==================== svfloat_itof_seq
**svfloat_itof_seq: the metal 3 layer**

(4 px per um)
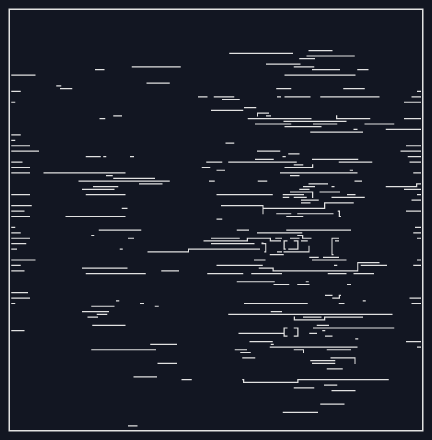

--- src/rtl/svfloat_pkg.sv ---
// Shared binary32 constants, rounding-mode and converter state encodings for the svfloat units.
package svfloat_pkg;

  localparam int F32_BIAS  = 127;
  localparam int F32_EXP_W = 8;
  localparam int F32_MAN_W = 23;

  // Biased exponent of a 32-bit magnitude whose MSB sits at bit 31.
  localparam logic [F32_EXP_W-1:0] F32_EXP_TOP = F32_EXP_W'(F32_BIAS + 31);

  typedef enum logic [2:0] {
    RNE = 3'b000,
    RTZ = 3'b001,
    RDN = 3'b010,
    RUP = 3'b011,
    RMM = 3'b100
  } rmode_t;

  typedef enum logic [1:0] {
    IDLE  = 2'd0,
    NORM  = 2'd1,
    ROUND = 2'd2,
    DONE  = 2'd3
  } itof_state_t;

endpackage

--- src/rtl/svfloat_round.sv ---
// Combinational binary32 rounder: takes a normalised 24-bit significand plus guard/sticky
// and packs the rounded result. Unknown rounding-mode encodings fall back to RNE.
module svfloat_round
  import svfloat_pkg::*;
(
  input  logic                 sign_i,
  input  logic [F32_EXP_W-1:0] exp_i,
  input  logic [F32_MAN_W:0]   sig_i,
  input  logic                 g_i,
  input  logic                 s_i,
  input  logic [2:0]           rmode_i,
  output logic [31:0]          result_o,
  output logic                 inexact_o
);

  logic                 inexact;
  logic                 round_up;
  logic [F32_MAN_W+1:0] sig_sum;
  logic [F32_EXP_W-1:0] exp_out;
  logic [F32_MAN_W-1:0] man_out;

  always_comb begin
    inexact = g_i | s_i;
    case (rmode_i)
      RTZ:     round_up = 1'b0;
      RDN:     round_up = sign_i & inexact;
      RUP:     round_up = ~sign_i & inexact;
      RMM:     round_up = g_i;
      default: round_up = g_i & (s_i | sig_i[0]);
    endcase

    sig_sum = {1'b0, sig_i} + (F32_MAN_W+2)'(round_up);
    // All-ones significand rolled over: renormalise by bumping the exponent.
    if (sig_sum[F32_MAN_W+1]) begin
      man_out = '0;
      exp_out = exp_i + 1'b1;
    end else begin
      man_out = sig_sum[F32_MAN_W-1:0];
      exp_out = exp_i;
    end

    result_o  = {sign_i, exp_out, man_out};
    inexact_o = inexact;
  end

endmodule

--- src/rtl/svfloat_itof_seq.sv ---
// Iterative 32-bit integer to binary32 converter with a multi-cycle normalising shift loop.
// Optional macro SVFLOAT_ITOF_RMODE_EN adds a selectable rounding mode (in_rmode).
module svfloat_itof_seq
  import svfloat_pkg::*;
#(
  parameter int SHIFT_STEP = 1
) (
  input  logic        clk,
  input  logic        rst,
  input  logic        in_valid,
  output logic        in_ready,
  input  logic [31:0] in_data,
  input  logic        in_signed,
`ifdef SVFLOAT_ITOF_RMODE_EN
  input  logic [2:0]  in_rmode,
`endif
  output logic        out_valid,
  input  logic        out_ready,
  output logic [31:0] out_data,
  output logic        out_inexact
);

  itof_state_t          state_q, state_d;
  logic [31:0]          mag_q, mag_d;
  logic [F32_EXP_W-1:0] exp_q, exp_d;
  logic                 sign_q, sign_d;
  logic [31:0]          data_q, data_d;
  logic                 inexact_q, inexact_d;
  logic [2:0]           rmode_q, rmode_d;

  logic [31:0]          rnd_result;
  logic                 rnd_inexact;

`ifdef SVFLOAT_ITOF_RMODE_EN
  logic [2:0] rmode_in;
  assign rmode_in = in_rmode;
`else
  logic [2:0] rmode_in;
  assign rmode_in = RNE;
`endif

  always_ff @(posedge clk or posedge rst) begin
    if (rst) begin
      state_q   <= IDLE;
      mag_q     <= '0;
      exp_q     <= '0;
      sign_q    <= 1'b0;
      data_q    <= '0;
      inexact_q <= 1'b0;
      rmode_q   <= RNE;
    end else begin
      state_q   <= state_d;
      mag_q     <= mag_d;
      exp_q     <= exp_d;
      sign_q    <= sign_d;
      data_q    <= data_d;
      inexact_q <= inexact_d;
      rmode_q   <= rmode_d;
    end
  end

  always_comb begin
    state_d   = state_q;
    mag_d     = mag_q;
    exp_d     = exp_q;
    sign_d    = sign_q;
    data_d    = data_q;
    inexact_d = inexact_q;
    rmode_d   = rmode_q;

    case (state_q)
      IDLE: begin
        if (in_valid) begin
          sign_d  = in_signed & in_data[31];
          // Negating 0x80000000 wraps back to itself, which is the correct magnitude.
          mag_d   = sign_d ? (32'd0 - in_data) : in_data;
          exp_d   = F32_EXP_TOP;
          rmode_d = rmode_in;
          if (mag_d == 32'd0) begin
            data_d    = '0;
            inexact_d = 1'b0;
            state_d   = DONE;
          end else begin
            state_d = NORM;
          end
        end
      end
      NORM: begin
        if (mag_q[31]) begin
          state_d = ROUND;
        end else if (mag_q[31 -: SHIFT_STEP] == '0) begin
          mag_d = mag_q << SHIFT_STEP;
          exp_d = exp_q - F32_EXP_W'(SHIFT_STEP);
        end else begin
          mag_d = mag_q << 1;
          exp_d = exp_q - 1'b1;
        end
      end
      ROUND: begin
        data_d    = rnd_result;
        inexact_d = rnd_inexact;
        state_d   = DONE;
      end
      DONE: begin
        if (out_ready) state_d = IDLE;
      end
      default: state_d = IDLE;
    endcase
  end

  svfloat_round u_round (
    .sign_i    (sign_q),
    .exp_i     (exp_q),
    .sig_i     (mag_q[31:8]),
    .g_i       (mag_q[7]),
    .s_i       (|mag_q[6:0]),
    .rmode_i   (rmode_q),
    .result_o  (rnd_result),
    .inexact_o (rnd_inexact)
  );

  assign in_ready    = (state_q == IDLE);
  assign out_valid   = (state_q == DONE);
  assign out_data    = data_q;
  assign out_inexact = inexact_q;

endmodule

--- config.mk ---
export PLATFORM = sky130hd
export DESIGN_NAME = svfloat_itof_seq
export DESIGN_NICKNAME = d
export VERILOG_FILES = /design/src/rtl/svfloat_pkg.sv /design/src/rtl/svfloat_round.sv /design/src/rtl/svfloat_itof_seq.sv
export SDC_FILE = /design/constraint.sdc
export NUM_CORES = 1
export LEC_CHECK = 0
export CAP_MARGIN = 20
export CORE_AREA = 2 2 101 103
export CTS_CLUSTER_SIZE = 30
export DETAILED_ROUTE_END_ITERATION = 7
export DIE_AREA = 0 0 103 105
export PLACE_DENSITY = 0.79
export RECOVER_POWER = 100
export SLEW_MARGIN = 20
export SYNTH_ARGS = -nofsm -noshare
export SYNTH_HDL_FRONTEND = slang
export SYNTH_SLANG_ARGS = --single-unit
--- constraint.sdc ---
create_clock -name clk -period 3.5 [get_ports clk]
set_clock_uncertainty 0.2 [all_clocks]
set_input_delay 0.7 -clock clk [delete_from_list [all_inputs] [get_ports clk]]
set_output_delay 0.7 -clock clk [all_outputs]
set_load 0.005 [all_outputs]
==================== axis_packet_fifo
$ cat src/rtl/axis_pkg.sv
// Shared types and width helpers for the AXI-Stream FIFO family.
package axis_pkg;

  typedef enum logic {
    STORE = 1'b0,
    FLUSH = 1'b1
  } pfifo_state_t;

  // Pointer width: address bits plus one wrap flag.
  function automatic int ptr_w(input int depth);
    return $clog2(depth) + 1;
  endfunction

  // Width able to hold every value 0..depth inclusive.
  function automatic int cnt_w(input int depth);
    return $clog2(depth + 1);
  endfunction

endpackage

$ cat src/rtl/axis_fifo_ram.sv
// Simple dual-port beat storage: synchronous write, combinational read.
module axis_fifo_ram #(
  parameter int W     = 37,
  parameter int DEPTH = 16,
  localparam int AW   = $clog2(DEPTH)
) (
  input  logic          clk,
  input  logic          we,
  input  logic [AW-1:0] waddr,
  input  logic [W-1:0]  wdata,
  input  logic [AW-1:0] raddr,
  output logic [W-1:0]  rdata
);

  logic [W-1:0] mem [DEPTH];

  always_ff @(posedge clk) begin
    if (we) mem[waddr] <= wdata;
  end

  assign rdata = mem[raddr];

endmodule

$ cat src/rtl/axis_packet_fifo.sv
// AXI-Stream FIFO with cut-through or store-and-forward delivery, plus a
// flush fallback so packets longer than the buffer cannot deadlock it.
module axis_packet_fifo
  import axis_pkg::*;
#(
  parameter int WORD_W      = 8,
  parameter int BUS_W       = 32,
  parameter int DEPTH       = 16,
  parameter int PACKET_MODE = 1,
  localparam int WORDS_PER_BEAT = BUS_W / WORD_W,
  localparam int CW             = cnt_w(DEPTH)
) (
  input  logic                                   clk,
  input  logic                                   rstn,
  input  logic                                   s_valid,
  output logic                                   s_ready,
  input  logic [WORDS_PER_BEAT-1:0][WORD_W-1:0]  s_data,
  input  logic [WORDS_PER_BEAT-1:0]              s_keep,
  input  logic                                   s_last,
  output logic                                   m_valid,
  input  logic                                   m_ready,
  output logic [WORDS_PER_BEAT-1:0][WORD_W-1:0]  m_data,
  output logic [WORDS_PER_BEAT-1:0]              m_keep,
  output logic                                   m_last,
  output logic [CW-1:0]                          count,
  output logic [CW-1:0]                          pkt_count,
  output pfifo_state_t                           state
);

  localparam int PW = ptr_w(DEPTH);
  localparam int AW = PW - 1;
  localparam logic [CW-1:0] FULL_CNT = CW'(DEPTH);
  localparam logic [CW-1:0] CNT_ONE  = CW'(1);
  localparam logic [PW-1:0] PTR_ONE  = PW'(1);

  typedef struct packed {
    logic [WORDS_PER_BEAT-1:0][WORD_W-1:0] data;
    logic [WORDS_PER_BEAT-1:0]             keep;
    logic                                  last;
  } beat_t;

  logic [PW-1:0] wr_ptr, rd_ptr;
  logic          out_of_reset, full, empty, push, pop;
  logic [CW-1:0] count_nxt, pkt_count_nxt;
  pfifo_state_t  state_nxt;
  beat_t         wr_beat, rd_beat;

  // Handshake: a beat moves on a port only in a cycle where valid and ready
  // are both high; m_valid, once high, holds until the beat is taken.
  assign full    = (wr_ptr[AW-1:0] == rd_ptr[AW-1:0]) && (wr_ptr[AW] != rd_ptr[AW]);
  assign empty   = (wr_ptr == rd_ptr);
  assign s_ready = out_of_reset && !full;
  assign push    = s_valid && s_ready;
  assign pop     = m_valid && m_ready;

  always_comb begin
    if (PACKET_MODE == 0 || state == FLUSH) m_valid = !empty;
    else                                    m_valid = !empty && (pkt_count != '0);
  end

  assign wr_beat = {s_data, s_keep, s_last};
  assign m_data  = rd_beat.data;
  assign m_keep  = rd_beat.keep;
  assign m_last  = rd_beat.last;

  axis_fifo_ram #(
    .W     ($bits(beat_t)),
    .DEPTH (DEPTH)
  ) u_ram (
    .clk   (clk),
    .we    (push),
    .waddr (wr_ptr[AW-1:0]),
    .wdata (wr_beat),
    .raddr (rd_ptr[AW-1:0]),
    .rdata (rd_beat)
  );

  always_comb begin
    count_nxt     = count;
    pkt_count_nxt = pkt_count;
    state_nxt     = state;
    if (push && !pop)      count_nxt = count + CNT_ONE;
    else if (pop && !push) count_nxt = count - CNT_ONE;
    if ((push && s_last) && !(pop && m_last))      pkt_count_nxt = pkt_count + CNT_ONE;
    else if ((pop && m_last) && !(push && s_last)) pkt_count_nxt = pkt_count - CNT_ONE;
    // Full with no complete packet means the head packet can never finish
    // buffering, so release it in cut-through until its last beat leaves.
    if (PACKET_MODE != 0) begin
      if (state == STORE) begin
        if (count_nxt == FULL_CNT && pkt_count_nxt == '0) state_nxt = FLUSH;
      end else if (pop && m_last) begin
        state_nxt = STORE;
      end
    end
  end

  always_ff @(posedge clk or negedge rstn) begin
    if (!rstn) begin
      out_of_reset <= 1'b0;
      wr_ptr       <= '0;
      rd_ptr       <= '0;
      count        <= '0;
      pkt_count    <= '0;
      state        <= STORE;
    end else begin
      out_of_reset <= 1'b1;
      if (push) wr_ptr <= wr_ptr + PTR_ONE;
      if (pop)  rd_ptr <= rd_ptr + PTR_ONE;
      count     <= count_nxt;
      pkt_count <= pkt_count_nxt;
      state     <= state_nxt;
    end
  end

endmodule
$ cat config.mk
export PLATFORM = sky130hd
export DESIGN_NAME = axis_packet_fifo
export DESIGN_NICKNAME = d
export VERILOG_FILES = /design/src/rtl/axis_pkg.sv /design/src/rtl/axis_fifo_ram.sv /design/src/rtl/axis_packet_fifo.sv
export SDC_FILE = /design/constraint.sdc
export NUM_CORES = 1
export LEC_CHECK = 0
export CORE_ASPECT_RATIO = 1.2
export CORE_MARGIN = 5
export CORE_UTILIZATION = 60
export CTS_CLUSTER_SIZE = 16
export DETAILED_ROUTE_END_ITERATION = 16
export PLACE_DENSITY = 0.79
export RECOVER_POWER = 100
export SLEW_MARGIN = 20
export SYNTH_ARGS = -nofsm -noshare
export SYNTH_HDL_FRONTEND = slang
export SYNTH_SLANG_ARGS = --single-unit
$ cat constraint.sdc
create_clock -name clk -period 5.5 [get_ports clk]
set_input_delay 0.55 -clock clk [delete_from_list [all_inputs] [get_ports clk]]
set_output_delay 0.55 -clock clk [all_outputs]
set_load 0.01 [all_outputs]
==================== register_file_flat
<file path="config.mk">
export PLATFORM = sky130hd
export DESIGN_NAME = register_file_flat
export DESIGN_NICKNAME = d
export VERILOG_FILES = /design/src/rtl/regfile_if.sv /design/src/rtl/register_file.sv /design/src/flat_wrapper.sv
export SDC_FILE = /design/constraint.sdc
export NUM_CORES = 1
export LEC_CHECK = 0
export ABC_AREA = 1
export CAP_MARGIN = 20
export CORE_UTILIZATION = 45
export DETAILED_ROUTE_END_ITERATION = 10
export HOLD_SLACK_MARGIN = 0.06
export PLACE_DENSITY = 0.62
export REMOVE_ABC_BUFFERS = 1
export SKIP_CTS_REPAIR_TIMING = 1
export SLEW_MARGIN = 20
export SYNTH_ARGS = -nofsm -noshare
export SYNTH_HDL_FRONTEND = slang
export SYNTH_SLANG_ARGS = --single-unit
</file>
<file path="constraint.sdc">
create_clock -name clk -period 4.7 [get_ports clk]
set_clock_uncertainty 0.05 [all_clocks]
set_input_delay 0.94 -clock clk [delete_from_list [all_inputs] [get_ports clk]]
set_output_delay 0.94 -clock clk [all_outputs]
set_load 0.03 [all_outputs]
</file>
<file path="src/rtl/regfile_if.sv">
// Register-file access bus: two read address/data pairs plus one write port.
interface regfile_if #(
    parameter int unsigned DATA_W = 16,
    parameter int unsigned ADDR_W = 4
);
    logic [ADDR_W-1:0] ReadRegister1;
    logic [ADDR_W-1:0] ReadRegister2;
    logic [ADDR_W-1:0] WriteRegister;
    logic [DATA_W-1:0] WriteData;
    logic              RegWrite;
    logic [DATA_W-1:0] ReadData1;
    logic [DATA_W-1:0] ReadData2;

    modport master (
        output ReadRegister1, ReadRegister2, WriteRegister, WriteData, RegWrite,
        input  ReadData1, ReadData2
    );

    modport slave (
        input  ReadRegister1, ReadRegister2, WriteRegister, WriteData, RegWrite,
        output ReadData1, ReadData2
    );
endinterface

</file>
<file path="src/rtl/register_file.sv">
// Flop-based register file: 2**ADDR_W x DATA_W, two combinational read ports, one write port.
// Optional macro REGFILE_BYPASS_EN adds same-cycle write-to-read forwarding.
module register_file #(
    parameter int unsigned DATA_W   = 16,
    parameter int unsigned ADDR_W   = 4,
    parameter bit          ZERO_REG = 1'b1
) (
    input logic      clk,
    input logic      rst_n,
    regfile_if.slave bus
);
    localparam int unsigned NUM_REGS = 1 << ADDR_W;

    logic [DATA_W-1:0] regs [NUM_REGS];
    logic [DATA_W-1:0] rd1;
    logic [DATA_W-1:0] rd2;

    // Per-register storage; a write enable gated by RegWrite keeps X addresses harmless when idle.
    for (genvar i = 0; i < int'(NUM_REGS); i++) begin : gen_reg
        if (i == 0 && ZERO_REG) begin : gen_zero
            assign regs[i] = '0;
        end else begin : gen_flop
            logic [DATA_W-1:0] q;
            logic              we;

            assign we = bus.RegWrite && (bus.WriteRegister == ADDR_W'(i));

            always_ff @(posedge clk or negedge rst_n) begin
                if (!rst_n) begin
                    q <= '0;
                end else if (we) begin
                    q <= bus.WriteData;
                end
            end

            assign regs[i] = q;
        end
    end

    // Read port 1; reset forces zero even if forwarding would otherwise apply.
    always_comb begin
        rd1 = regs[bus.ReadRegister1];
`ifdef REGFILE_BYPASS_EN
        if (bus.RegWrite && (bus.ReadRegister1 == bus.WriteRegister) &&
            !(ZERO_REG && (bus.ReadRegister1 == '0))) begin
            rd1 = bus.WriteData;
        end
`endif
        if (!rst_n) begin
            rd1 = '0;
        end
    end

    // Read port 2, identical to port 1.
    always_comb begin
        rd2 = regs[bus.ReadRegister2];
`ifdef REGFILE_BYPASS_EN
        if (bus.RegWrite && (bus.ReadRegister2 == bus.WriteRegister) &&
            !(ZERO_REG && (bus.ReadRegister2 == '0))) begin
            rd2 = bus.WriteData;
        end
`endif
        if (!rst_n) begin
            rd2 = '0;
        end
    end

    assign bus.ReadData1 = rd1;
    assign bus.ReadData2 = rd2;
endmodule

</file>
<file path="src/flat_wrapper.sv">
// flat-port wrapper written by rule: the top's interface ports become plain ports
module register_file_flat 
#(
    parameter int unsigned DATA_W   = 16,
    parameter int unsigned ADDR_W   = 4,
    parameter bit          ZERO_REG = 1'b1
)
  (clk, rst_n, bus_ReadRegister1, bus_ReadRegister2, bus_WriteRegister, bus_WriteData, bus_RegWrite, bus_ReadData1, bus_ReadData2);
  regfile_if #(.DATA_W(DATA_W), .ADDR_W(ADDR_W)) bus_i ();
  input logic clk;
  input logic rst_n;
  input wire logic [$bits(bus_i.ReadRegister1)-1:0] bus_ReadRegister1;
  input wire logic [$bits(bus_i.ReadRegister2)-1:0] bus_ReadRegister2;
  input wire logic [$bits(bus_i.WriteRegister)-1:0] bus_WriteRegister;
  input wire logic [$bits(bus_i.WriteData)-1:0] bus_WriteData;
  input wire logic [$bits(bus_i.RegWrite)-1:0] bus_RegWrite;
  output wire logic [$bits(bus_i.ReadData1)-1:0] bus_ReadData1;
  output wire logic [$bits(bus_i.ReadData2)-1:0] bus_ReadData2;
  assign bus_i.ReadRegister1 = bus_ReadRegister1;
  assign bus_i.ReadRegister2 = bus_ReadRegister2;
  assign bus_i.WriteRegister = bus_WriteRegister;
  assign bus_i.WriteData = bus_WriteData;
  assign bus_i.RegWrite = bus_RegWrite;
  assign bus_ReadData1 = bus_i.ReadData1;
  assign bus_ReadData2 = bus_i.ReadData2;
  register_file #(.DATA_W(DATA_W), .ADDR_W(ADDR_W), .ZERO_REG(ZERO_REG)) u_core (.clk(clk), .rst_n(rst_n), .bus(bus_i));
endmodule
</file>
==================== udp_tx_arbiter
### src/rtl/udp_tx_arbiter.sv
// Packet-granular round-robin arbiter that feeds one packet_gen TX path from N_SRC AXI-stream sources.
// Defining TX_ARB_STATS_EN adds per-source packet counters and a length-error counter.
module udp_tx_arbiter #(
    parameter int unsigned N_SRC      = 4,
    parameter int unsigned WORD_BYTES = 1,
    parameter int unsigned LEN_W      = 12
) (
    input  logic                          clk_i,
    input  logic                          rst_i,
    input  logic [N_SRC*WORD_BYTES*8-1:0] s_axis_tdata_i,
    input  logic [N_SRC-1:0]              s_axis_tvalid_i,
    input  logic [N_SRC-1:0]              s_axis_tlast_i,
    input  logic [N_SRC*LEN_W-1:0]        s_axis_tuser_i,
    output logic [N_SRC-1:0]              s_axis_tready_o,
    output logic [WORD_BYTES*8-1:0]       m_axis_tdata_o,
    output logic                          m_axis_tvalid_o,
    output logic                          m_axis_tlast_o,
    output logic [LEN_W-1:0]              m_axis_tuser_o,
    input  logic                          m_axis_tready_i,
    output logic [N_SRC-1:0]              grant_o,
    output logic                          len_err_o
`ifdef TX_ARB_STATS_EN
    ,
    output logic [N_SRC*16-1:0]           pkt_count_o,
    output logic [15:0]                   err_count_o
`endif
);

    localparam int unsigned DW    = WORD_BYTES * 8;
    localparam int unsigned PTR_W = (N_SRC > 1) ? $clog2(N_SRC) : 1;

    typedef enum logic [0:0] {StIdle, StXfer} state_e;

    state_e           state_q;
    logic [PTR_W-1:0] ptr_q;
    logic [PTR_W-1:0] gidx_q;
    logic [LEN_W:0]   cnt_q;
    logic [LEN_W:0]   cnt_inc;
    logic             pick_valid;
    logic [PTR_W-1:0] pick_idx;
    logic             accept;

    // Scan ptr+1, ptr+2, ... so the most recent owner is considered last.
    always_comb begin
        pick_valid = 1'b0;
        pick_idx   = '0;
        for (int unsigned k = 1; k <= N_SRC; k++) begin
            int unsigned      cand;
            logic [PTR_W-1:0] cand_idx;
            cand = 32'(ptr_q) + k;
            if (cand >= N_SRC) begin
                cand = cand - N_SRC;
            end
            cand_idx = PTR_W'(cand);
            if (!pick_valid && s_axis_tvalid_i[cand_idx]) begin
                pick_valid = 1'b1;
                pick_idx   = cand_idx;
            end
        end
    end

    always_comb begin
        m_axis_tdata_o  = s_axis_tdata_i[32'(gidx_q)*DW +: DW];
        m_axis_tvalid_o = 1'b0;
        m_axis_tlast_o  = 1'b0;
        s_axis_tready_o = '0;
        if (state_q == StXfer) begin
            m_axis_tvalid_o         = s_axis_tvalid_i[gidx_q];
            m_axis_tlast_o          = s_axis_tlast_i[gidx_q];
            s_axis_tready_o[gidx_q] = m_axis_tready_i;
        end
    end

    assign accept  = m_axis_tvalid_o && m_axis_tready_i;
    assign cnt_inc = (cnt_q == '1) ? cnt_q : cnt_q + 1'b1;

    always_ff @(posedge clk_i) begin
        if (rst_i) begin
            state_q        <= StIdle;
            ptr_q          <= PTR_W'(N_SRC - 1);
            gidx_q         <= '0;
            grant_o        <= '0;
            m_axis_tuser_o <= '0;
            cnt_q          <= '0;
            len_err_o      <= 1'b0;
        end else begin
            len_err_o <= 1'b0;
            case (state_q)
                StIdle: begin
                    if (pick_valid) begin
                        grant_o        <= N_SRC'(1) << pick_idx;
                        gidx_q         <= pick_idx;
                        m_axis_tuser_o <= s_axis_tuser_i[32'(pick_idx)*LEN_W +: LEN_W];
                        cnt_q          <= '0;
                        state_q        <= StXfer;
                    end
                end
                StXfer: begin
                    if (accept) begin
                        cnt_q <= cnt_inc;
                        if (m_axis_tlast_o) begin
                            ptr_q     <= gidx_q;
                            grant_o   <= '0;
                            len_err_o <= (cnt_inc != {1'b0, m_axis_tuser_o});
                            state_q   <= StIdle;
                        end
                    end
                end
                default: state_q <= StIdle;
            endcase
        end
    end

`ifdef TX_ARB_STATS_EN
    logic [15:0] pkt_cnt_q [N_SRC];
    logic [15:0] err_cnt_q;

    always_ff @(posedge clk_i) begin
        if (rst_i) begin
            for (int unsigned i = 0; i < N_SRC; i++) begin
                pkt_cnt_q[i] <= '0;
            end
            err_cnt_q <= '0;
        end else begin
            if (state_q == StXfer && accept && m_axis_tlast_o) begin
                pkt_cnt_q[gidx_q] <= pkt_cnt_q[gidx_q] + 16'd1;
            end
            if (len_err_o) begin
                err_cnt_q <= err_cnt_q + 16'd1;
            end
        end
    end

    always_comb begin
        pkt_count_o = '0;
        for (int unsigned i = 0; i < N_SRC; i++) begin
            pkt_count_o[i*16 +: 16] = pkt_cnt_q[i];
        end
    end

    assign err_count_o = err_cnt_q;
`endif

endmodule

### config.mk
export PLATFORM = sky130hd
export DESIGN_NAME = udp_tx_arbiter
export DESIGN_NICKNAME = d
export VERILOG_FILES = /design/src/rtl/udp_tx_arbiter.sv
export SDC_FILE = /design/constraint.sdc
export NUM_CORES = 1
export LEC_CHECK = 0
export CAP_MARGIN = 10
export CORE_ASPECT_RATIO = 0.75
export CORE_MARGIN = 8
export CORE_UTILIZATION = 39
export CTS_BUF_LIST = sky130_fd_sc_hd__clkbuf_4 sky130_fd_sc_hd__clkbuf_8
export CTS_CLUSTER_SIZE = 25
export DETAILED_ROUTE_END_ITERATION = 6
export MAX_ROUTING_LAYER = met4
export PLACE_DENSITY_LB_ADDON = 0.2
export SYNTH_ARGS = -nofsm -noshare
export SYNTH_HDL_FRONTEND = slang
export SYNTH_SLANG_ARGS = --single-unit
### constraint.sdc
create_clock -name clk_i -period 2.25 [get_ports clk_i]
set_input_delay 0.225 -clock clk_i [delete_from_list [all_inputs] [get_ports clk_i]]
set_output_delay 0.225 -clock clk_i [all_outputs]
set_load 0.1 [all_outputs]
==================== int_ack_responder
[config.mk]
export PLATFORM = sky130hd
export DESIGN_NAME = int_ack_responder
export DESIGN_NICKNAME = d
export VERILOG_FILES = /design/src/rtl/int_ack_responder.sv
export SDC_FILE = /design/constraint.sdc
export NUM_CORES = 1
export LEC_CHECK = 0
export CORE_MARGIN = 5
export CORE_UTILIZATION = 25
export CTS_CLUSTER_DIAMETER = 150
export DETAILED_ROUTE_END_ITERATION = 6
export MAX_ROUTING_LAYER = met4
export PLACE_DENSITY = 0.42
export SLEW_MARGIN = 0
export SYNTH_ARGS = -nofsm -noshare
export SYNTH_HDL_FRONTEND = slang
export SYNTH_SLANG_ARGS = --single-unit
[constraint.sdc]
create_clock -name clk -period 1.9 [get_ports clk]
set_clock_uncertainty 0.2 [all_clocks]
set_input_delay 0.57 -clock clk [delete_from_list [all_inputs] [get_ports clk]]
set_output_delay 0.57 -clock clk [all_outputs]
set_load 0.01 [all_outputs]
[src/rtl/int_ack_responder.sv]
// Processor-side interrupt acknowledge responder: accepts a level request at an
// instruction boundary, issues a delayed one-cycle ack plus vector load, and tracks the ISR.
module int_ack_responder #(
  parameter int ACK_DELAY = 2,
  parameter int COUNT_W   = 8
) (
  input  logic               clk,
  input  logic               reset,
  input  logic               interrupt,
  input  logic               int_en_set,
  input  logic               int_en_clr,
  input  logic               busy,
  input  logic               returni,
  input  logic               returni_en,
  output logic               interrupt_ack,
  output logic               vector_load,
  output logic               in_isr,
  output logic               ie,
  output logic [COUNT_W-1:0] isr_count,
  output logic               spurious
);

  typedef enum logic [1:0] {
    IDLE,
    WAIT,
    ACK,
    SERVICE
  } state_t;

  localparam logic [3:0] DELAY = 4'(ACK_DELAY);

  state_t             state, state_d;
  logic [3:0]         cnt, cnt_d;
  logic               ie_d, ie_upd, ack_d, in_isr_d, spurious_d;
  logic [COUNT_W-1:0] count_d;

  // Disable wins when both enable pulses arrive together.
  always_comb begin
    ie_upd = ie;
    if (int_en_clr)
      ie_upd = 1'b0;
    else if (int_en_set)
      ie_upd = 1'b1;
  end

  always_comb begin
    state_d    = state;
    cnt_d      = cnt;
    ie_d       = ie;
    ack_d      = 1'b0;
    in_isr_d   = in_isr;
    spurious_d = spurious;
    count_d    = isr_count;
    case (state)
      IDLE: begin
        ie_d = ie_upd;
        if (interrupt && ie && !busy) begin
          cnt_d   = DELAY;
          state_d = (DELAY == 4'd0) ? ACK : WAIT;
        end
      end
      WAIT: begin
        ie_d = ie_upd;
        // A withdrawn request means there is nothing left to vector to.
        if (!interrupt) begin
          state_d    = IDLE;
          spurious_d = 1'b1;
          cnt_d      = 4'd0;
        end else if (cnt <= 4'd1) begin
          state_d = ACK;
          cnt_d   = 4'd0;
        end else begin
          cnt_d = cnt - 4'd1;
        end
      end
      ACK: begin
        ack_d    = 1'b1;
        in_isr_d = 1'b1;
        ie_d     = 1'b0;
        count_d  = isr_count + COUNT_W'(1);
        state_d  = SERVICE;
      end
      SERVICE: begin
        if (returni) begin
          state_d  = IDLE;
          in_isr_d = 1'b0;
          ie_d     = returni_en;
        end
      end
      default: state_d = IDLE;
    endcase
  end

  always_ff @(posedge clk) begin
    if (reset) begin
      state         <= IDLE;
      cnt           <= 4'd0;
      ie            <= 1'b0;
      in_isr        <= 1'b0;
      interrupt_ack <= 1'b0;
      vector_load   <= 1'b0;
      isr_count     <= '0;
      spurious      <= 1'b0;
    end else begin
      state         <= state_d;
      cnt           <= cnt_d;
      ie            <= ie_d;
      in_isr        <= in_isr_d;
      interrupt_ack <= ack_d;
      vector_load   <= ack_d;
      isr_count     <= count_d;
      spurious      <= spurious_d;
    end
  end

endmodule
**svfloat_itof_seq: clock network drawn from the DEF**

(4 px per um)
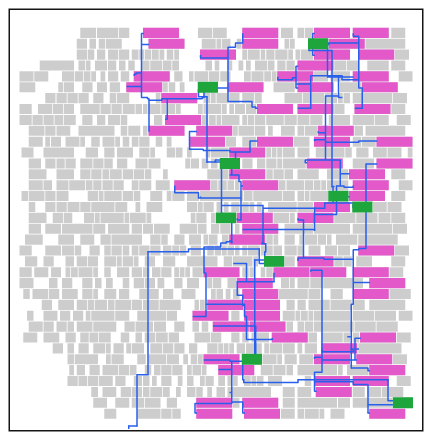
legend:
  clock wires:
    colour: blue
    length: 1020 um
  flip-flops:
    colour: magenta
    count: 76
  clock-net drivers:
    colour: green
    count: 9
routed clock nets: 10

## Picture notes: 'the metal 3 layer' of svfloat_itof_seq
wire length on this layer: 1320 um
main direction: horizontal
longest straight run: 40.7 um
share of all routed wire: 7.1%

==> results.txt, svfloat_itof_seq <==
Status -> finished, violations left
Violated checks -> setup timing
Share of total power in combinational logic -> 51.8%
Met3 wire len -> 1.32 mm
Final GP Congestion -> 0.903
Worst Path Arrival -> 3.76 ns
YS warnings -> 0
Top Usage Layer GRT -> met2
Cell taking the most area after synthesis -> dfrtp_1
Rel. slew slack -> 17.9%
Clock group -> 0.854 mW
Signal buffers -> 201
Critical path depth -> 13
Comb area -> 3550 um2
Commonest Layout Cell -> buf_4
Post-synthesis sequential area ratio -> 35.9%
Placed cells -> 865
Final hold violations -> 0
Tot GR Track Use -> 30.7%
Largest Pwr Group -> combinational cells
GRT met3 Usage -> 5.02%
EDFF count, synth -> 0
Mapped Nets -> 648
N_diodes -> 0
Most area-consuming cells after synthesis -> dfrtp_1 36%, xnor2_1 6.4%, o2bb2ai_2 5.7%
R2R depth -> 14
Final setup violation count -> 33
ANT nets after route -> 0
CP max stage delay -> 0.57 ns
ClkCell Share -> 3.23%
TNS Setup -> -4.80 ns
Finished Cell Area -> 7750 um2
Worst setup margin -> -0.195 ns
Total Power -> 5.43 mW
CP Launch Point -> in_data[2]
Worst path cell trace -> clkdlybuf4s15_2 -> or4b_4 -> or3_4 -> or4_4 -> a211oi_2 -> o2111ai_2 -> buf_4 -> nor4_2 -> buf_4 -> o22ai_4 -> buf_12 -> clkbuf_16 -> o2bb2ai_2
Share of cells above drive strength 1 -> 30.3%
DRC -> 0
## svfloat_itof_seq: Yosys cell counts (all sizes together) (2+ instances only)
master / n
or2: 4
or3: 12
nor2: 50
o21ai: 44
a32o: 2
or4: 9
xor2: 20
ha: 9
o22a: 2
and3: 6
and2: 4
buf: 14
a211oi: 2
a31oi: 29
dfrtp: 76
o2bb2ai: 33
a22oi: 2
nand3: 21
xnor2: 39
inv: 18
o211ai: 3
mux2: 3
nand4: 10
nor3b: 2
o31ai: 2
nor3: 19
o41ai: 2
and4: 6
a41oi: 5
nand2: 52
a311oi: 3
a21oi: 21
nand2b: 3
nor4: 14
nor2b: 2
mux2i: 3
o311ai: 3
clkbuf: 33
o2111ai: 6
## svfloat_itof_seq: what timing repair did
| action | CTS | global route |
|---|---|---|
| gates resized | 71 | 49 |
| pin swaps | 19 | 30 |
| setup endpoints to repair | 34 | 33 |
| endpoints found under the hold margin | 0 | 0 |
| cloned | 5 | 2 |
| setup buffers | 15 | 4 |
## svfloat_itof_seq: sequential cells by signal (all words and copies together) (netlist names)
name / flops
mag_q: 32
out_data: 32
exp_q: 8
state_q: 2
out_inexact: 1
sign_q: 1
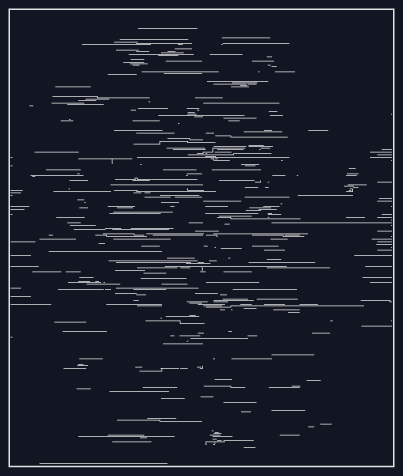
**Above:** axis_packet_fifo (the metal 3 layer).
(2 px per um)
longest straight run: 75.9 um
main direction: horizontal
nets with wire on the layer: 208
GRT met3 Usage: 4.66%
vias: 11.0k
routed wire length: 50.9 mm

==> results.txt, axis_packet_fifo <==
Largest Pwr Group -> sequential cells
Initial antenna violation count -> 3
Avg Cell Area, Syn -> 24.2 um2
ClkCell Share -> 6.81%
Ports -> 91
VDD IR-drop max -> 361 uV
Status -> finished, violations left
Fill count -> 2301
Final setup violation count -> 0
Slowest CP cell -> clkbuf_2
Simple-gate share of the synthesized area -> 1.28%
Cell taking the most area after synthesis -> edfxtp_1
Max Freq -> 219 MHz
Worst setup margin -> 0.926 ns
Hold buffer count at CTS -> 0
Violated checks -> capacitance limit, slew limit
Hold endpoint -> count[4]
Sw Share -> 28.0%
Commonest cells post-synth -> 592 x edfxtp_1, 184 x mux4_2, 26 x clkbuf_1
Post-Layout Cell Count -> 1680
Max Cap Viol -> 5
Dpl hpwl -> 25.7 mm
Slew Viols, Final -> 104
CORE AREA -> 38900 um2
Clock Latency Late Sink -> 0.59 ns
Synth top area share -> 74.9%
Chip area line of the yosys report -> 23700 um2
FF-to-FF End -> u_ram.mem[15][22]
GRT overflow -> 0
Async S/R FF share, synth -> 3.58%
Number of core rows -> 79
Mapped Nets -> 1033
## axis_packet_fifo: registers in the layout, indices dropped and copies added (netlist names)
name	count
u_ram.mem	592
count	5
pkt_count	5
rd_ptr	5
wr_ptr	5
out_of_reset	1
state	1
## axis_packet_fifo: cells in the final DEF, fill, tap and decap left out, types with 4 or more instances in the layout
cell type | netlist | routed
edfxtp_1 | 592 | 592
mux4_2 | 184 | 184
dlygate4sd3_1 | 0 | 86
clkbuf_16 | 0 | 57
clkbuf_1 | 26 | 20
dfrtp_1 | 22 | 18
nor2_1 | 21 | 14
clkinv_2 | 0 | 14
xnor2_1 | 10 | 10
nand2_1 | 10 | 10
ha_1 | 10 | 10
bufinv_16 | 0 | 9
buf_4 | 2 | 9
xor2_1 | 7 | 8
clkinv_1 | 0 | 8
inv_1 | 7 | 7
nor3_1 | 7 | 7
a21oi_1 | 5 | 6
clkbuf_2 | 0 | 6
o21ai_0 | 5 | 5
nor2_4 | 0 | 5
buf_12 | 0 | 5
mux2i_1 | 3 | 4
nand3_1 | 4 | 4
clkdlybuf4s50_1 | 0 | 4
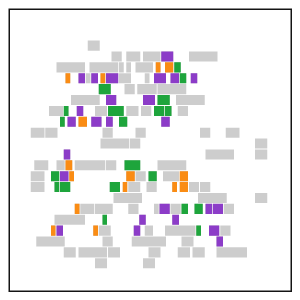
**Above:** int_ack_responder (logic cells by family).
(4 px per um)
legend:
  aoi and oai cells:
    colour: purple
    cells: 25
    most_used: a21oi_1
  nor cells:
    colour: orange
    cells: 15
    most_used: nor2_1
  nand cells:
    colour: green
    cells: 20
    most_used: nand2_1

**int_ack_responder: clock network drawn from the DEF**

(6 px per um)
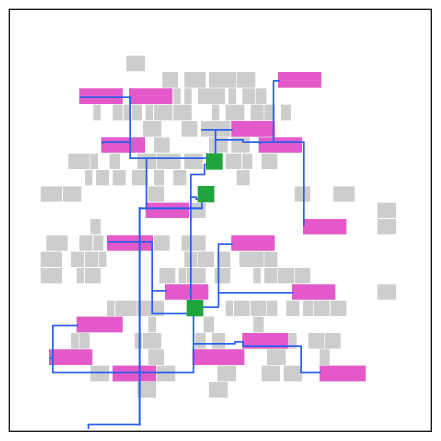
legend:
  clock wires:
    colour: blue
    length: 313 um
  clock-net drivers:
    colour: green
    count: 3
  flip-flops:
    colour: magenta
    count: 18
routed clock nets: 4
clock share of power: 34.2%
Clock Latency Late Sink: 0.30 ns
Clock group: 0.251 mW

==> results.txt, int_ack_responder <==
Seq area share -> 29.6%
Class of the worst hold path -> reg -> reg
Chip area line of the yosys report -> 903 um2
CP max stage delay -> 0.38 ns
Synth Instances -> 105
Status -> completed
Multi-In Gates -> 75
Simple-gate share of the synthesized area -> 27.6%
EDFF count, synth -> 0
Place WS -> -0.124 ns
Worst path cell trace -> dlygate4sd2_1
Mux cell area share after synthesis -> 2.35%
Critical path depth -> 1
Total Power -> 0.735 mW
CTS tree -> built
Hold buffer count at CTS -> 0
CP Buf/Inv Count -> 1
==> int_ack_responder: routing by layer <==
layer	vias up	track usage, %
li1	445	-
met1	369	12.0
met2	16	14.3
met3	2	1.29
met4	0	5.74
met5	-	-
==> int_ack_responder: stage by stage <==
step / hold slack, ns / setup TNS (ns) / cell area [um2] / util (%)
floorplan: 0.283 / 0 / 903 / -
global placement: 0.254 / -0.220 / 1220 / 35.7
detailed placement: 0.265 / -0.318 / 1220 / 35.7
CTS: 0.287 / 0 / 1250 / 36.5
global route: 0.325 / 0 / 1250 / 36.5
finish: 0.279 / 0 / 1250 / 36.5
==> int_ack_responder: cell usage after synthesis (2+ instances only) <==
library cell / instances
a21oi_1: 11
a31oi_1: 4
and3b_1: 2
buf_2: 2
clkbuf_1: 3
dfxtp_1: 18
ha_1: 3
inv_1: 5
nand2_1: 5
nand2b_1: 2
nand3_1: 4
nand3b_1: 3
nand4_1: 2
nand4b_1: 2
nor2_1: 9
nor2b_1: 4
o311ai_0: 4
o31ai_1: 5
or3_1: 2
or4_1: 3
==> int_ack_responder: power by group <==
part | switching [mW] | internal [mW]
clock | 0.134 | 0.117
combinational | 0.0433 | 0.0496
sequential | 0.00578 | 0.385
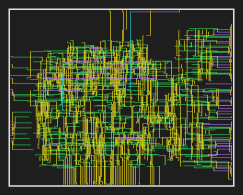
**Above:** udp_tx_arbiter (wiring by layer).
(2 px per um)
legend:
  M4:
    colour: cyan
    wire_length: 91.1 um
  M3:
    colour: purple
    wire_length: 689 um
  M2:
    colour: yellow
    wire_length: 4510 um
  M1:
    colour: green
    wire_length: 4340 um
routed wire length: 9.63 mm
Tot GR Track Use: 20.0%
DR WL/cell: 18.0 um
vias: 3048

==> results.txt, udp_tx_arbiter <==
Max Freq -> 477 MHz
# Cells Yosys -> 322
Hold path depth -> 2
H-tree depth -> 2
Global-route wire length before repair -> 15.8 mm
Hold buffer count at CTS -> 0
Final hold violations -> 0
PwrDens -> 538 nW/um2
Reg power frac -> 30.4%
Cycle use final -> 93.2%
Largest Pwr Group -> combinational cells
Met1 Resource Use GR -> 24.3%
Largest net degree at the start of global routing -> 25
Met3 wire len -> 689 um
Via density -> 5.69
EDFF count, synth -> 0
Simple-gate share of the synthesized area -> 20.2%
Critical Path Sink -> len_err_o
Status -> completed
XOR-XNOR Cells, Area Fraction -> 4.93%
Final nets -> 543
Sw Share -> 41.8%
Total Power -> 2.31 mW
Comb area -> 1800 um2
## udp_tx_arbiter: per-stage QoR
stage / cells / area [um2] / utilization (%) / hold WS (ns)
after floorplan: 322 / 2670 / - / 0.473
after global placement: 528 / 4190 / 62.6 / 0.458
after detailed placement: 528 / 4190 / 62.6 / 0.470
after CTS: 536 / 4280 / 63.9 / 0.485
after global routing: 536 / 4300 / 64.1 / 0.499
final: 536 / 4300 / 64.1 / 0.484
## udp_tx_arbiter: area by class of cell
type | instances | area share (%)
Timing Repair Buffer | 150 | 36.1
Multi-Input combinational cell | 245 | 41.8
Sequential cell | 35 | 16.3
Clock buffer | 5 | 1.60
Clock inverter | 3 | 0.466
Tap cell | 84 | 2.45
Inverter | 14 | 1.22
## udp_tx_arbiter: cells in the mapped netlist (6+ instances only)
master    number
a211o_1       14
a211oi_1      16
a21oi_1       27
a311oi_1      18
buf_2          7
clkbuf_1      16
dfxtp_1       35
inv_1         14
mux2i_1       13
mux4_2        10
nand2_1       22
nand3_1        8
nand4_1        8
nor2_1        28
nor3_1         7
o21ai_0        7
xnor2_1        9
xor2_1         6
**register_file_flat: clock network drawn from the DEF**

(3 px per um)
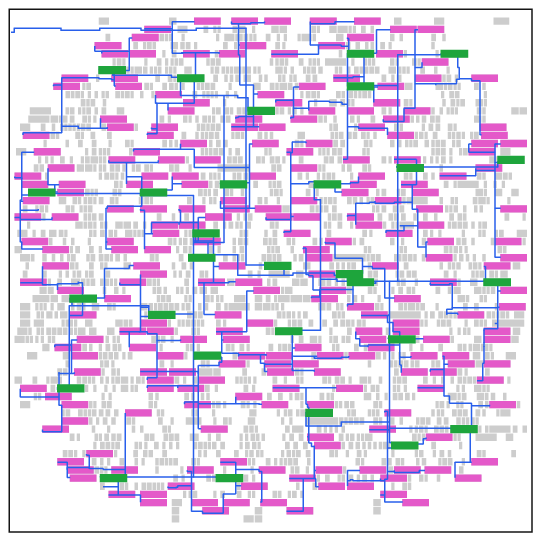
legend:
  flip-flops:
    colour: magenta
    count: 240
  clock-net drivers:
    colour: green
    count: 29
  clock wires:
    colour: blue
    length: 3340 um
flops lie: widely spread
Clock Latency Late Sink: 0.55 ns
Clock group: 2.37 mW
clock share of power: 36.5%

**register_file_flat: logic cells by family**

(1.5 px per um)
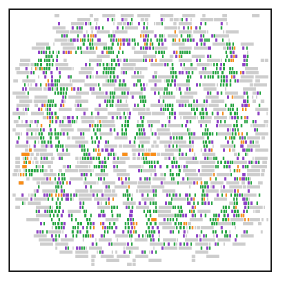
legend:
  nor cells:
    colour: orange
    cells: 117
    most_used: nor2_1
    where: widely spread
  nand cells:
    colour: green
    cells: 863
    most_used: nand2_1
    where: widely spread
  aoi and oai cells:
    colour: purple
    cells: 400
    most_used: o21ai_0
    where: widely spread

==> results.txt, register_file_flat <==
Status -> completed
Comb area -> 6110 um2
CORE AREA -> 28900 um2
Highest metal layer with signal wires -> met4
Clkbuf count -> 33
Number of core rows -> 62
Final nets -> 1934
Starting Density -> 46.0%
Finished Cell Area -> 15100 um2
N_diodes -> 0
GRT overflow -> 0
Ys flops -> 240
Sequential cell area -> 6010 um2
CTS max path bufs -> 3
Share of total power in combinational logic -> 20.5%
Slew Viols, Final -> 0
Die W -> 174 um
Worst-path maximum fanout -> 67
Global-route wire length before repair -> 70.7 mm
DRC -> 0
N_taps -> 384
Placed cells -> 2256
Signal buffers -> 111
Largest Pwr Group -> sequential cells
Root buffer cell -> clkbuf_16
VDD IR-drop max -> 351 uV
Critical path capture point type -> output pin
TNS Setup -> 0 ns
Rel. slew slack -> 32.7%
Fraction of area in multi-input gates -> 40.4%
Count of tool warnings -> 25
Adder-Cell Fraction of Synth Area -> 0%
Net load switching power -> 2.06 mW
Distinct lib cells used -> 17
CTS tree -> built
Reg power frac -> 43.1%
Multi-In Gates -> 1380
Aoi share -> 15.7%
register_file_flat: layout by cell type, fill, tap and decap left out, drive strengths merged:
cell,count
buf,88
clkdlybuf4s50,23
inv,141
nor2,114
o21ai,208
clkbuf,33
a21oi,160
o211ai,32
nor3,3
nand3,228
clkinvlp,4
bufinv,5
nand2,635
dfrtp,240
clkinv,11
register_file_flat: synth_stat cells (2+ instances only):
master,n,area [um2]
nor2_1,112,420
a21oi_1,160,801
buf_4,8,60.1
o21ai_0,194,971
nor3_2,3,30.0
buf_1,13,48.8
nand2_1,635,2380
buf_2,49,245
o211ai_1,32,240
nor2_4,2,22.5
clkbuf_1,77,289
o21ai_1,14,70.1
nand3_1,228,1140
dfrtp_1,240,6010
inv_1,137,514
inv_2,4,15.0
register_file_flat: critical path, cell delays in order:
cell     delay (ns)
buf_4          0.33
buf_4          0.75
nand2_1        0.12
nand3_1        0.12
nand3_1        0.08
nand3_1        0.08
nand2_1        0.05
nor2_1         0.20
buf_4          0.21
register_file_flat: layer usage:
layer	vias to the layer above	global-route usage [%]
met1	6111	42.1
li1	6149	-
met3	108	6.16
met2	630	46.8
met5	-	0
met4	0	10.3

==> screenshots <==
Clock nets.
shot_01.png
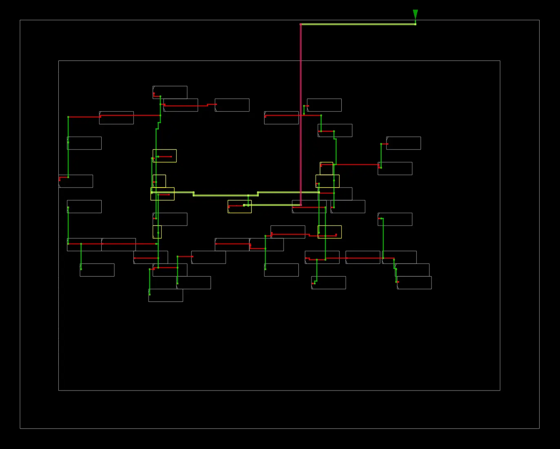
shot_02.png
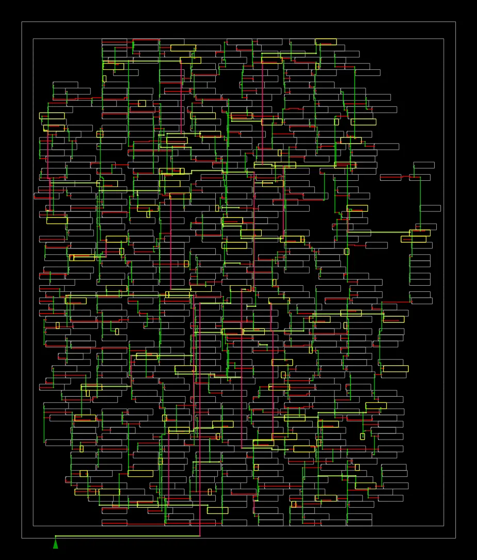
shot_03.png
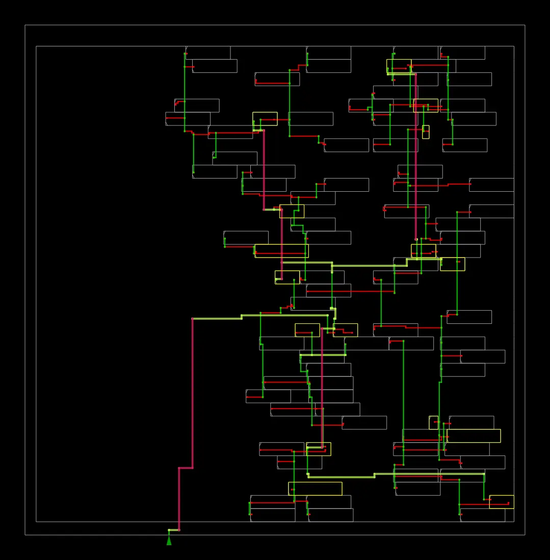
shot_04.png
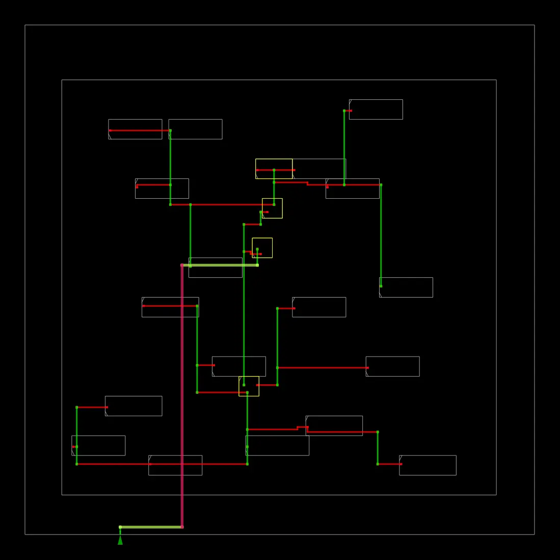
shot_05.png
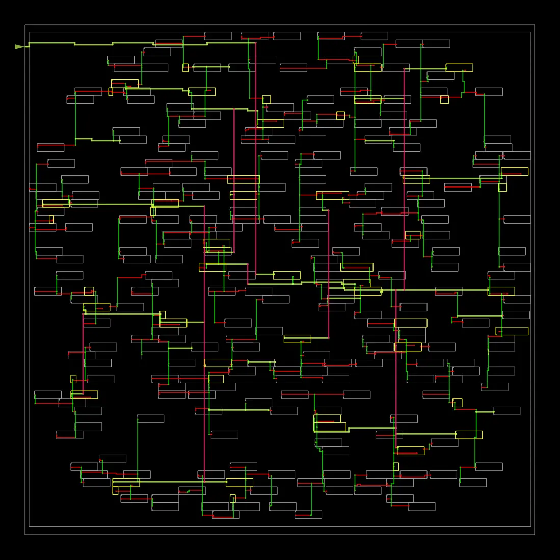
svfloat_itof_seq -> shot_03.png
int_ack_responder -> shot_04.png
udp_tx_arbiter -> shot_01.png
axis_packet_fifo -> shot_02.png
register_file_flat -> shot_05.png
The one with the most sequential cells is shot_02.png.
The one with the fewest sequential cells is shot_04.png.


==================== set_lookup_ctrl
**set_lookup_ctrl: clock network drawn from the DEF**

(1.5 px per um)
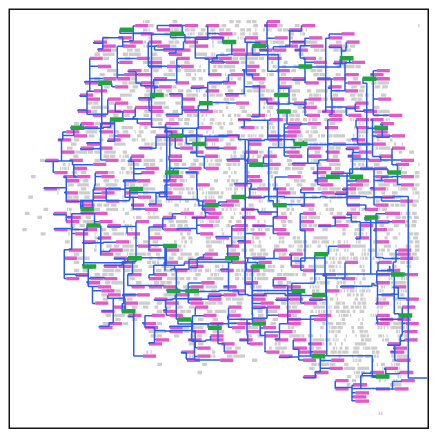

<file path="config.mk">
export PLATFORM = sky130hd
export DESIGN_NAME = set_lookup_ctrl
export DESIGN_NICKNAME = d
export VERILOG_FILES = /design/src/rtl/set_lookup_ctrl.sv
export SDC_FILE = /design/constraint.sdc
export NUM_CORES = 1
export LEC_CHECK = 0
export CORE_MARGIN = 5
export CORE_UTILIZATION = 35
export CTS_CLUSTER_DIAMETER = 200
export CTS_CLUSTER_SIZE = 12
export DETAILED_ROUTE_END_ITERATION = 16
export PLACE_DENSITY_LB_ADDON = 0.25
export SYNTH_ARGS = -nofsm -noshare
export SYNTH_HDL_FRONTEND = slang
export SYNTH_SLANG_ARGS = --single-unit
</file>
<file path="constraint.sdc">
create_clock -name clk -period 24.8 [get_ports clk]
set_clock_uncertainty 0.1 [all_clocks]
set_input_delay 7.44 -clock clk [delete_from_list [all_inputs] [get_ports clk]]
set_output_delay 7.44 -clock clk [all_outputs]
set_load 0.02 [all_outputs]
</file>
<file path="src/rtl/set_lookup_ctrl.sv">
// Set-associative tag lookup controller: tag/LRU store, hit/miss resolution,
// victim writeback and fill sequencing toward memory, one response per request.
module set_lookup_ctrl #(
   parameter int ADDR_W   = 32,
   parameter int TAG_W    = 24,
   parameter int INDEX_W  = 2,
   parameter int OFFSET_W = 6,
   parameter int WAYS     = 4
) (
   input  logic                              clk,
   input  logic                              rst,
   input  logic                              req_valid,
   output logic                              req_ready,
   input  logic [ADDR_W-1:0]                 req_addr,
   input  logic                              req_write,
   output logic                              resp_valid,
   output logic                              resp_hit,
   output logic [INDEX_W+$clog2(WAYS)-1:0]   block_num,
   output logic                              set_enable,
   output logic                              mem_req_valid,
   output logic                              mem_req_write,
   output logic [ADDR_W-1:0]                 mem_req_addr,
   input  logic                              mem_ack,
   output logic [2:0]                        dbg_state
);

   localparam int WAY_W = $clog2(WAYS);
   localparam int SETS  = 1 << INDEX_W;

   // Handshakes: a request transfers on a rising edge where req_valid && req_ready;
   // a memory request completes on a rising edge where mem_req_valid && mem_ack.
   typedef enum logic [2:0] {S_IDLE, S_LOOKUP, S_WB, S_FILL, S_RESP} state_t;

   state_t                r_state;
   logic [TAG_W-1:0]      r_tag   [SETS][WAYS];
   logic [WAY_W-1:0]      r_age   [SETS][WAYS];
   logic [WAYS-1:0]       r_valid [SETS];
   logic [WAYS-1:0]       r_dirty [SETS];

   logic [TAG_W-1:0]      r_req_tag;
   logic [INDEX_W-1:0]    r_req_idx;
   logic                  r_req_wr;
   logic [WAY_W-1:0]      r_way;

   logic                  r_resp_valid;
   logic                  r_resp_hit;
   logic [INDEX_W+WAY_W-1:0] r_block_num;
   logic                  r_set_enable;
   logic                  r_mem_req_valid;
   logic                  r_mem_req_write;
   logic [ADDR_W-1:0]     r_mem_req_addr;

   logic                  w_hit;
   logic [WAY_W-1:0]      w_hit_way;
   logic                  w_inv_found;
   logic [WAY_W-1:0]      w_inv_way;
   logic [WAY_W-1:0]      w_lru_way;
   logic [WAY_W-1:0]      w_victim;
   logic [WAY_W-1:0]      w_old_age;
   logic                  w_unused_offset;

   assign w_unused_offset = ^req_addr[OFFSET_W-1:0];

   // Descending scan so the lowest-index match wins.
   always_comb begin
      w_hit       = 1'b0;
      w_hit_way   = '0;
      w_inv_found = 1'b0;
      w_inv_way   = '0;
      w_lru_way   = '0;
      for (int w = WAYS - 1; w >= 0; w--) begin
         if (r_valid[r_req_idx][w] && (r_tag[r_req_idx][w] == r_req_tag)) begin
            w_hit     = 1'b1;
            w_hit_way = WAY_W'(w);
         end
         if (!r_valid[r_req_idx][w]) begin
            w_inv_found = 1'b1;
            w_inv_way   = WAY_W'(w);
         end
         if (r_age[r_req_idx][w] == WAY_W'(WAYS - 1)) begin
            w_lru_way = WAY_W'(w);
         end
      end
      w_victim  = w_inv_found ? w_inv_way : w_lru_way;
      w_old_age = r_age[r_req_idx][r_way];
   end

   always_ff @(posedge clk or posedge rst) begin
      if (rst) begin
         r_state         <= S_IDLE;
         r_req_tag       <= '0;
         r_req_idx       <= '0;
         r_req_wr        <= 1'b0;
         r_way           <= '0;
         r_resp_valid    <= 1'b0;
         r_resp_hit      <= 1'b0;
         r_block_num     <= '0;
         r_set_enable    <= 1'b0;
         r_mem_req_valid <= 1'b0;
         r_mem_req_write <= 1'b0;
         r_mem_req_addr  <= '0;
         for (int s = 0; s < SETS; s++) begin
            r_valid[s] <= '0;
            r_dirty[s] <= '0;
            for (int w = 0; w < WAYS; w++) begin
               r_tag[s][w] <= '0;
               r_age[s][w] <= WAY_W'(w);
            end
         end
      end else begin
         case (r_state)
            S_IDLE: begin
               if (req_valid) begin
                  r_req_tag <= req_addr[ADDR_W-1 -: TAG_W];
                  r_req_idx <= req_addr[OFFSET_W +: INDEX_W];
                  r_req_wr  <= req_write;
                  r_state   <= S_LOOKUP;
               end
            end
            S_LOOKUP: begin
               if (w_hit) begin
                  r_way        <= w_hit_way;
                  if (r_req_wr) r_dirty[r_req_idx][w_hit_way] <= 1'b1;
                  r_resp_valid <= 1'b1;
                  r_resp_hit   <= 1'b1;
                  r_set_enable <= 1'b1;
                  r_block_num  <= {r_req_idx, w_hit_way};
                  r_state      <= S_RESP;
               end else begin
                  r_way           <= w_victim;
                  r_resp_hit      <= 1'b0;
                  r_mem_req_valid <= 1'b1;
                  if (r_valid[r_req_idx][w_victim] && r_dirty[r_req_idx][w_victim]) begin
                     r_mem_req_write <= 1'b1;
                     r_mem_req_addr  <= {r_tag[r_req_idx][w_victim], r_req_idx, {OFFSET_W{1'b0}}};
                     r_state         <= S_WB;
                  end else begin
                     r_mem_req_write <= 1'b0;
                     r_mem_req_addr  <= {r_req_tag, r_req_idx, {OFFSET_W{1'b0}}};
                     r_state         <= S_FILL;
                  end
               end
            end
            S_WB: begin
               // Fill follows immediately, so mem_req_valid stays up across the switch.
               if (mem_ack) begin
                  r_mem_req_write <= 1'b0;
                  r_mem_req_addr  <= {r_req_tag, r_req_idx, {OFFSET_W{1'b0}}};
                  r_state         <= S_FILL;
               end
            end
            S_FILL: begin
               if (mem_ack) begin
                  r_mem_req_valid             <= 1'b0;
                  r_tag[r_req_idx][r_way]     <= r_req_tag;
                  r_valid[r_req_idx][r_way]   <= 1'b1;
                  r_dirty[r_req_idx][r_way]   <= r_req_wr;
                  r_resp_valid                <= 1'b1;
                  r_set_enable                <= 1'b1;
                  r_block_num                 <= {r_req_idx, r_way};
                  r_state                     <= S_RESP;
               end
            end
            S_RESP: begin
               r_resp_valid <= 1'b0;
               r_set_enable <= 1'b0;
               for (int w = 0; w < WAYS; w++) begin
                  if (WAY_W'(w) == r_way) begin
                     r_age[r_req_idx][w] <= '0;
                  end else if (r_age[r_req_idx][w] < w_old_age) begin
                     r_age[r_req_idx][w] <= r_age[r_req_idx][w] + 1'b1;
                  end
               end
               r_state <= S_IDLE;
            end
            default: r_state <= S_IDLE;
         endcase
      end
   end

   assign req_ready     = (r_state == S_IDLE) && !rst;
   assign resp_valid    = r_resp_valid;
   assign resp_hit      = r_resp_hit;
   assign block_num     = r_block_num;
   assign set_enable    = r_set_enable;
   assign mem_req_valid = r_mem_req_valid;
   assign mem_req_write = r_mem_req_write;
   assign mem_req_addr  = r_mem_req_addr;
   assign dbg_state     = r_state;

endmodule

</file>
==================== dffram_arbiter_flat
File: config.mk
export PLATFORM = sky130hd
export DESIGN_NAME = dffram_arbiter_flat
export DESIGN_NICKNAME = d
export VERILOG_FILES = /design/src/rtl/dffram_arbiter_if.sv /design/src/rtl/dffram_arbiter.sv /design/src/flat_wrapper.sv
export SDC_FILE = /design/constraint.sdc
export NUM_CORES = 1
export LEC_CHECK = 0
export CAP_MARGIN = 20
export CORE_ASPECT_RATIO = 0.5
export CORE_UTILIZATION = 41
export DETAILED_ROUTE_END_ITERATION = 12
export PLACE_DENSITY = 0.92
export SKIP_CTS_REPAIR_TIMING = 1
export SYNTH_ARGS = -nofsm -noshare
export SYNTH_HDL_FRONTEND = slang
export SYNTH_SLANG_ARGS = --single-unit
File: constraint.sdc
create_clock -name CLK -period 2.3 [get_ports CLK]
set_input_delay 0.46 -clock CLK [delete_from_list [all_inputs] [get_ports CLK]]
set_output_delay 0.46 -clock CLK [all_outputs]
set_load 0.03 [all_outputs]
File: src/rtl/dffram_arbiter_if.sv
// Requester and DFFRAM-side bus of the two-port DFFRAM arbiter.
// The slave modport is the arbiter. The master modport is the environment: both requesters plus the RAM macro.
interface dffram_arbiter_if #(
  parameter int AW = 8
);
  logic          REQ0, REQ1;
  logic          WR0, WR1;
  logic [1:0]    SZ0, SZ1;
  logic [AW+1:0] AD0, AD1;
  logic [31:0]   WD0, WD1;
  logic          GNT0, GNT1;
  logic          DONE0, DONE1;
  logic          ERR;
  logic [31:0]   RDATA;
  logic          RAM_EN;
  logic [3:0]    RAM_WE;
  logic [AW-1:0] RAM_A;
  logic [31:0]   RAM_DI;
  logic [31:0]   RAM_DO;

  modport slave (
    input  REQ0, REQ1, WR0, WR1, SZ0, SZ1, AD0, AD1, WD0, WD1, RAM_DO,
    output GNT0, GNT1, DONE0, DONE1, ERR, RDATA, RAM_EN, RAM_WE, RAM_A, RAM_DI
  );

  modport master (
    output REQ0, REQ1, WR0, WR1, SZ0, SZ1, AD0, AD1, WD0, WD1, RAM_DO,
    input  GNT0, GNT1, DONE0, DONE1, ERR, RDATA, RAM_EN, RAM_WE, RAM_A, RAM_DI
  );
endinterface

File: src/rtl/dffram_arbiter.sv
// Two-requester front end for a single-port DFFRAM: arbitrates, lane-steers byte/hword/word
// accesses, and rejects misaligned or illegal-size requests without touching the RAM.
module dffram_arbiter #(
  parameter int AW    = 8,
  parameter bit RR_EN = 1'b1
) (
  input logic               CLK,
  input logic               RSTn,
  dffram_arbiter_if.slave   bus
);

  typedef enum logic [1:0] {IDLE, ACCESS, RESP} state_t;

  state_t        state;
  logic          own;       // port that owns the request in flight
  logic          rr_prio;   // port preferred when both request
  logic          wr_q;
  logic [1:0]    sz_q;
  logic [AW+1:0] ad_q;
  logic [31:0]   wd_q;
  logic          err_q;
  logic          done0_q, done1_q, err_out_q;
  logic [31:0]   rdata_q;

  logic          any_req, grant, pick1;
  logic          sel_wr, sel_bad;
  logic [1:0]    sel_sz;
  logic [AW+1:0] sel_ad;
  logic [31:0]   sel_wd;
  logic [31:0]   rd_shift, rd_aligned;

  function automatic logic is_illegal(input logic [1:0] sz, input logic [1:0] lo);
    case (sz)
      2'b00:   is_illegal = 1'b0;
      2'b01:   is_illegal = lo[0];
      2'b10:   is_illegal = (lo != 2'b00);
      default: is_illegal = 1'b1;
    endcase
  endfunction

  assign any_req = bus.REQ0 | bus.REQ1;
  assign pick1   = (bus.REQ0 && bus.REQ1) ? (RR_EN ? rr_prio : 1'b0) : bus.REQ1;
  assign grant   = RSTn && (state == IDLE) && any_req;

  assign sel_wr  = pick1 ? bus.WR1 : bus.WR0;
  assign sel_sz  = pick1 ? bus.SZ1 : bus.SZ0;
  assign sel_ad  = pick1 ? bus.AD1 : bus.AD0;
  assign sel_wd  = pick1 ? bus.WD1 : bus.WD0;
  assign sel_bad = is_illegal(sel_sz, sel_ad[1:0]);

  assign bus.GNT0  = grant & ~pick1;
  assign bus.GNT1  = grant &  pick1;
  assign bus.DONE0 = done0_q;
  assign bus.DONE1 = done1_q;
  assign bus.ERR   = err_out_q;
  assign bus.RDATA = rdata_q;

  // RAM is driven only in ACCESS, so a reset sampled at the end of ACCESS still lets that write land.
  always_comb begin
    // NOTE: every output gets a default first so no path through the block can infer a latch.
    bus.RAM_EN = 1'b0;
    bus.RAM_WE = '0;
    bus.RAM_A  = '0;
    bus.RAM_DI = '0;
    if (state == ACCESS) begin
      bus.RAM_EN = 1'b1;
      bus.RAM_A  = ad_q[AW+1:2];
      if (wr_q) begin
        case (sz_q)
          2'b00:   bus.RAM_WE = 4'b0001 << ad_q[1:0];
          2'b01:   bus.RAM_WE = ad_q[1] ? 4'b1100 : 4'b0011;
          default: bus.RAM_WE = 4'b1111;
        endcase
        bus.RAM_DI = wd_q << {ad_q[1:0], 3'b000};
      end
    end
  end

  assign rd_shift = bus.RAM_DO >> {ad_q[1:0], 3'b000};

  always_comb begin
    case (sz_q)
      2'b00:   rd_aligned = {24'b0, rd_shift[7:0]};
      2'b01:   rd_aligned = {16'b0, rd_shift[15:0]};
      default: rd_aligned = rd_shift;
    endcase
  end

  always_ff @(posedge CLK) begin
    // NOTE: sequential state uses non-blocking assignments so every register samples pre-edge values.
    if (!RSTn) begin
      state     <= IDLE;
      own       <= 1'b0;
      rr_prio   <= 1'b0;
      wr_q      <= 1'b0;
      sz_q      <= '0;
      ad_q      <= '0;
      wd_q      <= '0;
      err_q     <= 1'b0;
      done0_q   <= 1'b0;
      done1_q   <= 1'b0;
      err_out_q <= 1'b0;
      rdata_q   <= '0;
    end else begin
      done0_q   <= 1'b0;
      done1_q   <= 1'b0;
      err_out_q <= 1'b0;
      case (state)
        IDLE: if (any_req) begin
          own     <= pick1;
          rr_prio <= ~pick1;
          wr_q    <= sel_wr;
          sz_q    <= sel_sz;
          ad_q    <= sel_ad;
          wd_q    <= sel_wd;
          err_q   <= sel_bad;
          state   <= sel_bad ? RESP : ACCESS;
        end
        ACCESS: state <= RESP;
        RESP: begin
          if (!err_q && !wr_q) rdata_q <= rd_aligned;
          done0_q   <= ~own;
          done1_q   <=  own;
          err_out_q <= err_q;
          state     <= IDLE;
        end
        default: state <= IDLE;
      endcase
    end
  end

endmodule

File: src/flat_wrapper.sv
// flat-port wrapper written by rule: the top's interface ports become plain ports
module dffram_arbiter_flat 
#(
  parameter int AW    = 8,
  parameter bit RR_EN = 1'b1
)
  (CLK, RSTn, bus_REQ0, bus_REQ1, bus_WR0, bus_WR1, bus_SZ0, bus_SZ1, bus_AD0, bus_AD1, bus_WD0, bus_WD1, bus_RAM_DO, bus_GNT0, bus_GNT1, bus_DONE0, bus_DONE1, bus_ERR, bus_RDATA, bus_RAM_EN, bus_RAM_WE, bus_RAM_A, bus_RAM_DI);
  dffram_arbiter_if #(.AW(AW)) bus_i ();
  input logic CLK;
  input logic RSTn;
  input wire logic [$bits(bus_i.REQ0)-1:0] bus_REQ0;
  input wire logic [$bits(bus_i.REQ1)-1:0] bus_REQ1;
  input wire logic [$bits(bus_i.WR0)-1:0] bus_WR0;
  input wire logic [$bits(bus_i.WR1)-1:0] bus_WR1;
  input wire logic [$bits(bus_i.SZ0)-1:0] bus_SZ0;
  input wire logic [$bits(bus_i.SZ1)-1:0] bus_SZ1;
  input wire logic [$bits(bus_i.AD0)-1:0] bus_AD0;
  input wire logic [$bits(bus_i.AD1)-1:0] bus_AD1;
  input wire logic [$bits(bus_i.WD0)-1:0] bus_WD0;
  input wire logic [$bits(bus_i.WD1)-1:0] bus_WD1;
  input wire logic [$bits(bus_i.RAM_DO)-1:0] bus_RAM_DO;
  output wire logic [$bits(bus_i.GNT0)-1:0] bus_GNT0;
  output wire logic [$bits(bus_i.GNT1)-1:0] bus_GNT1;
  output wire logic [$bits(bus_i.DONE0)-1:0] bus_DONE0;
  output wire logic [$bits(bus_i.DONE1)-1:0] bus_DONE1;
  output wire logic [$bits(bus_i.ERR)-1:0] bus_ERR;
  output wire logic [$bits(bus_i.RDATA)-1:0] bus_RDATA;
  output wire logic [$bits(bus_i.RAM_EN)-1:0] bus_RAM_EN;
  output wire logic [$bits(bus_i.RAM_WE)-1:0] bus_RAM_WE;
  output wire logic [$bits(bus_i.RAM_A)-1:0] bus_RAM_A;
  output wire logic [$bits(bus_i.RAM_DI)-1:0] bus_RAM_DI;
  assign bus_i.REQ0 = bus_REQ0;
  assign bus_i.REQ1 = bus_REQ1;
  assign bus_i.WR0 = bus_WR0;
  assign bus_i.WR1 = bus_WR1;
  assign bus_i.SZ0 = bus_SZ0;
  assign bus_i.SZ1 = bus_SZ1;
  assign bus_i.AD0 = bus_AD0;
  assign bus_i.AD1 = bus_AD1;
  assign bus_i.WD0 = bus_WD0;
  assign bus_i.WD1 = bus_WD1;
  assign bus_i.RAM_DO = bus_RAM_DO;
  assign bus_GNT0 = bus_i.GNT0;
  assign bus_GNT1 = bus_i.GNT1;
  assign bus_DONE0 = bus_i.DONE0;
  assign bus_DONE1 = bus_i.DONE1;
  assign bus_ERR = bus_i.ERR;
  assign bus_RDATA = bus_i.RDATA;
  assign bus_RAM_EN = bus_i.RAM_EN;
  assign bus_RAM_WE = bus_i.RAM_WE;
  assign bus_RAM_A = bus_i.RAM_A;
  assign bus_RAM_DI = bus_i.RAM_DI;
  dffram_arbiter #(.AW(AW), .RR_EN(RR_EN)) u_core (.CLK(CLK), .RSTn(RSTn), .bus(bus_i));
endmodule
==================== adc_frame_aligner
File: src/rtl/adc_frame_aligner.sv
// Purpose: frame-clock alignment FSM; bitslips the lane deserializers until the frame word matches, then holds lock.
// Latency: Aligned rises SettleCycles+MatchCount+1 cycles after Start when the frame word is already aligned.
// Backpressure: none; consumes one FrameWord per FrmClk, and DataLine words are usable only while Aligned is high.
module adc_frame_aligner #(
    parameter int          AdcBits      = 14,
    parameter logic [15:0] FramePattern = 16'h3F80,
    parameter int          SettleCycles = 4,
    parameter int          MatchCount   = 8,
    parameter int          LossCount    = 4,
    parameter int          MaxSlips     = AdcBits
) (
    input  logic        FrmClk,
    input  logic        FrmRst_n,
    input  logic        Start,
    input  logic [15:0] FrameWord,
    output logic        BitSlip,
    output logic        Aligned,
    output logic        AlignFail,
    output logic [4:0]  SlipCnt
);

    typedef enum logic [2:0] {
        ST_IDLE,
        ST_SETTLE,
        ST_CHECK,
        ST_SLIP,
        ST_LOCKED,
        ST_FAIL
    } state_t;

    // Only the low AdcBits of the frame word carry the frame pattern.
    localparam logic [15:0] CMP_MASK    = 16'((32'h1 << AdcBits) - 32'h1);
    // Counters compare against "last value" so a count of N takes exactly N cycles.
    localparam logic [3:0]  SETTLE_LAST = 4'(SettleCycles - 1);
    localparam logic [3:0]  MATCH_LAST  = 4'(MatchCount - 1);
    localparam logic [3:0]  LOSS_LAST   = 4'(LossCount - 1);
    localparam logic [4:0]  SLIP_MAX    = 5'(MaxSlips);

    state_t      state_q, state_d;
    logic [3:0]  wait_q, wait_d;
    logic [3:0]  run_q, run_d;
    logic [4:0]  slip_cnt_q, slip_cnt_d;
    logic        bit_slip_q, bit_slip_d;
    logic        aligned_q, aligned_d;
    logic        align_fail_q, align_fail_d;
    logic        match;

    // Frame word matches the expected pattern in the compared bits.
    always_comb begin
        match = ((FrameWord ^ FramePattern) & CMP_MASK) == 16'h0000;
    end

    // Next-state, counter and registered-output decode; Start overrides every state.
    always_comb begin
        state_d    = state_q;
        wait_d     = wait_q;
        run_d      = run_q;
        slip_cnt_d = slip_cnt_q;
        if (Start) begin
            state_d    = ST_SETTLE;
            wait_d     = 4'd0;
            run_d      = 4'd0;
            slip_cnt_d = 5'd0;
        end else begin
            case (state_q)
                ST_IDLE: begin
                    state_d = ST_IDLE;
                end
                ST_SETTLE: begin
                    if (wait_q == SETTLE_LAST) begin
                        state_d = ST_CHECK;
                        wait_d  = 4'd0;
                        run_d   = 4'd0;
                    end else begin
                        wait_d = wait_q + 4'd1;
                    end
                end
                ST_CHECK: begin
                    if (match) begin
                        if (run_q == MATCH_LAST) begin
                            state_d = ST_LOCKED;
                            run_d   = 4'd0;
                        end else begin
                            run_d = run_q + 4'd1;
                        end
                    end else if (slip_cnt_q == SLIP_MAX) begin
                        state_d = ST_FAIL;
                    end else begin
                        state_d = ST_SLIP;
                    end
                end
                ST_SLIP: begin
                    // The pulse is this state's registered output; the count lands as we leave.
                    state_d = ST_SETTLE;
                    wait_d  = 4'd0;
                    if (slip_cnt_q != 5'd31) begin
                        slip_cnt_d = slip_cnt_q + 5'd1;
                    end
                end
                ST_LOCKED: begin
                    // Run counter tracks consecutive misses; any hit forgives them.
                    if (match) begin
                        run_d = 4'd0;
                    end else if (run_q == LOSS_LAST) begin
                        state_d    = ST_SETTLE;
                        wait_d     = 4'd0;
                        run_d      = 4'd0;
                        slip_cnt_d = 5'd0;
                    end else begin
                        run_d = run_q + 4'd1;
                    end
                end
                ST_FAIL: begin
                    state_d = ST_FAIL;
                end
                default: begin
                    state_d = ST_IDLE;
                end
            endcase
        end
        bit_slip_d   = (state_d == ST_SLIP);
        aligned_d    = (state_d == ST_LOCKED);
        align_fail_d = (state_d == ST_FAIL);
    end

    // State, counters and outputs; reset drops everything to IDLE at once.
    always_ff @(posedge FrmClk or negedge FrmRst_n) begin
        if (!FrmRst_n) begin
            state_q      <= ST_IDLE;
            wait_q       <= 4'd0;
            run_q        <= 4'd0;
            slip_cnt_q   <= 5'd0;
            bit_slip_q   <= 1'b0;
            aligned_q    <= 1'b0;
            align_fail_q <= 1'b0;
        end else begin
            state_q      <= state_d;
            wait_q       <= wait_d;
            run_q        <= run_d;
            slip_cnt_q   <= slip_cnt_d;
            bit_slip_q   <= bit_slip_d;
            aligned_q    <= aligned_d;
            align_fail_q <= align_fail_d;
        end
    end

    assign BitSlip   = bit_slip_q;
    assign Aligned   = aligned_q;
    assign AlignFail = align_fail_q;
    assign SlipCnt   = slip_cnt_q;

endmodule

File: config.mk
export PLATFORM = sky130hd
export DESIGN_NAME = adc_frame_aligner
export DESIGN_NICKNAME = d
export VERILOG_FILES = /design/src/rtl/adc_frame_aligner.sv
export SDC_FILE = /design/constraint.sdc
export NUM_CORES = 1
export LEC_CHECK = 0
export CORE_MARGIN = 4
export CORE_UTILIZATION = 49
export DETAILED_ROUTE_END_ITERATION = 8
export PLACE_DENSITY = 0.77
export RECOVER_POWER = 100
export SETUP_SLACK_MARGIN = 0.1
export SLEW_MARGIN = 10
export SYNTH_ARGS = -nofsm -noshare
export SYNTH_HDL_FRONTEND = slang
export SYNTH_SLANG_ARGS = --single-unit
File: constraint.sdc
create_clock -name FrmClk -period 2.1 [get_ports FrmClk]
set_input_delay 0.315 -clock FrmClk [delete_from_list [all_inputs] [get_ports FrmClk]]
set_output_delay 0.315 -clock FrmClk [all_outputs]
set_load 0.02 [all_outputs]
**set_lookup_ctrl: wiring by layer**

(1 px per um)
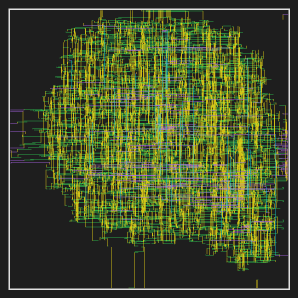
legend:
  M2:
    colour: yellow
    wire_length: 33.4 mm
  M3:
    colour: purple
    wire_length: 4450 um
  M4:
    colour: cyan
    wire_length: 1840 um
  M1:
    colour: green
    wire_length: 33.0 mm

## Picture notes: 'clock network drawn from the DEF' of set_lookup_ctrl
legend:
  clock wires:
    colour: blue
    length: 7000 um
  clock-net drivers:
    colour: green
    count: 48
  flip-flops:
    colour: magenta
    count: 514
routed clock nets: 49
Clock group: 0.681 mW
Clock Latency Late Sink: 0.60 ns

==> results.txt, set_lookup_ctrl <==
Status -> completed
Total CTS buffers -> 48
Number of core rows -> 98
Die height -> 278 um
Critical Path Sink -> req_ready
CORE AREA -> 71500 um2
Class of the worst hold path -> reg -> reg
Initial antenna violation count -> 1
Period minus WS final -> 16.34 ns
Synth top area share -> 49.4%
Commonest Layout Cell -> dfrtp_1
Non-clk buf share -> 3.53%
Vias -> 16.2k
CTS tree -> built
Hold path depth -> 1
Worst-path maximum fanout -> 2
Most instantiated logic cells after routing -> 496 x dfrtp_1, 379 x mux2_2, 168 x nand2_1, 97 x mux4_2, 90 x o21ai_0
Met2 WL -> 33.4 mm
FF-to-FF End -> mem_req_addr[6]
Biggest Area Class -> sequential cells
Final nets -> 2005
Worst Path Arrival -> 8.80 ns
CP Launch Type -> primary input
Share of cells above drive strength 1 -> 31.9%
Crit path DRT -> 17.26 ns
Top Usage Layer GRT -> met2
Seq area share -> 46.0%
Sw Share -> 40.4%
Reg power frac -> 39.2%
TNS Setup -> 0 ns
Flop count -> 514
Met1 wire length -> 33.0 mm
set_lookup_ctrl: critical path: stages:
cell             delay, ns
clkdlybuf4s50_1       0.51
nor4_1                0.20
clkdlybuf4s50_1       0.65
set_lookup_ctrl: flip-flops by register name, summed over array words and instances (netlist names):
name and flops:
r_tag 384, r_way 2, resp_hit 1, r_req_tag 24, set_enable 1, r_age 32, block_num 4, mem_req_write 1
mem_req_addr 26, dbg_state 3, mem_req_valid 1, r_req_wr 1, r_valid 16, r_dirty 16, r_req_idx 2
set_lookup_ctrl: per-stage QoR:
step / worst slack [ns] / utilization [%] / cells
final: 8.46 / 39.2 / 2921
after global routing: 8.42 / 39.2 / 2921
after CTS: 8.45 / 39.2 / 2921
after detailed placement: 8.46 / 37.4 / 2860
after global placement: 8.41 / 37.4 / 2860
after floorplan: 2.93 / - / 1972
set_lookup_ctrl: power groups by stage:
| stage | clock network (mW) | logic [mW] | registers (mW) |
|---|---|---|---|
| global route | 0.728 | 1.50 | 1.37 |
| CTS | 0.702 | 1.40 | 1.33 |
| detailed placement | 0 | 1.40 | 1.35 |
| global placement | 0 | 1.39 | 1.33 |
| floorplan | 0 | 1.04 | 1.21 |
| finish | 0.681 | 1.39 | 1.34 |
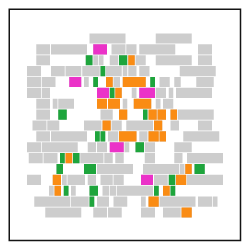
**Above:** adc_frame_aligner (logic cells by family).
(4 px per um)
legend:
  non-inverting ao/oa cells:
    colour: magenta
    cells: 6
  nand cells:
    colour: green
    cells: 22
    most_used: nand2_1
  aoi and oai cells:
    colour: orange
    cells: 24
    most_used: a31oi_1
Post-Layout Cell Count: 182
fraction of area in multi-input gates: 44.6%

**adc_frame_aligner: clock network drawn from the DEF**

(8 px per um)
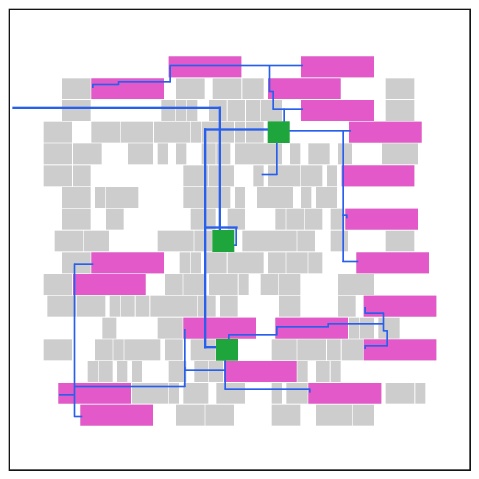
legend:
  flip-flops:
    colour: magenta
    count: 19
  clock wires:
    colour: blue
    length: 264 um
  clock-net drivers:
    colour: green
    count: 3
routed clock nets: 4
Clock group: 0.192 mW
Worst Skew: 0.0129 ns
clock share of power: 23.6%
Clock Latency Late Sink: 0.31 ns

==> results.txt, adc_frame_aligner <==
PwrDens -> 535 nW/um2
Fill count -> 182
Most instantiated logic cells after routing -> 19 x dfrtp_1, 14 x clkdlybuf4s50_1, 12 x nand2_1, 10 x nor2_1, 10 x dlygate4sd3_1
R2r setup slk -> 0.15 ns
Cycle use final -> 93.2%
RSZ-0062 raised after global routing -> no
Crit path DRT -> 2.33 ns
Hold WS -> 0.533 ns
Chip area line of the yosys report -> 1200 um2
Status -> completed
Mapped Area -> 1200 um2
Worst path cell trace -> dlygate4sd3_1 -> nor4_1 -> and4_4 -> a21oi_4 -> or4_1 -> o21ai_0
Drt first pass iters -> 4
Finished Cell Area -> 1520 um2
Mapped Nets -> 147
Largest net degree at the start of global routing -> 20
Net load switching power -> 0.250 mW
FF-to-FF Start -> wait_q[0]
Critical Path Sink -> run_q[2]
Final setup violation count -> 0
Dpl hpwl -> 2.16 mm
Die W -> 57.4 um
Max Freq -> 511 MHz
Seq pwr -> 0.418 mW
Initial DRC count -> 21
Most area-consuming cells after synthesis -> dfrtp_1 40%, ha_1 5.2%, nand2_1 3.8%
CP max stage delay -> 0.54 ns
P_int -> 0.563 mW
Final hold violations -> 0
Routed wire length -> 2.80 mm
Hold buffer count at CTS -> 0
Total CTS buffers -> 3
Period minus WS final -> 1.96 ns
adc_frame_aligner: metal layers:
layer  wire [um]  GRT usage, %  up-vias
li1            -             -      524
met5           0             0        -
met3         157          2.94        5
met1        1230          22.6      522
met2        1370          31.1       35
met4          43          5.96        0
adc_frame_aligner: what timing repair did:
item | in CTS | in global routing
buffers inserted | 0 | 1
endpoints found under the setup margin | 0 | 8
gates resized | 0 | 4
adc_frame_aligner: area by class of cell:
class | instances | area share, %
clock buffer | 4 | 1.73
inverter | 4 | 0.988
multi-input combinational | 96 | 44.6
sequential | 19 | 31.3
tap | 28 | 2.31
timing repair buffer | 31 | 19.0
adc_frame_aligner: cell families after synthesis:
family | Yosys count | synth area share [%]
simple gates | 58 | 30.1
compound gates | 30 | 19.0
flops | 19 | 39.7
buf+inv | 8 | 3.55
fa+ha+maj | 5 | 5.22
xor+xnor | 2 | 1.46
mux | 1 | 0.940
**dffram_arbiter_flat: the metal 3 layer**

(4 px per um)
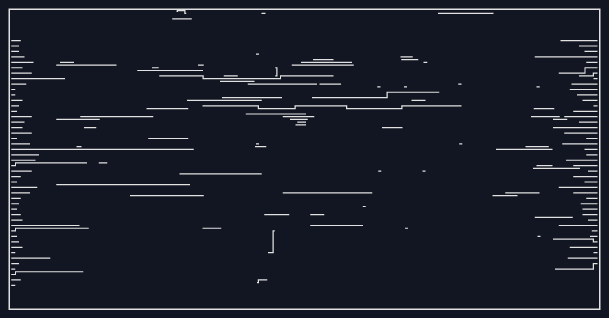
share of all routed wire: 7.3%
nets with wire on the layer: 134
longest straight run: 45.3 um
main direction: horizontal
wire length on this layer: 1090 um
GRT met3 Usage: 6.00%
routed wire length: 14.9 mm
vias: 4685

**dffram_arbiter_flat: clock network drawn from the DEF**

(4 px per um)
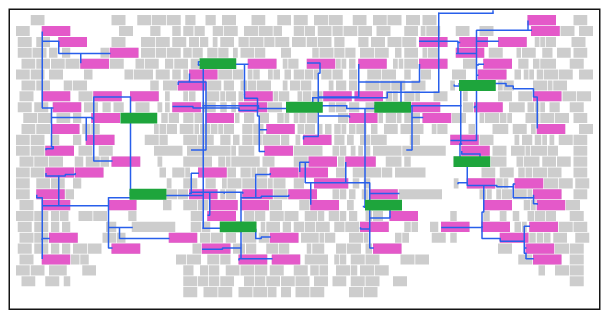
legend:
  flip-flops:
    colour: magenta
    count: 85
  clock wires:
    colour: blue
    length: 1030 um
  clock-net drivers:
    colour: green
    count: 9
routed clock nets: 10
Clock group: 1.75 mW
Worst Skew: 0.00494 ns
clock share of power: 37.6%
Clock Latency Late Sink: 0.34 ns

==> results.txt, dffram_arbiter_flat <==
Largest net degree at the start of global routing -> 63
Starting Density -> 42.3%
Via density -> 5.63
Post-DP Area -> 6520 um2
Comb area -> 2420 um2
Drt first pass iters -> 7
DRC -> 0
Async S/R FF share, synth -> 0%
Sequential cell area -> 1710 um2
Root buffer cell -> clkbuf_16
Met2 WL -> 7.20 mm
HP Start -> u_core.wd_q[26]
Slew Viols, Final -> 0
Max Freq -> 444 MHz
Mapped Area -> 4320 um2
Met1 Resource Use GR -> 33.3%
Top Usage Layer GRT -> met2
Count of tool warnings -> 27
Most instantiated logic cells after routing -> 165 x clkdlybuf4s50_1, 82 x dfxtp_1, 57 x buf_4, 51 x nor2_1, 39 x a21oi_1
VDD IR-drop max -> 435 uV
Biggest Area Class -> multi-input combinational cells
Max Cap Viol -> 0
Dpl hpwl -> 10.8 mm
Met1 wire length -> 6.27 mm
Fill count -> 819
CP Launch Point -> u_core.state[1]
Final setup violation count -> 0
Period minus WS final -> 2.25 ns
Distinct lib cells used -> 43
ClkCell Share -> 5.16%
CP Buf/Inv Count -> 1
CORE AREA -> 10200 um2
Status -> completed
YS warnings -> 0
Aoi share -> 26.3%
Die ar. -> 11000 um2
Final nets -> 813
Cell taking the most area after synthesis -> dfxtp_1
Final GP Congestion -> 0.895
N_diodes -> 0
Class of the worst hold path -> reg -> reg
Worst-path maximum fanout -> 6
Critical path capture point type -> output pin
dffram_arbiter_flat: state kept, by name (all words and copies together), names as in the netlist:
signal	count
u_core.own	1
u_core.wd_q	32
u_core.err_q	1
u_core.ad_q	10
u_core.bus.ERR	1
u_core.sz_q	2
u_core.bus.DONE1	1
u_core.wr_q	1
u_core.rr_prio	1
u_core.bus.RDATA	32
u_core.state	2
u_core.bus.DONE0	1
dffram_arbiter_flat: report_power, final:
part	total [mW]	internal (mW)	leakage (nW)	switching, mW
logic	1.19	0.579	1.90	0.612
registers	1.72	1.61	0.697	0.115
clock network	1.75	1.17	0.171	0.581
total	4.67	3.36	2.77	1.31
dffram_arbiter_flat: Yosys cell counts, types with 4 or more instances:
master      n
a211oi_1   16
o21ai_0    14
a22oi_1    34
mux2_2      8
o2bb2ai_1   6
a221o_1    24
buf_4       4
buf_2      12
nor2_1     52
a32o_1      8
nand3_1     8
a21oi_1    39
and3_1     25
clkbuf_1   23
o21ai_1     8
nor2b_1    10
dfxtp_1    85
and2_1     17
inv_1       5
mux2i_1    37
buf_1       6
nand2_1    22

==> notes/layouts.md <==
Pictures saved along the way, in no particular order.

Clock nets.
panel A
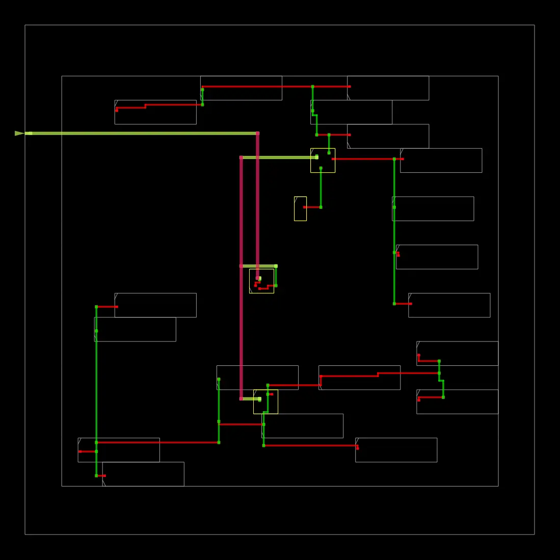
panel B
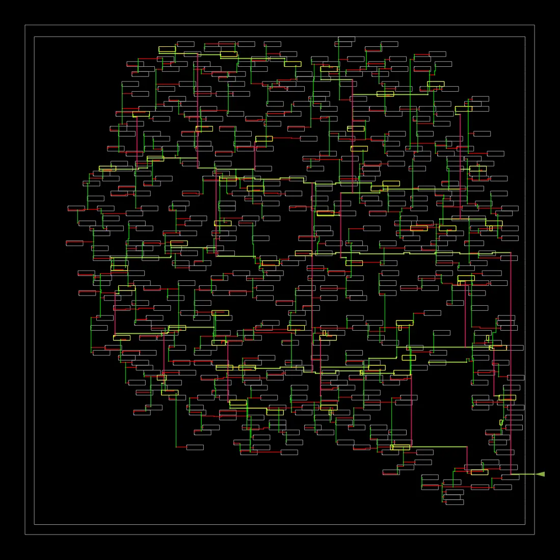
panel C
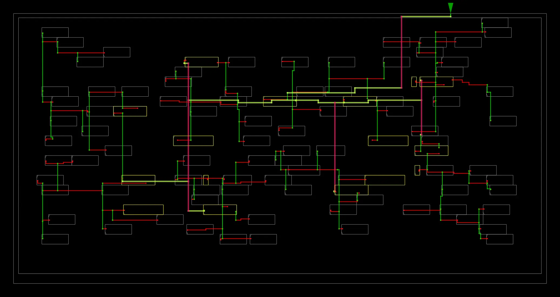
- most clock buffers: panel B
For dffram_arbiter_flat, see panel C.
For adc_frame_aligner, see panel A.
For set_lookup_ctrl, see panel B.


==================== pa_ram_loader
**pa_ram_loader: clock nets**

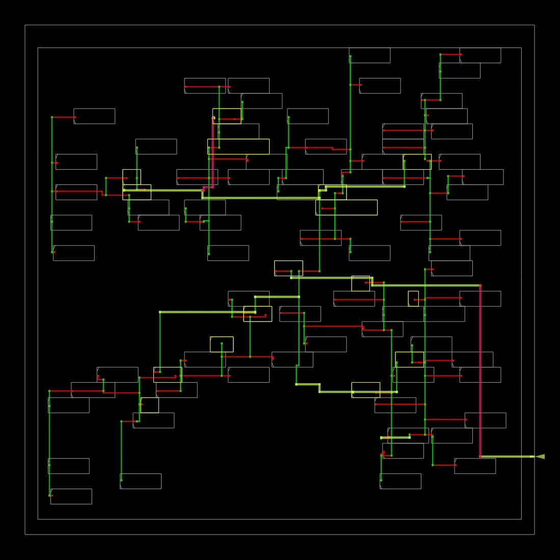

[config.mk]
export PLATFORM = sky130hd
export DESIGN_NAME = pa_ram_loader
export DESIGN_NICKNAME = d
export VERILOG_FILES = /design/src/rtl/pa_ram_loader.sv
export SDC_FILE = /design/constraint.sdc
export NUM_CORES = 1
export LEC_CHECK = 0
export CAP_MARGIN = 20
export CORE_MARGIN = 2
export CORE_UTILIZATION = 38
export DETAILED_ROUTE_END_ITERATION = 12
export GPL_TIMING_DRIVEN = 1
export PLACE_DENSITY = 0.75
export SKIP_LAST_GASP = 1
export SYNTH_ARGS = -nofsm -noshare
export SYNTH_HDL_FRONTEND = slang
export SYNTH_SLANG_ARGS = --single-unit
[constraint.sdc]
create_clock -name clk -period 2.4 [get_ports clk]
set_input_delay 0.72 -clock clk [delete_from_list [all_inputs] [get_ports clk]]
set_output_delay 0.72 -clock clk [all_outputs]
set_load 0.02 [all_outputs]
[src/rtl/pa_ram_loader.sv]
// Write-side sequencer for the banked weight RAM: turns a valid/ready word stream
// into registered RAM writes, filling bank 0 words 0..wpb-1, then bank 1, and so on.
module pa_ram_loader #(
    parameter int ADDR_WIDTH = 13,
    parameter int DATA_WIDTH = 8,
    parameter int BANKS      = 16,
    parameter int BANK_DEPTH = 512
) (
    input  logic                    clk,
    input  logic                    rst_n,
    input  logic                    start,
    input  logic                    abort,
    input  logic [31:0]             rhs_cols,
    input  logic                    s_valid,
    input  logic [4*DATA_WIDTH-1:0] s_data,
    output logic                    s_ready,
    output logic [ADDR_WIDTH-1:0]   ram_addr,
    output logic [4*DATA_WIDTH-1:0] ram_data,
    output logic                    ram_we,
    output logic                    busy,
    output logic                    done,
    output logic                    err
);
    localparam int WORD_W = 9;
    localparam int BANK_W = ADDR_WIDTH - WORD_W;
    localparam int DW     = 4 * DATA_WIDTH;

    localparam logic [WORD_W:0]   WORD_ONE  = 1;
    localparam logic [BANK_W-1:0] BANK_ONE  = 1;
    localparam logic [BANK_W-1:0] LAST_BANK = BANK_W'(BANKS - 1);

    typedef enum logic [1:0] {
        S_IDLE = 2'd0,
        S_LOAD = 2'd1,
        S_DONE = 2'd2
    } state_t;

    state_t                state_q,    state_d;
    // One bit wider than the word index so wpb=512 compares without wrapping.
    logic [WORD_W:0]       wpb_q,      wpb_d;
    logic [WORD_W:0]       word_q,     word_d;
    logic [BANK_W-1:0]     bank_q,     bank_d;
    logic                  ram_we_q,   ram_we_d;
    logic [ADDR_WIDTH-1:0] ram_addr_q, ram_addr_d;
    logic [DW-1:0]         ram_data_q, ram_data_d;
    logic                  err_q,      err_d;
    logic                  cols_ok;

    assign cols_ok = (rhs_cols != 32'd0) && (rhs_cols <= 32'(BANK_DEPTH));

    always_comb begin
        // NOTE: every signal gets a default first, so no path through the case
        // leaves a value unassigned and no latch is inferred.
        state_d    = state_q;
        wpb_d      = wpb_q;
        word_d     = word_q;
        bank_d     = bank_q;
        ram_we_d   = 1'b0;
        ram_addr_d = '0;
        ram_data_d = '0;
        err_d      = 1'b0;

        unique case (state_q)
            S_IDLE: begin
                if (start && !abort) begin
                    if (cols_ok) begin
                        state_d = S_LOAD;
                        wpb_d   = rhs_cols[WORD_W:0];
                        word_d  = '0;
                        bank_d  = '0;
                    end else begin
                        err_d = 1'b1;
                    end
                end
            end
            S_LOAD: begin
                // Abort wins over a same-cycle handshake; that word is dropped.
                if (abort) begin
                    state_d = S_IDLE;
                    word_d  = '0;
                    bank_d  = '0;
                end else if (s_valid) begin
                    ram_we_d   = 1'b1;
                    ram_addr_d = {bank_q, word_q[WORD_W-1:0]};
                    ram_data_d = s_data;
                    if (word_q == wpb_q - WORD_ONE) begin
                        word_d = '0;
                        bank_d = bank_q + BANK_ONE;
                        if (bank_q == LAST_BANK) begin
                            state_d = S_DONE;
                        end
                    end else begin
                        word_d = word_q + WORD_ONE;
                    end
                end
            end
            S_DONE: begin
                state_d = S_IDLE;
                word_d  = '0;
                bank_d  = '0;
            end
            default: begin
                state_d = S_IDLE;
            end
        endcase
    end

    always_ff @(posedge clk) begin
        // NOTE: state registers use non-blocking assignments so every flop
        // samples the pre-edge values computed above.
        if (!rst_n) begin
            state_q    <= S_IDLE;
            wpb_q      <= '0;
            word_q     <= '0;
            bank_q     <= '0;
            ram_we_q   <= 1'b0;
            ram_addr_q <= '0;
            ram_data_q <= '0;
            err_q      <= 1'b0;
        end else begin
            state_q    <= state_d;
            wpb_q      <= wpb_d;
            word_q     <= word_d;
            bank_q     <= bank_d;
            ram_we_q   <= ram_we_d;
            ram_addr_q <= ram_addr_d;
            ram_data_q <= ram_data_d;
            err_q      <= err_d;
        end
    end

    assign s_ready  = (state_q == S_LOAD);
    assign busy     = (state_q != S_IDLE);
    assign done     = (state_q == S_DONE);
    assign err      = err_q;
    assign ram_we   = ram_we_q;
    assign ram_addr = ram_addr_q;
    assign ram_data = ram_data_q;

endmodule

==================== rgb_pwm_fader
<file path="config.mk">
export PLATFORM = sky130hd
export DESIGN_NAME = rgb_pwm_fader
export DESIGN_NICKNAME = d
export VERILOG_FILES = /design/src/rtl/rgb_pwm_fader.sv
export SDC_FILE = /design/constraint.sdc
export NUM_CORES = 1
export LEC_CHECK = 0
export CORE_ASPECT_RATIO = 0.6
export CORE_MARGIN = 2
export CORE_UTILIZATION = 56
export DETAILED_ROUTE_END_ITERATION = 7
export PLACE_DENSITY = 0.76
export SLEW_MARGIN = 0
export SYNTH_ARGS = -nofsm -noshare
export SYNTH_HDL_FRONTEND = slang
export SYNTH_SLANG_ARGS = --single-unit
</file>
<file path="constraint.sdc">
create_clock -name clk -period 3.6 [get_ports clk]
set_input_delay 0.9 -clock clk [delete_from_list [all_inputs] [get_ports clk]]
set_output_delay 0.9 -clock clk [all_outputs]
set_load 0.005 [all_outputs]
</file>
<file path="src/rtl/rgb_pwm_fader.sv">
// Three-channel active-low PWM LED driver with a load handshake that either
// jumps to or linearly ramps toward a new duty triple at PWM period boundaries.
module rgb_pwm_fader #(
    parameter int unsigned PWM_BITS          = 8,
    parameter int unsigned PRESCALE          = 16,
    parameter int unsigned FADE_STEP_PERIODS = 4
) (
    input  logic                clk,
    input  logic                rst,
    input  logic                load_valid,
    output logic                load_ready,
    input  logic [PWM_BITS-1:0] duty_r,
    input  logic [PWM_BITS-1:0] duty_g,
    input  logic [PWM_BITS-1:0] duty_b,
    input  logic                fade_en,
    output logic                led_r,
    output logic                led_g,
    output logic                led_b,
    output logic                period_start,
    output logic                fading
);

    typedef enum logic [1:0] {IDLE, PENDING, FADING} state_t;

    localparam logic [15:0]         PRE_MAX  = 16'(PRESCALE - 1);
    localparam logic [7:0]          STEP_MAX = 8'(FADE_STEP_PERIODS - 1);
    localparam logic [PWM_BITS-1:0] PWM_ONE  = PWM_BITS'(1);

    state_t              state_q, state_nxt;
    logic [15:0]         pre_cnt;
    logic [PWM_BITS-1:0] pwm_cnt;
    logic                tick;
    logic                handshake;
    logic [7:0]          step_q, step_nxt;
    logic                fade_q;
    logic                all_eq;
    logic [PWM_BITS-1:0] duty_q   [3];
    logic [PWM_BITS-1:0] tgt_q    [3];
    logic [PWM_BITS-1:0] duty_nxt [3];

    assign tick      = (pre_cnt == PRE_MAX);
    assign handshake = load_valid && load_ready;

    always_ff @(posedge clk or negedge rst) begin
        if (!rst) begin
            pre_cnt      <= '0;
            pwm_cnt      <= '0;
            period_start <= 1'b0;
        end else begin
            pre_cnt      <= tick ? '0 : pre_cnt + 16'd1;
            if (tick) pwm_cnt <= pwm_cnt + PWM_ONE;
            period_start <= tick && (pwm_cnt == '1);
        end
    end

    always_comb begin
        state_nxt = state_q;
        step_nxt  = step_q;
        all_eq    = 1'b1;
        for (int unsigned i = 0; i < 3; i++) duty_nxt[i] = duty_q[i];

        case (state_q)
            IDLE: begin
                if (handshake) state_nxt = PENDING;
            end
            PENDING: begin
                if (period_start) begin
                    if (fade_q) begin
                        state_nxt = FADING;
                        step_nxt  = '0;
                    end else begin
                        for (int unsigned i = 0; i < 3; i++) duty_nxt[i] = tgt_q[i];
                        state_nxt = IDLE;
                    end
                end
            end
            FADING: begin
                if (period_start) begin
                    if (step_q == STEP_MAX) begin
                        step_nxt = '0;
                        for (int unsigned i = 0; i < 3; i++) begin
                            if (duty_q[i] < tgt_q[i])      duty_nxt[i] = duty_q[i] + PWM_ONE;
                            else if (duty_q[i] > tgt_q[i]) duty_nxt[i] = duty_q[i] - PWM_ONE;
                            if (duty_nxt[i] != tgt_q[i]) all_eq = 1'b0;
                        end
                        if (all_eq) state_nxt = IDLE;
                    end else begin
                        step_nxt = step_q + 8'd1;
                    end
                end
            end
            default: state_nxt = IDLE;
        endcase
    end

    // LEDs compare against the duty being written this edge, so the first
    // counter value of a new period already uses the new duty.
    always_ff @(posedge clk or negedge rst) begin
        if (!rst) begin
            state_q    <= IDLE;
            step_q     <= '0;
            fade_q     <= 1'b0;
            load_ready <= 1'b1;
            fading     <= 1'b0;
            led_r      <= 1'b1;
            led_g      <= 1'b1;
            led_b      <= 1'b1;
            for (int unsigned i = 0; i < 3; i++) begin
                duty_q[i] <= '0;
                tgt_q[i]  <= '0;
            end
        end else begin
            state_q    <= state_nxt;
            step_q     <= step_nxt;
            load_ready <= (state_nxt == IDLE);
            fading     <= (state_nxt == FADING);
            led_r      <= (pwm_cnt >= duty_nxt[0]);
            led_g      <= (pwm_cnt >= duty_nxt[1]);
            led_b      <= (pwm_cnt >= duty_nxt[2]);
            for (int unsigned i = 0; i < 3; i++) duty_q[i] <= duty_nxt[i];
            if (handshake) begin
                tgt_q[0] <= duty_r;
                tgt_q[1] <= duty_g;
                tgt_q[2] <= duty_b;
                fade_q   <= fade_en;
            end
        end
    end

endmodule

</file>
==================== elevator_call_scheduler
$ cat src/rtl/elevador_pkg.sv
// Shared definitions for the elevator call scheduler.
//   - state_t : controller states
//   - dir_t   : travel direction memory (none / up / down)
//   - FC_*    : fault code values reported on fault_code
//   - N_FLOORS_DEF : default floor count (width of call/sensor vectors)
package elevador_pkg;

    localparam int N_FLOORS_DEF = 3;

    typedef enum logic [2:0] {
        ST_INIT,
        ST_HOMING,
        ST_IDLE,
        ST_MOVE_UP,
        ST_MOVE_DOWN,
        ST_DOOR,
        ST_FAULT
    } state_t;

    typedef enum logic [1:0] {
        DIR_NONE = 2'd0,
        DIR_UP   = 2'd1,
        DIR_DOWN = 2'd2
    } dir_t;

    localparam logic [1:0] FC_NONE    = 2'd0;
    localparam logic [1:0] FC_MULTI   = 2'd1;
    localparam logic [1:0] FC_SEQ     = 2'd2;
    localparam logic [1:0] FC_TIMEOUT = 2'd3;

endpackage

$ cat src/rtl/elev_target_select.sv
// Combinational next-direction pick for the collective policy.
// Ports:
//   pending   in  latched requests, bit i = floor i+1
//   cur_floor in  current floor 1..N
//   last_dir  in  direction of the previous departure (dir_t encoding)
//   req_valid out some request exists above or below the current floor
//   go_up     out 1 = depart upwards, 0 = depart downwards
// The last direction is kept while requests remain on that side; otherwise
// the nearest request wins and an equal distance resolves downwards.
module elev_target_select
    import elevador_pkg::*;
#(
    parameter int N_FLOORS = N_FLOORS_DEF
) (
    input  logic [N_FLOORS-1:0] pending,
    input  logic [1:0]          cur_floor,
    input  logic [1:0]          last_dir,
    output logic                req_valid,
    output logic                go_up
);

    int                  cur_idx;
    logic [N_FLOORS-1:0] above;
    logic [N_FLOORS-1:0] below;
    int                  near_up;
    int                  near_dn;

    assign cur_idx = int'(cur_floor) - 1;

    for (genvar gi = 0; gi < N_FLOORS; gi++) begin : g_side
        assign above[gi] = pending[gi] && (gi > cur_idx);
        assign below[gi] = pending[gi] && (gi < cur_idx);
    end

    always_comb begin
        near_up = N_FLOORS;
        near_dn = N_FLOORS;
        for (int i = 0; i < N_FLOORS; i++) begin
            if (above[i] && ((i - cur_idx) < near_up)) near_up = i - cur_idx;
            if (below[i] && ((cur_idx - i) < near_dn)) near_dn = cur_idx - i;
        end
        req_valid = (|above) || (|below);
        if ((last_dir == DIR_UP) && (|above)) begin
            go_up = 1'b1;
        end else if ((last_dir == DIR_DOWN) && (|below)) begin
            go_up = 1'b0;
        end else if ((|below) && (near_dn <= near_up)) begin
            go_up = 1'b0;
        end else begin
            go_up = |above;
        end
    end

endmodule

$ cat src/rtl/elevator_call_scheduler.sv
// Elevator sequencing controller: latches calls, chooses direction, drives
// motor and door commands, and supervises the floor/overweight sensors.
// Ports:
//   clk, reset        clock (rising edge), asynchronous active-high reset
//   call[N]           call buttons, bit i = floor i+1 (level)
//   floor_sns[N]      floor sensors, bit i high while cabin at floor i+1
//   overweight        inhibits departure and holds the door open
//   mup, mdw          motor up/down commands (registered)
//   door_open         door command (registered)
//   cur_floor[2]      last valid floor 1..3, 0 = unknown
//   pending[N]        latched request vector
//   fault, fault_code sticky fault flag and cause (1 multi, 2 sequence, 3 timeout)
// Build option: define ELEV_TRAVEL_TIMEOUT_EN to fault (code 3) when the cabin
// is commanded to move for TIMEOUT_CYCLES cycles without a new sensor edge.
module elevator_call_scheduler
    import elevador_pkg::*;
#(
    parameter int N_FLOORS       = N_FLOORS_DEF,
    parameter int DOOR_CYCLES    = 8,
    parameter int TIMEOUT_CYCLES = 64
) (
    input  logic                clk,
    input  logic                reset,
    input  logic [N_FLOORS-1:0] call,
    input  logic [N_FLOORS-1:0] floor_sns,
    input  logic                overweight,
    output logic                mup,
    output logic                mdw,
    output logic                door_open,
    output logic [1:0]          cur_floor,
    output logic [N_FLOORS-1:0] pending,
    output logic                fault,
    output logic [1:0]          fault_code
);

    localparam int CW = $clog2(DOOR_CYCLES + 1);

    state_t              state_reg;
    dir_t                last_dir_reg;
    logic [N_FLOORS-1:0] sns_prev_reg;
    logic [CW-1:0]       door_cnt_reg;

    logic [N_FLOORS-1:0] edge_v;
    logic [N_FLOORS-1:0] cur_onehot;
    logic [N_FLOORS-1:0] exp_up;
    logic [N_FLOORS-1:0] exp_dn;
    logic [N_FLOORS-1:0] latch_mask;
    logic [1:0]          sns_floor;
    logic [1:0]          edge_floor;
    logic                multi;
    logic                fault_det;
    logic [1:0]          fault_det_code;
    logic                req_valid;
    logic                go_up;

    // Rising sensor edges against the previous-cycle sample.
    assign edge_v = floor_sns & ~sns_prev_reg;
    // More than one bit set: clearing the lowest set bit leaves something.
    assign multi  = |(floor_sns & (floor_sns - N_FLOORS'(1)));

    // Per-floor masks: current floor, and the only legal arrival floor
    // when travelling up (cur+1) or down (cur-1).
    for (genvar gi = 0; gi < N_FLOORS; gi++) begin : g_floor
        assign cur_onehot[gi] = (int'(cur_floor) == gi + 1);
        assign exp_up[gi]     = (int'(cur_floor) == gi);
        assign exp_dn[gi]     = (int'(cur_floor) == gi + 2);
    end

    // A call for the floor whose door is open only restarts the door timer.
    assign latch_mask = (state_reg == ST_DOOR) ? (call & ~cur_onehot) : call;

    always_comb begin
        sns_floor  = '0;
        edge_floor = '0;
        for (int i = 0; i < N_FLOORS; i++) begin
            if (floor_sns[i]) sns_floor = 2'(i + 1);
            if (edge_v[i])    edge_floor = 2'(i + 1);
        end
    end

`ifdef ELEV_TRAVEL_TIMEOUT_EN
    localparam int TW = $clog2(TIMEOUT_CYCLES + 1);
    logic [TW-1:0] tmo_cnt_reg;
    logic          travelling;
    logic          tmo_hit;

    assign travelling = state_reg inside {ST_HOMING, ST_MOVE_UP, ST_MOVE_DOWN};
    assign tmo_hit    = travelling && (edge_v == '0) &&
                        (tmo_cnt_reg == TW'(TIMEOUT_CYCLES - 1));

    always_ff @(posedge clk or posedge reset) begin
        if (reset) begin
            tmo_cnt_reg <= '0;
        end else if (travelling && (edge_v == '0)) begin
            tmo_cnt_reg <= tmo_cnt_reg + TW'(1);
        end else begin
            tmo_cnt_reg <= '0;
        end
    end
`else
    logic tmo_unused;
    assign tmo_unused = (TIMEOUT_CYCLES != 0);
`endif

    always_comb begin
        fault_det      = 1'b0;
        fault_det_code = FC_NONE;
        if ((state_reg != ST_INIT) && (state_reg != ST_FAULT)) begin
            if (multi) begin
                fault_det      = 1'b1;
                fault_det_code = FC_MULTI;
            end else if ((state_reg == ST_MOVE_UP) && (|(edge_v & ~exp_up))) begin
                fault_det      = 1'b1;
                fault_det_code = FC_SEQ;
            end else if ((state_reg == ST_MOVE_DOWN) && (|(edge_v & ~exp_dn))) begin
                fault_det      = 1'b1;
                fault_det_code = FC_SEQ;
            end else if (((state_reg == ST_IDLE) || (state_reg == ST_DOOR)) &&
                         (|(edge_v & ~cur_onehot))) begin
                fault_det      = 1'b1;
                fault_det_code = FC_SEQ;
`ifdef ELEV_TRAVEL_TIMEOUT_EN
            end else if (tmo_hit) begin
                fault_det      = 1'b1;
                fault_det_code = FC_TIMEOUT;
`endif
            end
        end
    end

    elev_target_select #(
        .N_FLOORS (N_FLOORS)
    ) u_target (
        .pending   (pending),
        .cur_floor (cur_floor),
        .last_dir  (last_dir_reg),
        .req_valid (req_valid),
        .go_up     (go_up)
    );

    always_ff @(posedge clk or posedge reset) begin
        if (reset) begin
            state_reg    <= ST_INIT;
            last_dir_reg <= DIR_NONE;
            sns_prev_reg <= '0;
            door_cnt_reg <= '0;
            mup          <= 1'b0;
            mdw          <= 1'b0;
            door_open    <= 1'b0;
            cur_floor    <= '0;
            pending      <= '0;
            fault        <= 1'b0;
            fault_code   <= FC_NONE;
        end else begin
            sns_prev_reg <= floor_sns;
            // Lowest-precedence action; serve and fault override it below.
            if (state_reg != ST_FAULT) pending <= pending | latch_mask;

            if (fault_det || ((state_reg == ST_INIT) && multi)) begin
                state_reg  <= ST_FAULT;
                fault      <= 1'b1;
                fault_code <= fault_det ? fault_det_code : FC_MULTI;
                mup        <= 1'b0;
                mdw        <= 1'b0;
                door_open  <= 1'b0;
                pending    <= '0;
            end else begin
                case (state_reg)
                    ST_INIT: begin
                        if (floor_sns != '0) begin
                            cur_floor <= sns_floor;
                            state_reg <= ST_IDLE;
                        end else begin
                            mdw       <= 1'b1;
                            state_reg <= ST_HOMING;
                        end
                    end
                    ST_HOMING: begin
                        if (edge_v != '0) begin
                            cur_floor <= edge_floor;
                            mdw       <= 1'b0;
                            state_reg <= ST_IDLE;
                        end
                    end
                    ST_IDLE: begin
                        if (|(pending & cur_onehot)) begin
                            pending      <= (pending | latch_mask) & ~cur_onehot;
                            door_open    <= 1'b1;
                            door_cnt_reg <= CW'(DOOR_CYCLES - 1);
                            state_reg    <= ST_DOOR;
                        end else if (req_valid && !overweight) begin
                            if (go_up) begin
                                mup          <= 1'b1;
                                last_dir_reg <= DIR_UP;
                                state_reg    <= ST_MOVE_UP;
                            end else begin
                                mdw          <= 1'b1;
                                last_dir_reg <= DIR_DOWN;
                                state_reg    <= ST_MOVE_DOWN;
                            end
                        end
                    end
                    ST_MOVE_UP, ST_MOVE_DOWN: begin
                        // Any edge reaching here is the legal next floor.
                        if (edge_v != '0) begin
                            cur_floor <= edge_floor;
                            if (|(edge_v & pending)) begin
                                pending      <= (pending | latch_mask) & ~edge_v;
                                mup          <= 1'b0;
                                mdw          <= 1'b0;
                                door_open    <= 1'b1;
                                door_cnt_reg <= CW'(DOOR_CYCLES - 1);
                                state_reg    <= ST_DOOR;
                            end
                        end
                    end
                    ST_DOOR: begin
                        if (overweight || (|(call & cur_onehot))) begin
                            door_cnt_reg <= CW'(DOOR_CYCLES - 1);
                        end else if (door_cnt_reg == '0) begin
                            door_open <= 1'b0;
                            state_reg <= ST_IDLE;
                        end else begin
                            door_cnt_reg <= door_cnt_reg - CW'(1);
                        end
                    end
                    default: begin
                        // ST_FAULT: hold everything until reset.
                    end
                endcase
            end
        end
    end

endmodule

$ cat config.mk
export PLATFORM = sky130hd
export DESIGN_NAME = elevator_call_scheduler
export DESIGN_NICKNAME = d
export VERILOG_FILES = /design/src/rtl/elevador_pkg.sv /design/src/rtl/elev_target_select.sv /design/src/rtl/elevator_call_scheduler.sv
export SDC_FILE = /design/constraint.sdc
export NUM_CORES = 1
export LEC_CHECK = 0
export ABC_AREA = 1
export CORE_MARGIN = 3
export CORE_UTILIZATION = 55
export CTS_CLUSTER_DIAMETER = 120
export DETAILED_ROUTE_END_ITERATION = 10
export DONT_BUFFER_PORTS = 1
export PLACE_DENSITY_LB_ADDON = 0.15
export SLEW_MARGIN = 10
export SYNTH_ARGS = -nofsm -noshare
export SYNTH_HDL_FRONTEND = slang
export SYNTH_SLANG_ARGS = --single-unit
$ cat constraint.sdc
create_clock -name clk -period 7.4 [get_ports clk]
set_input_delay 1.48 -clock clk [delete_from_list [all_inputs] [get_ports clk]]
set_output_delay 1.48 -clock clk [all_outputs]
set_load 0.01 [all_outputs]

==> screenshots <==
Clock network drawn from the DEF.
picture 1
(6 px per um)
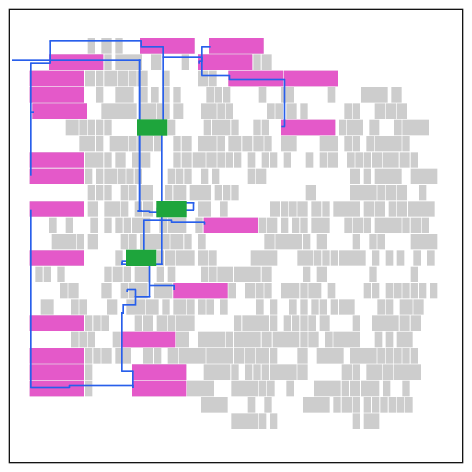
picture 2
(4 px per um)
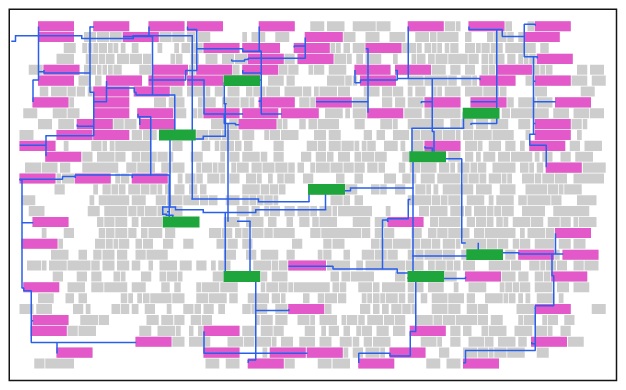
picture 3
(4 px per um)
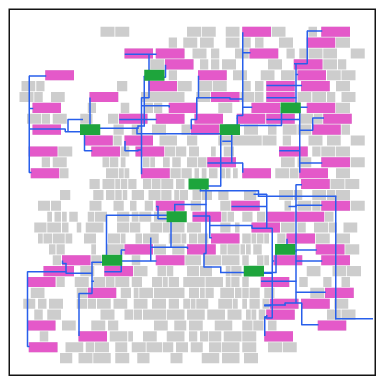
The one with the most sequential cells is picture 2.
For rgb_pwm_fader, see picture 2.
For elevator_call_scheduler, see picture 1.
For pa_ram_loader, see picture 3.

Key to picture 3:
legend:
  clock-net drivers:
    colour: green
    count: 9
  clock wires:
    colour: blue
    length: 854 um
  flip-flops:
    colour: magenta
    count: 73
routed clock nets: 10
flops lie: widely spread

**elevator_call_scheduler: logic cells by family**

(4 px per um)
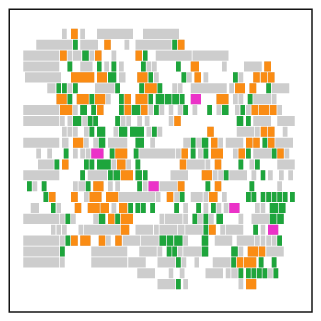
legend:
  non-inverting ao/oa cells:
    colour: magenta
    cells: 5
  nand cells:
    colour: green
    cells: 133
    most_used: nand2_1
  aoi and oai cells:
    colour: orange
    cells: 77
Post-Layout Cell Count: 466
Commonest Layout Cell: nand2_1

==> results.txt, elevator_call_scheduler <==
CTS max path bufs -> 2
Status -> completed
Worst setup margin -> 2.08 ns
Die height -> 75.3 um
Clk sinks -> 23
H-tree depth -> 1
Critical path depth -> 40
Fraction of area in multi-input gates -> 63.8%
Met3 wire len -> 349 um
Clk pin slew, worst setup/hold paths -> 0.08 ns
FF-to-FF End -> mup
Place WS -> 2.15 ns
Highest metal layer with signal wires -> met4
Worst Path Arrival -> 5.51 ns
Mux cell area share after synthesis -> 0%
Clock group -> 0.0773 mW
Cycle use final -> 71.9%
CP Launch Type -> register
VDD IR-drop max -> 89.4 uV
DRC -> 0
Global-route wire length before repair -> 10.2 mm
N_diodes -> 0
Dpl hpwl -> 4.99 mm
Drt first pass iters -> 5
Final GP Congestion -> 0.972
CP Class -> reg -> reg
## elevator_call_scheduler: cells in the mapped netlist, types with 2 or more instances
cell,instances,area share [%]
nand2_1,102,14
inv_1,80,11
nor2_1,46,6.5
ha_1,34,16
dfrtp_1,23,22
a21oi_1,21,4.0
o21ai_0,21,4.0
nand3_1,20,3.8
nand2_2,6,1.4
nor3_1,6,1.1
a311oi_1,4,1.3
o22ai_1,4,0.95
a211oi_1,3,0.85
nand4_1,3,0.71
o211ai_1,3,0.85
o21ai_1,3,0.57
o21ai_2,3,0.99
o221ai_1,3,0.99
a21o_1,2,0.57
a31oi_1,2,0.47
nand3_2,2,0.76
o21a_1,2,0.57
o21bai_1,2,0.57
o31ai_1,2,0.57
xor2_1,2,0.66
## elevator_call_scheduler: worst min-delay path by stage
stage	endpoint	slack [ns]	depth (start not counted)
after detailed placement	door_cnt_reg[3]	0.52	2
after floorplan	door_cnt_reg[3]	0.49	2
after CTS	door_cnt_reg[3]	0.54	2
after global placement	door_cnt_reg[3]	0.53	2
final	door_cnt_reg[3]	0.54	2
after global routing	door_cnt_reg[3]	0.58	2
**rgb_pwm_fader: logic cells by family**

(2 px per um)
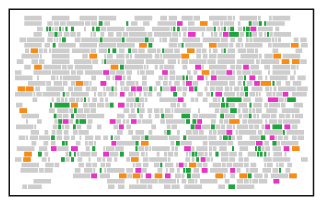
legend:
  non-inverting ao/oa cells:
    colour: magenta
    cells: 52
    most_used: a22o_1
  nand cells:
    colour: green
    cells: 122
    most_used: nand2_1
    where: widely spread
  mux cells:
    colour: orange
    cells: 33
    most_used: mux2_2
    where: widely spread
Post-Layout Cell Count: 1092
Commonest Layout Cell: buf_4
fraction of area in multi-input gates: 55.1%

==> results.txt, rgb_pwm_fader <==
Crit-path most repeated cell -> o21ai_1
CP Class -> reg -> reg
TNS Setup -> 0 ns
CTS tree -> built
GRT met3 Usage -> 7.39%
Rel. slew slack -> 45.0%
Starting Density -> 57.2%
Die height -> 92.5 um
Actual slew at the worst max-slew pin -> 0.825 ns
H-tree depth -> 3
PwrDens -> 438 nW/um2
Met3 wire len -> 2.35 mm
CP Buf/Inv Count -> 3
Vias -> 6982
Status -> completed
Reg power frac -> 31.3%
Regs by FF count -> duty_q (24), tgt_q (24), pre_cnt (16)
Distinct lib cells used -> 85
ANT nets after route -> 0
Drt first pass iters -> 6
Period minus WS final -> 3.52 ns
Worst Path Arrival -> 3.80 ns
Async S/R FF share, synth -> 100%
CP Launch Point -> tgt_q[1]
[rgb_pwm_fader: cell type report]
class	instances	area (um2)	area share (%)
clock buffer	9	225	2.45
clock inverter	7	81.3	0.885
inverter	61	229	2.49
multi-input combinational	619	5070	55.1
sequential	89	2230	24.3
tap	170	213	2.31
timing repair buffer	137	1140	12.4
[rgb_pwm_fader: cells in the mapped netlist, types with 26 or more instances]
cell type | number | area, um2
dfrtp_1 | 85 | 2130
clkbuf_1 | 28 | 105
a22o_1 | 26 | 228
ha_1 | 61 | 763
a21oi_1 | 42 | 210
nand3_1 | 35 | 175
nor2_1 | 42 | 158
nand2_1 | 48 | 180
xnor2_1 | 35 | 307
o21ai_0 | 35 | 175
mux2_2 | 31 | 349
inv_1 | 61 | 229
[rgb_pwm_fader: metrics by stage]
step | utilization, % | cell area, um2 | worst slack [ns]
3_5_place_dp | 64.6 | 8250 | -0.0500
4_1_cts | 67.4 | 8610 | -0.00759
6_report | 72.0 | 9190 | 0.0778
2_1_floorplan | - | 7300 | 0.164
5_1_grt | 72.0 | 9190 | -0.0740
3_3_place_gp | 64.6 | 8250 | -0.0679
**pa_ram_loader: the metal 3 layer**

(4 px per um)
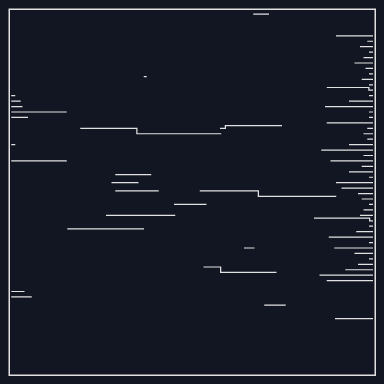
nets with wire on the layer: 64
main direction: horizontal
vias: 2630
GRT met3 Usage: 6.39%
routed wire length: 7.43 mm

## Picture notes: 'clock nets' of pa_ram_loader
clk sinks: 73
Clock group: 1.06 mW
flop count: 73
clkbuf count: 9
total CTS buffers: 9

==> results.txt, pa_ram_loader <==
Status -> finished, violations left
Violated checks -> setup timing
Biggest Area Class -> sequential cells
CP max stage delay -> 0.43 ns
Combinational power -> 0.140 mW
Post-DP Area -> 4310 um2
Count of tool warnings -> 28
Hold WS -> 0.496 ns
Fraction of area in multi-input gates -> 29.9%
Critical Path Sink -> bank_q[3]
Seq area share -> 31.6%
Clk pin slew, worst setup/hold paths -> 0.08 ns
Hold path depth -> 2
Max Freq -> 412 MHz
Root buffer cell -> clkbuf_8
Largest Pwr Group -> sequential cells
CP Launch Point -> rhs_cols[12]
EDFF count, synth -> 0
Worst Path Arrival -> 2.71 ns
Mapped Area -> 2880 um2
N_diodes -> 0
Cycle use final -> 101%
Reg power frac -> 50.1%
Dpl hpwl -> 5.57 mm
DR WL/cell -> 13.7 um
GR met2 Demand/Resource -> 30.6%
Aoi share -> 8.89%
Max Cap Viol -> 0
Via density -> 4.84
Post-layout util -> 63.4%
Post-synthesis sequential area ratio -> 50.7%
PwrDens -> 522 nW/um2
R2R depth -> 9
Pleak -> 1.93 nW
Largest net degree at the start of global routing -> 34
Worst setup margin -> -0.0258 ns
CP Launch Type -> primary input
YS warnings -> 0
Top Usage Layer GRT -> met2
Final setup violation count -> 1
Hold buffer count at CTS -> 0
-- pa_ram_loader: flip-flops by register name, summed over array words and instances (netlist names) --
register / count
state_q: 2
ram_we: 1
ram_addr: 13
wpb_q: 10
bank_q: 4
ram_data: 32
word_q: 10
err: 1
-- pa_ram_loader: Yosys cell counts (2+ instances only) --
master / number / area, um2
clkbuf_1: 10 / 37.5
and3_1: 6 / 37.5
o22ai_1: 2 / 12.5
buf_2: 2 / 10.0
dfxtp_1: 73 / 1460
nand3_1: 9 / 45.0
and2_1: 44 / 275
nand4_1: 6 / 37.5
o21ai_0: 8 / 40.0
nor4_1: 5 / 31.3
ha_1: 3 / 37.5
nand2_1: 16 / 60.1
nor2_1: 11 / 41.3
a22oi_1: 4 / 30.0
xnor2_1: 8 / 70.1
and2b_1: 2 / 15.0
a31oi_1: 4 / 25.0
or3_1: 3 / 18.8
a21oi_1: 5 / 25.0
a211oi_1: 2 / 15.0
nand2b_1: 2 / 12.5
nor3_1: 6 / 30.0
mux2i_1: 9 / 90.1
xor2_1: 7 / 61.3
nor2b_1: 10 / 62.6
o31ai_1: 4 / 30.0
inv_1: 11 / 41.3
nor3b_1: 2 / 15.0


==> screenshots <==
Logic cells by family.
image #1
(2 px per um)
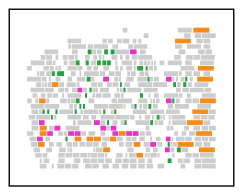
image #2
(3 px per um)
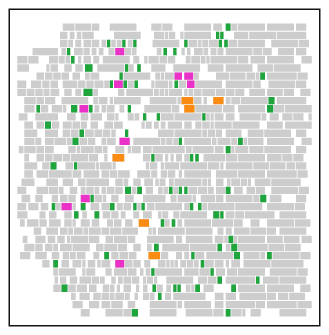
image #3
(2 px per um)
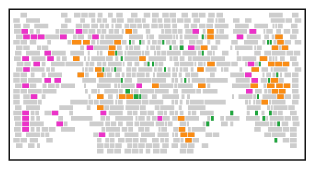
image #4
(3 px per um)
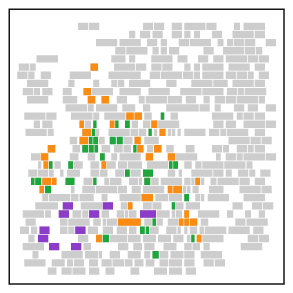
Image #1 is udp_tx_arbiter.
Image #4 is pa_ram_loader.
Image #2 is svfloat_itof_seq.
Image #3 is dffram_arbiter_flat.

Key to image #4:
legend:
  aoi and oai cells:
    colour: orange
    cells: 36
    most_used: o21ai_0
  mux cells:
    colour: purple
    cells: 10
    most_used: mux2i_1
    where: bottom left
  nand cells:
    colour: green
    cells: 35
    most_used: nand2_1


==> layout pictures side by side <==
The metal 3 layer.
(a)
(3 px per um)
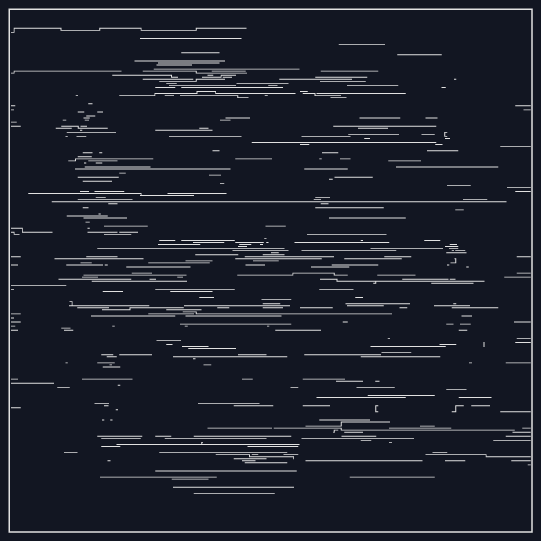
(b)
(4 px per um)
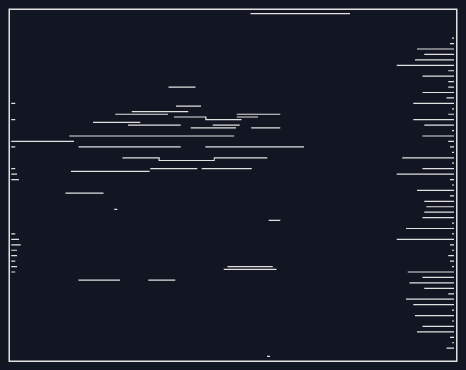
(c)
(4 px per um)
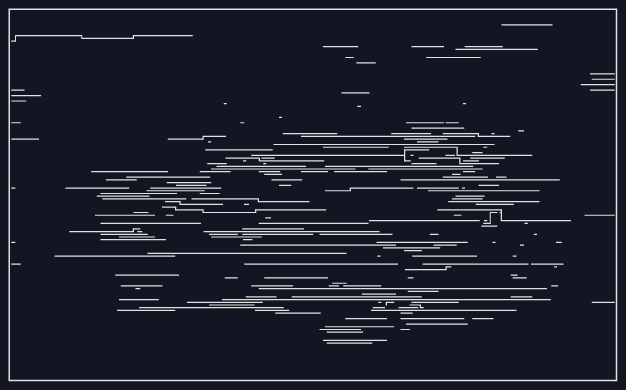
(d)
(8 px per um)
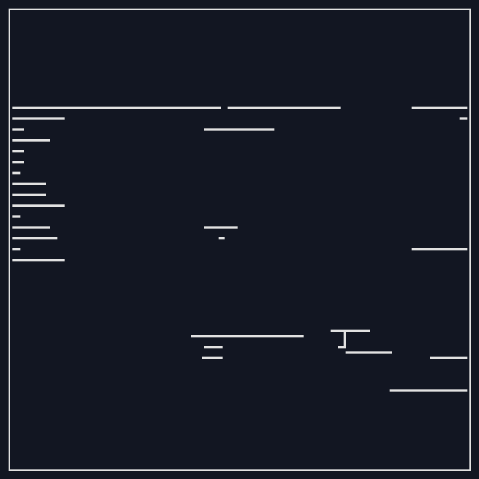
(e)
(6 px per um)
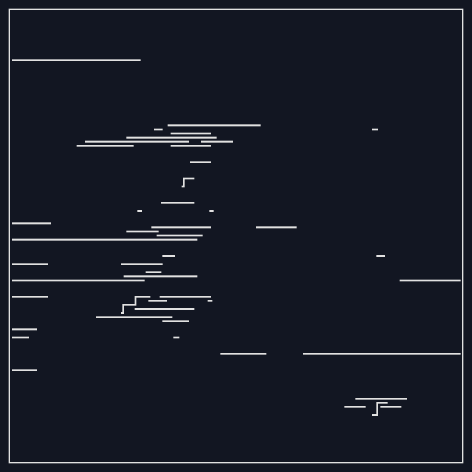
(f)
(1.5 px per um)
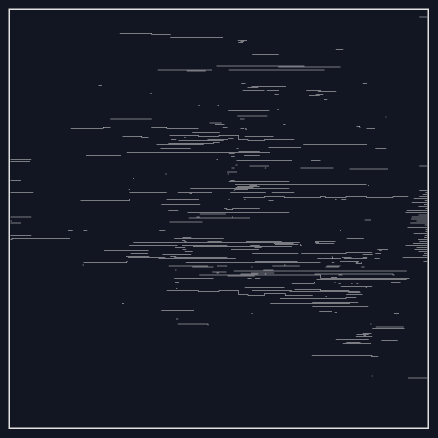
- set_lookup_ctrl = (f)
- register_file_flat = (a)
- rgb_pwm_fader = (c)
- elevator_call_scheduler = (e)
- adc_frame_aligner = (d)
- udp_tx_arbiter = (b)
- largest die: (f)
- smallest die: (d)

Power figures rest on the tool's default switching activity, not on a simulated workload.
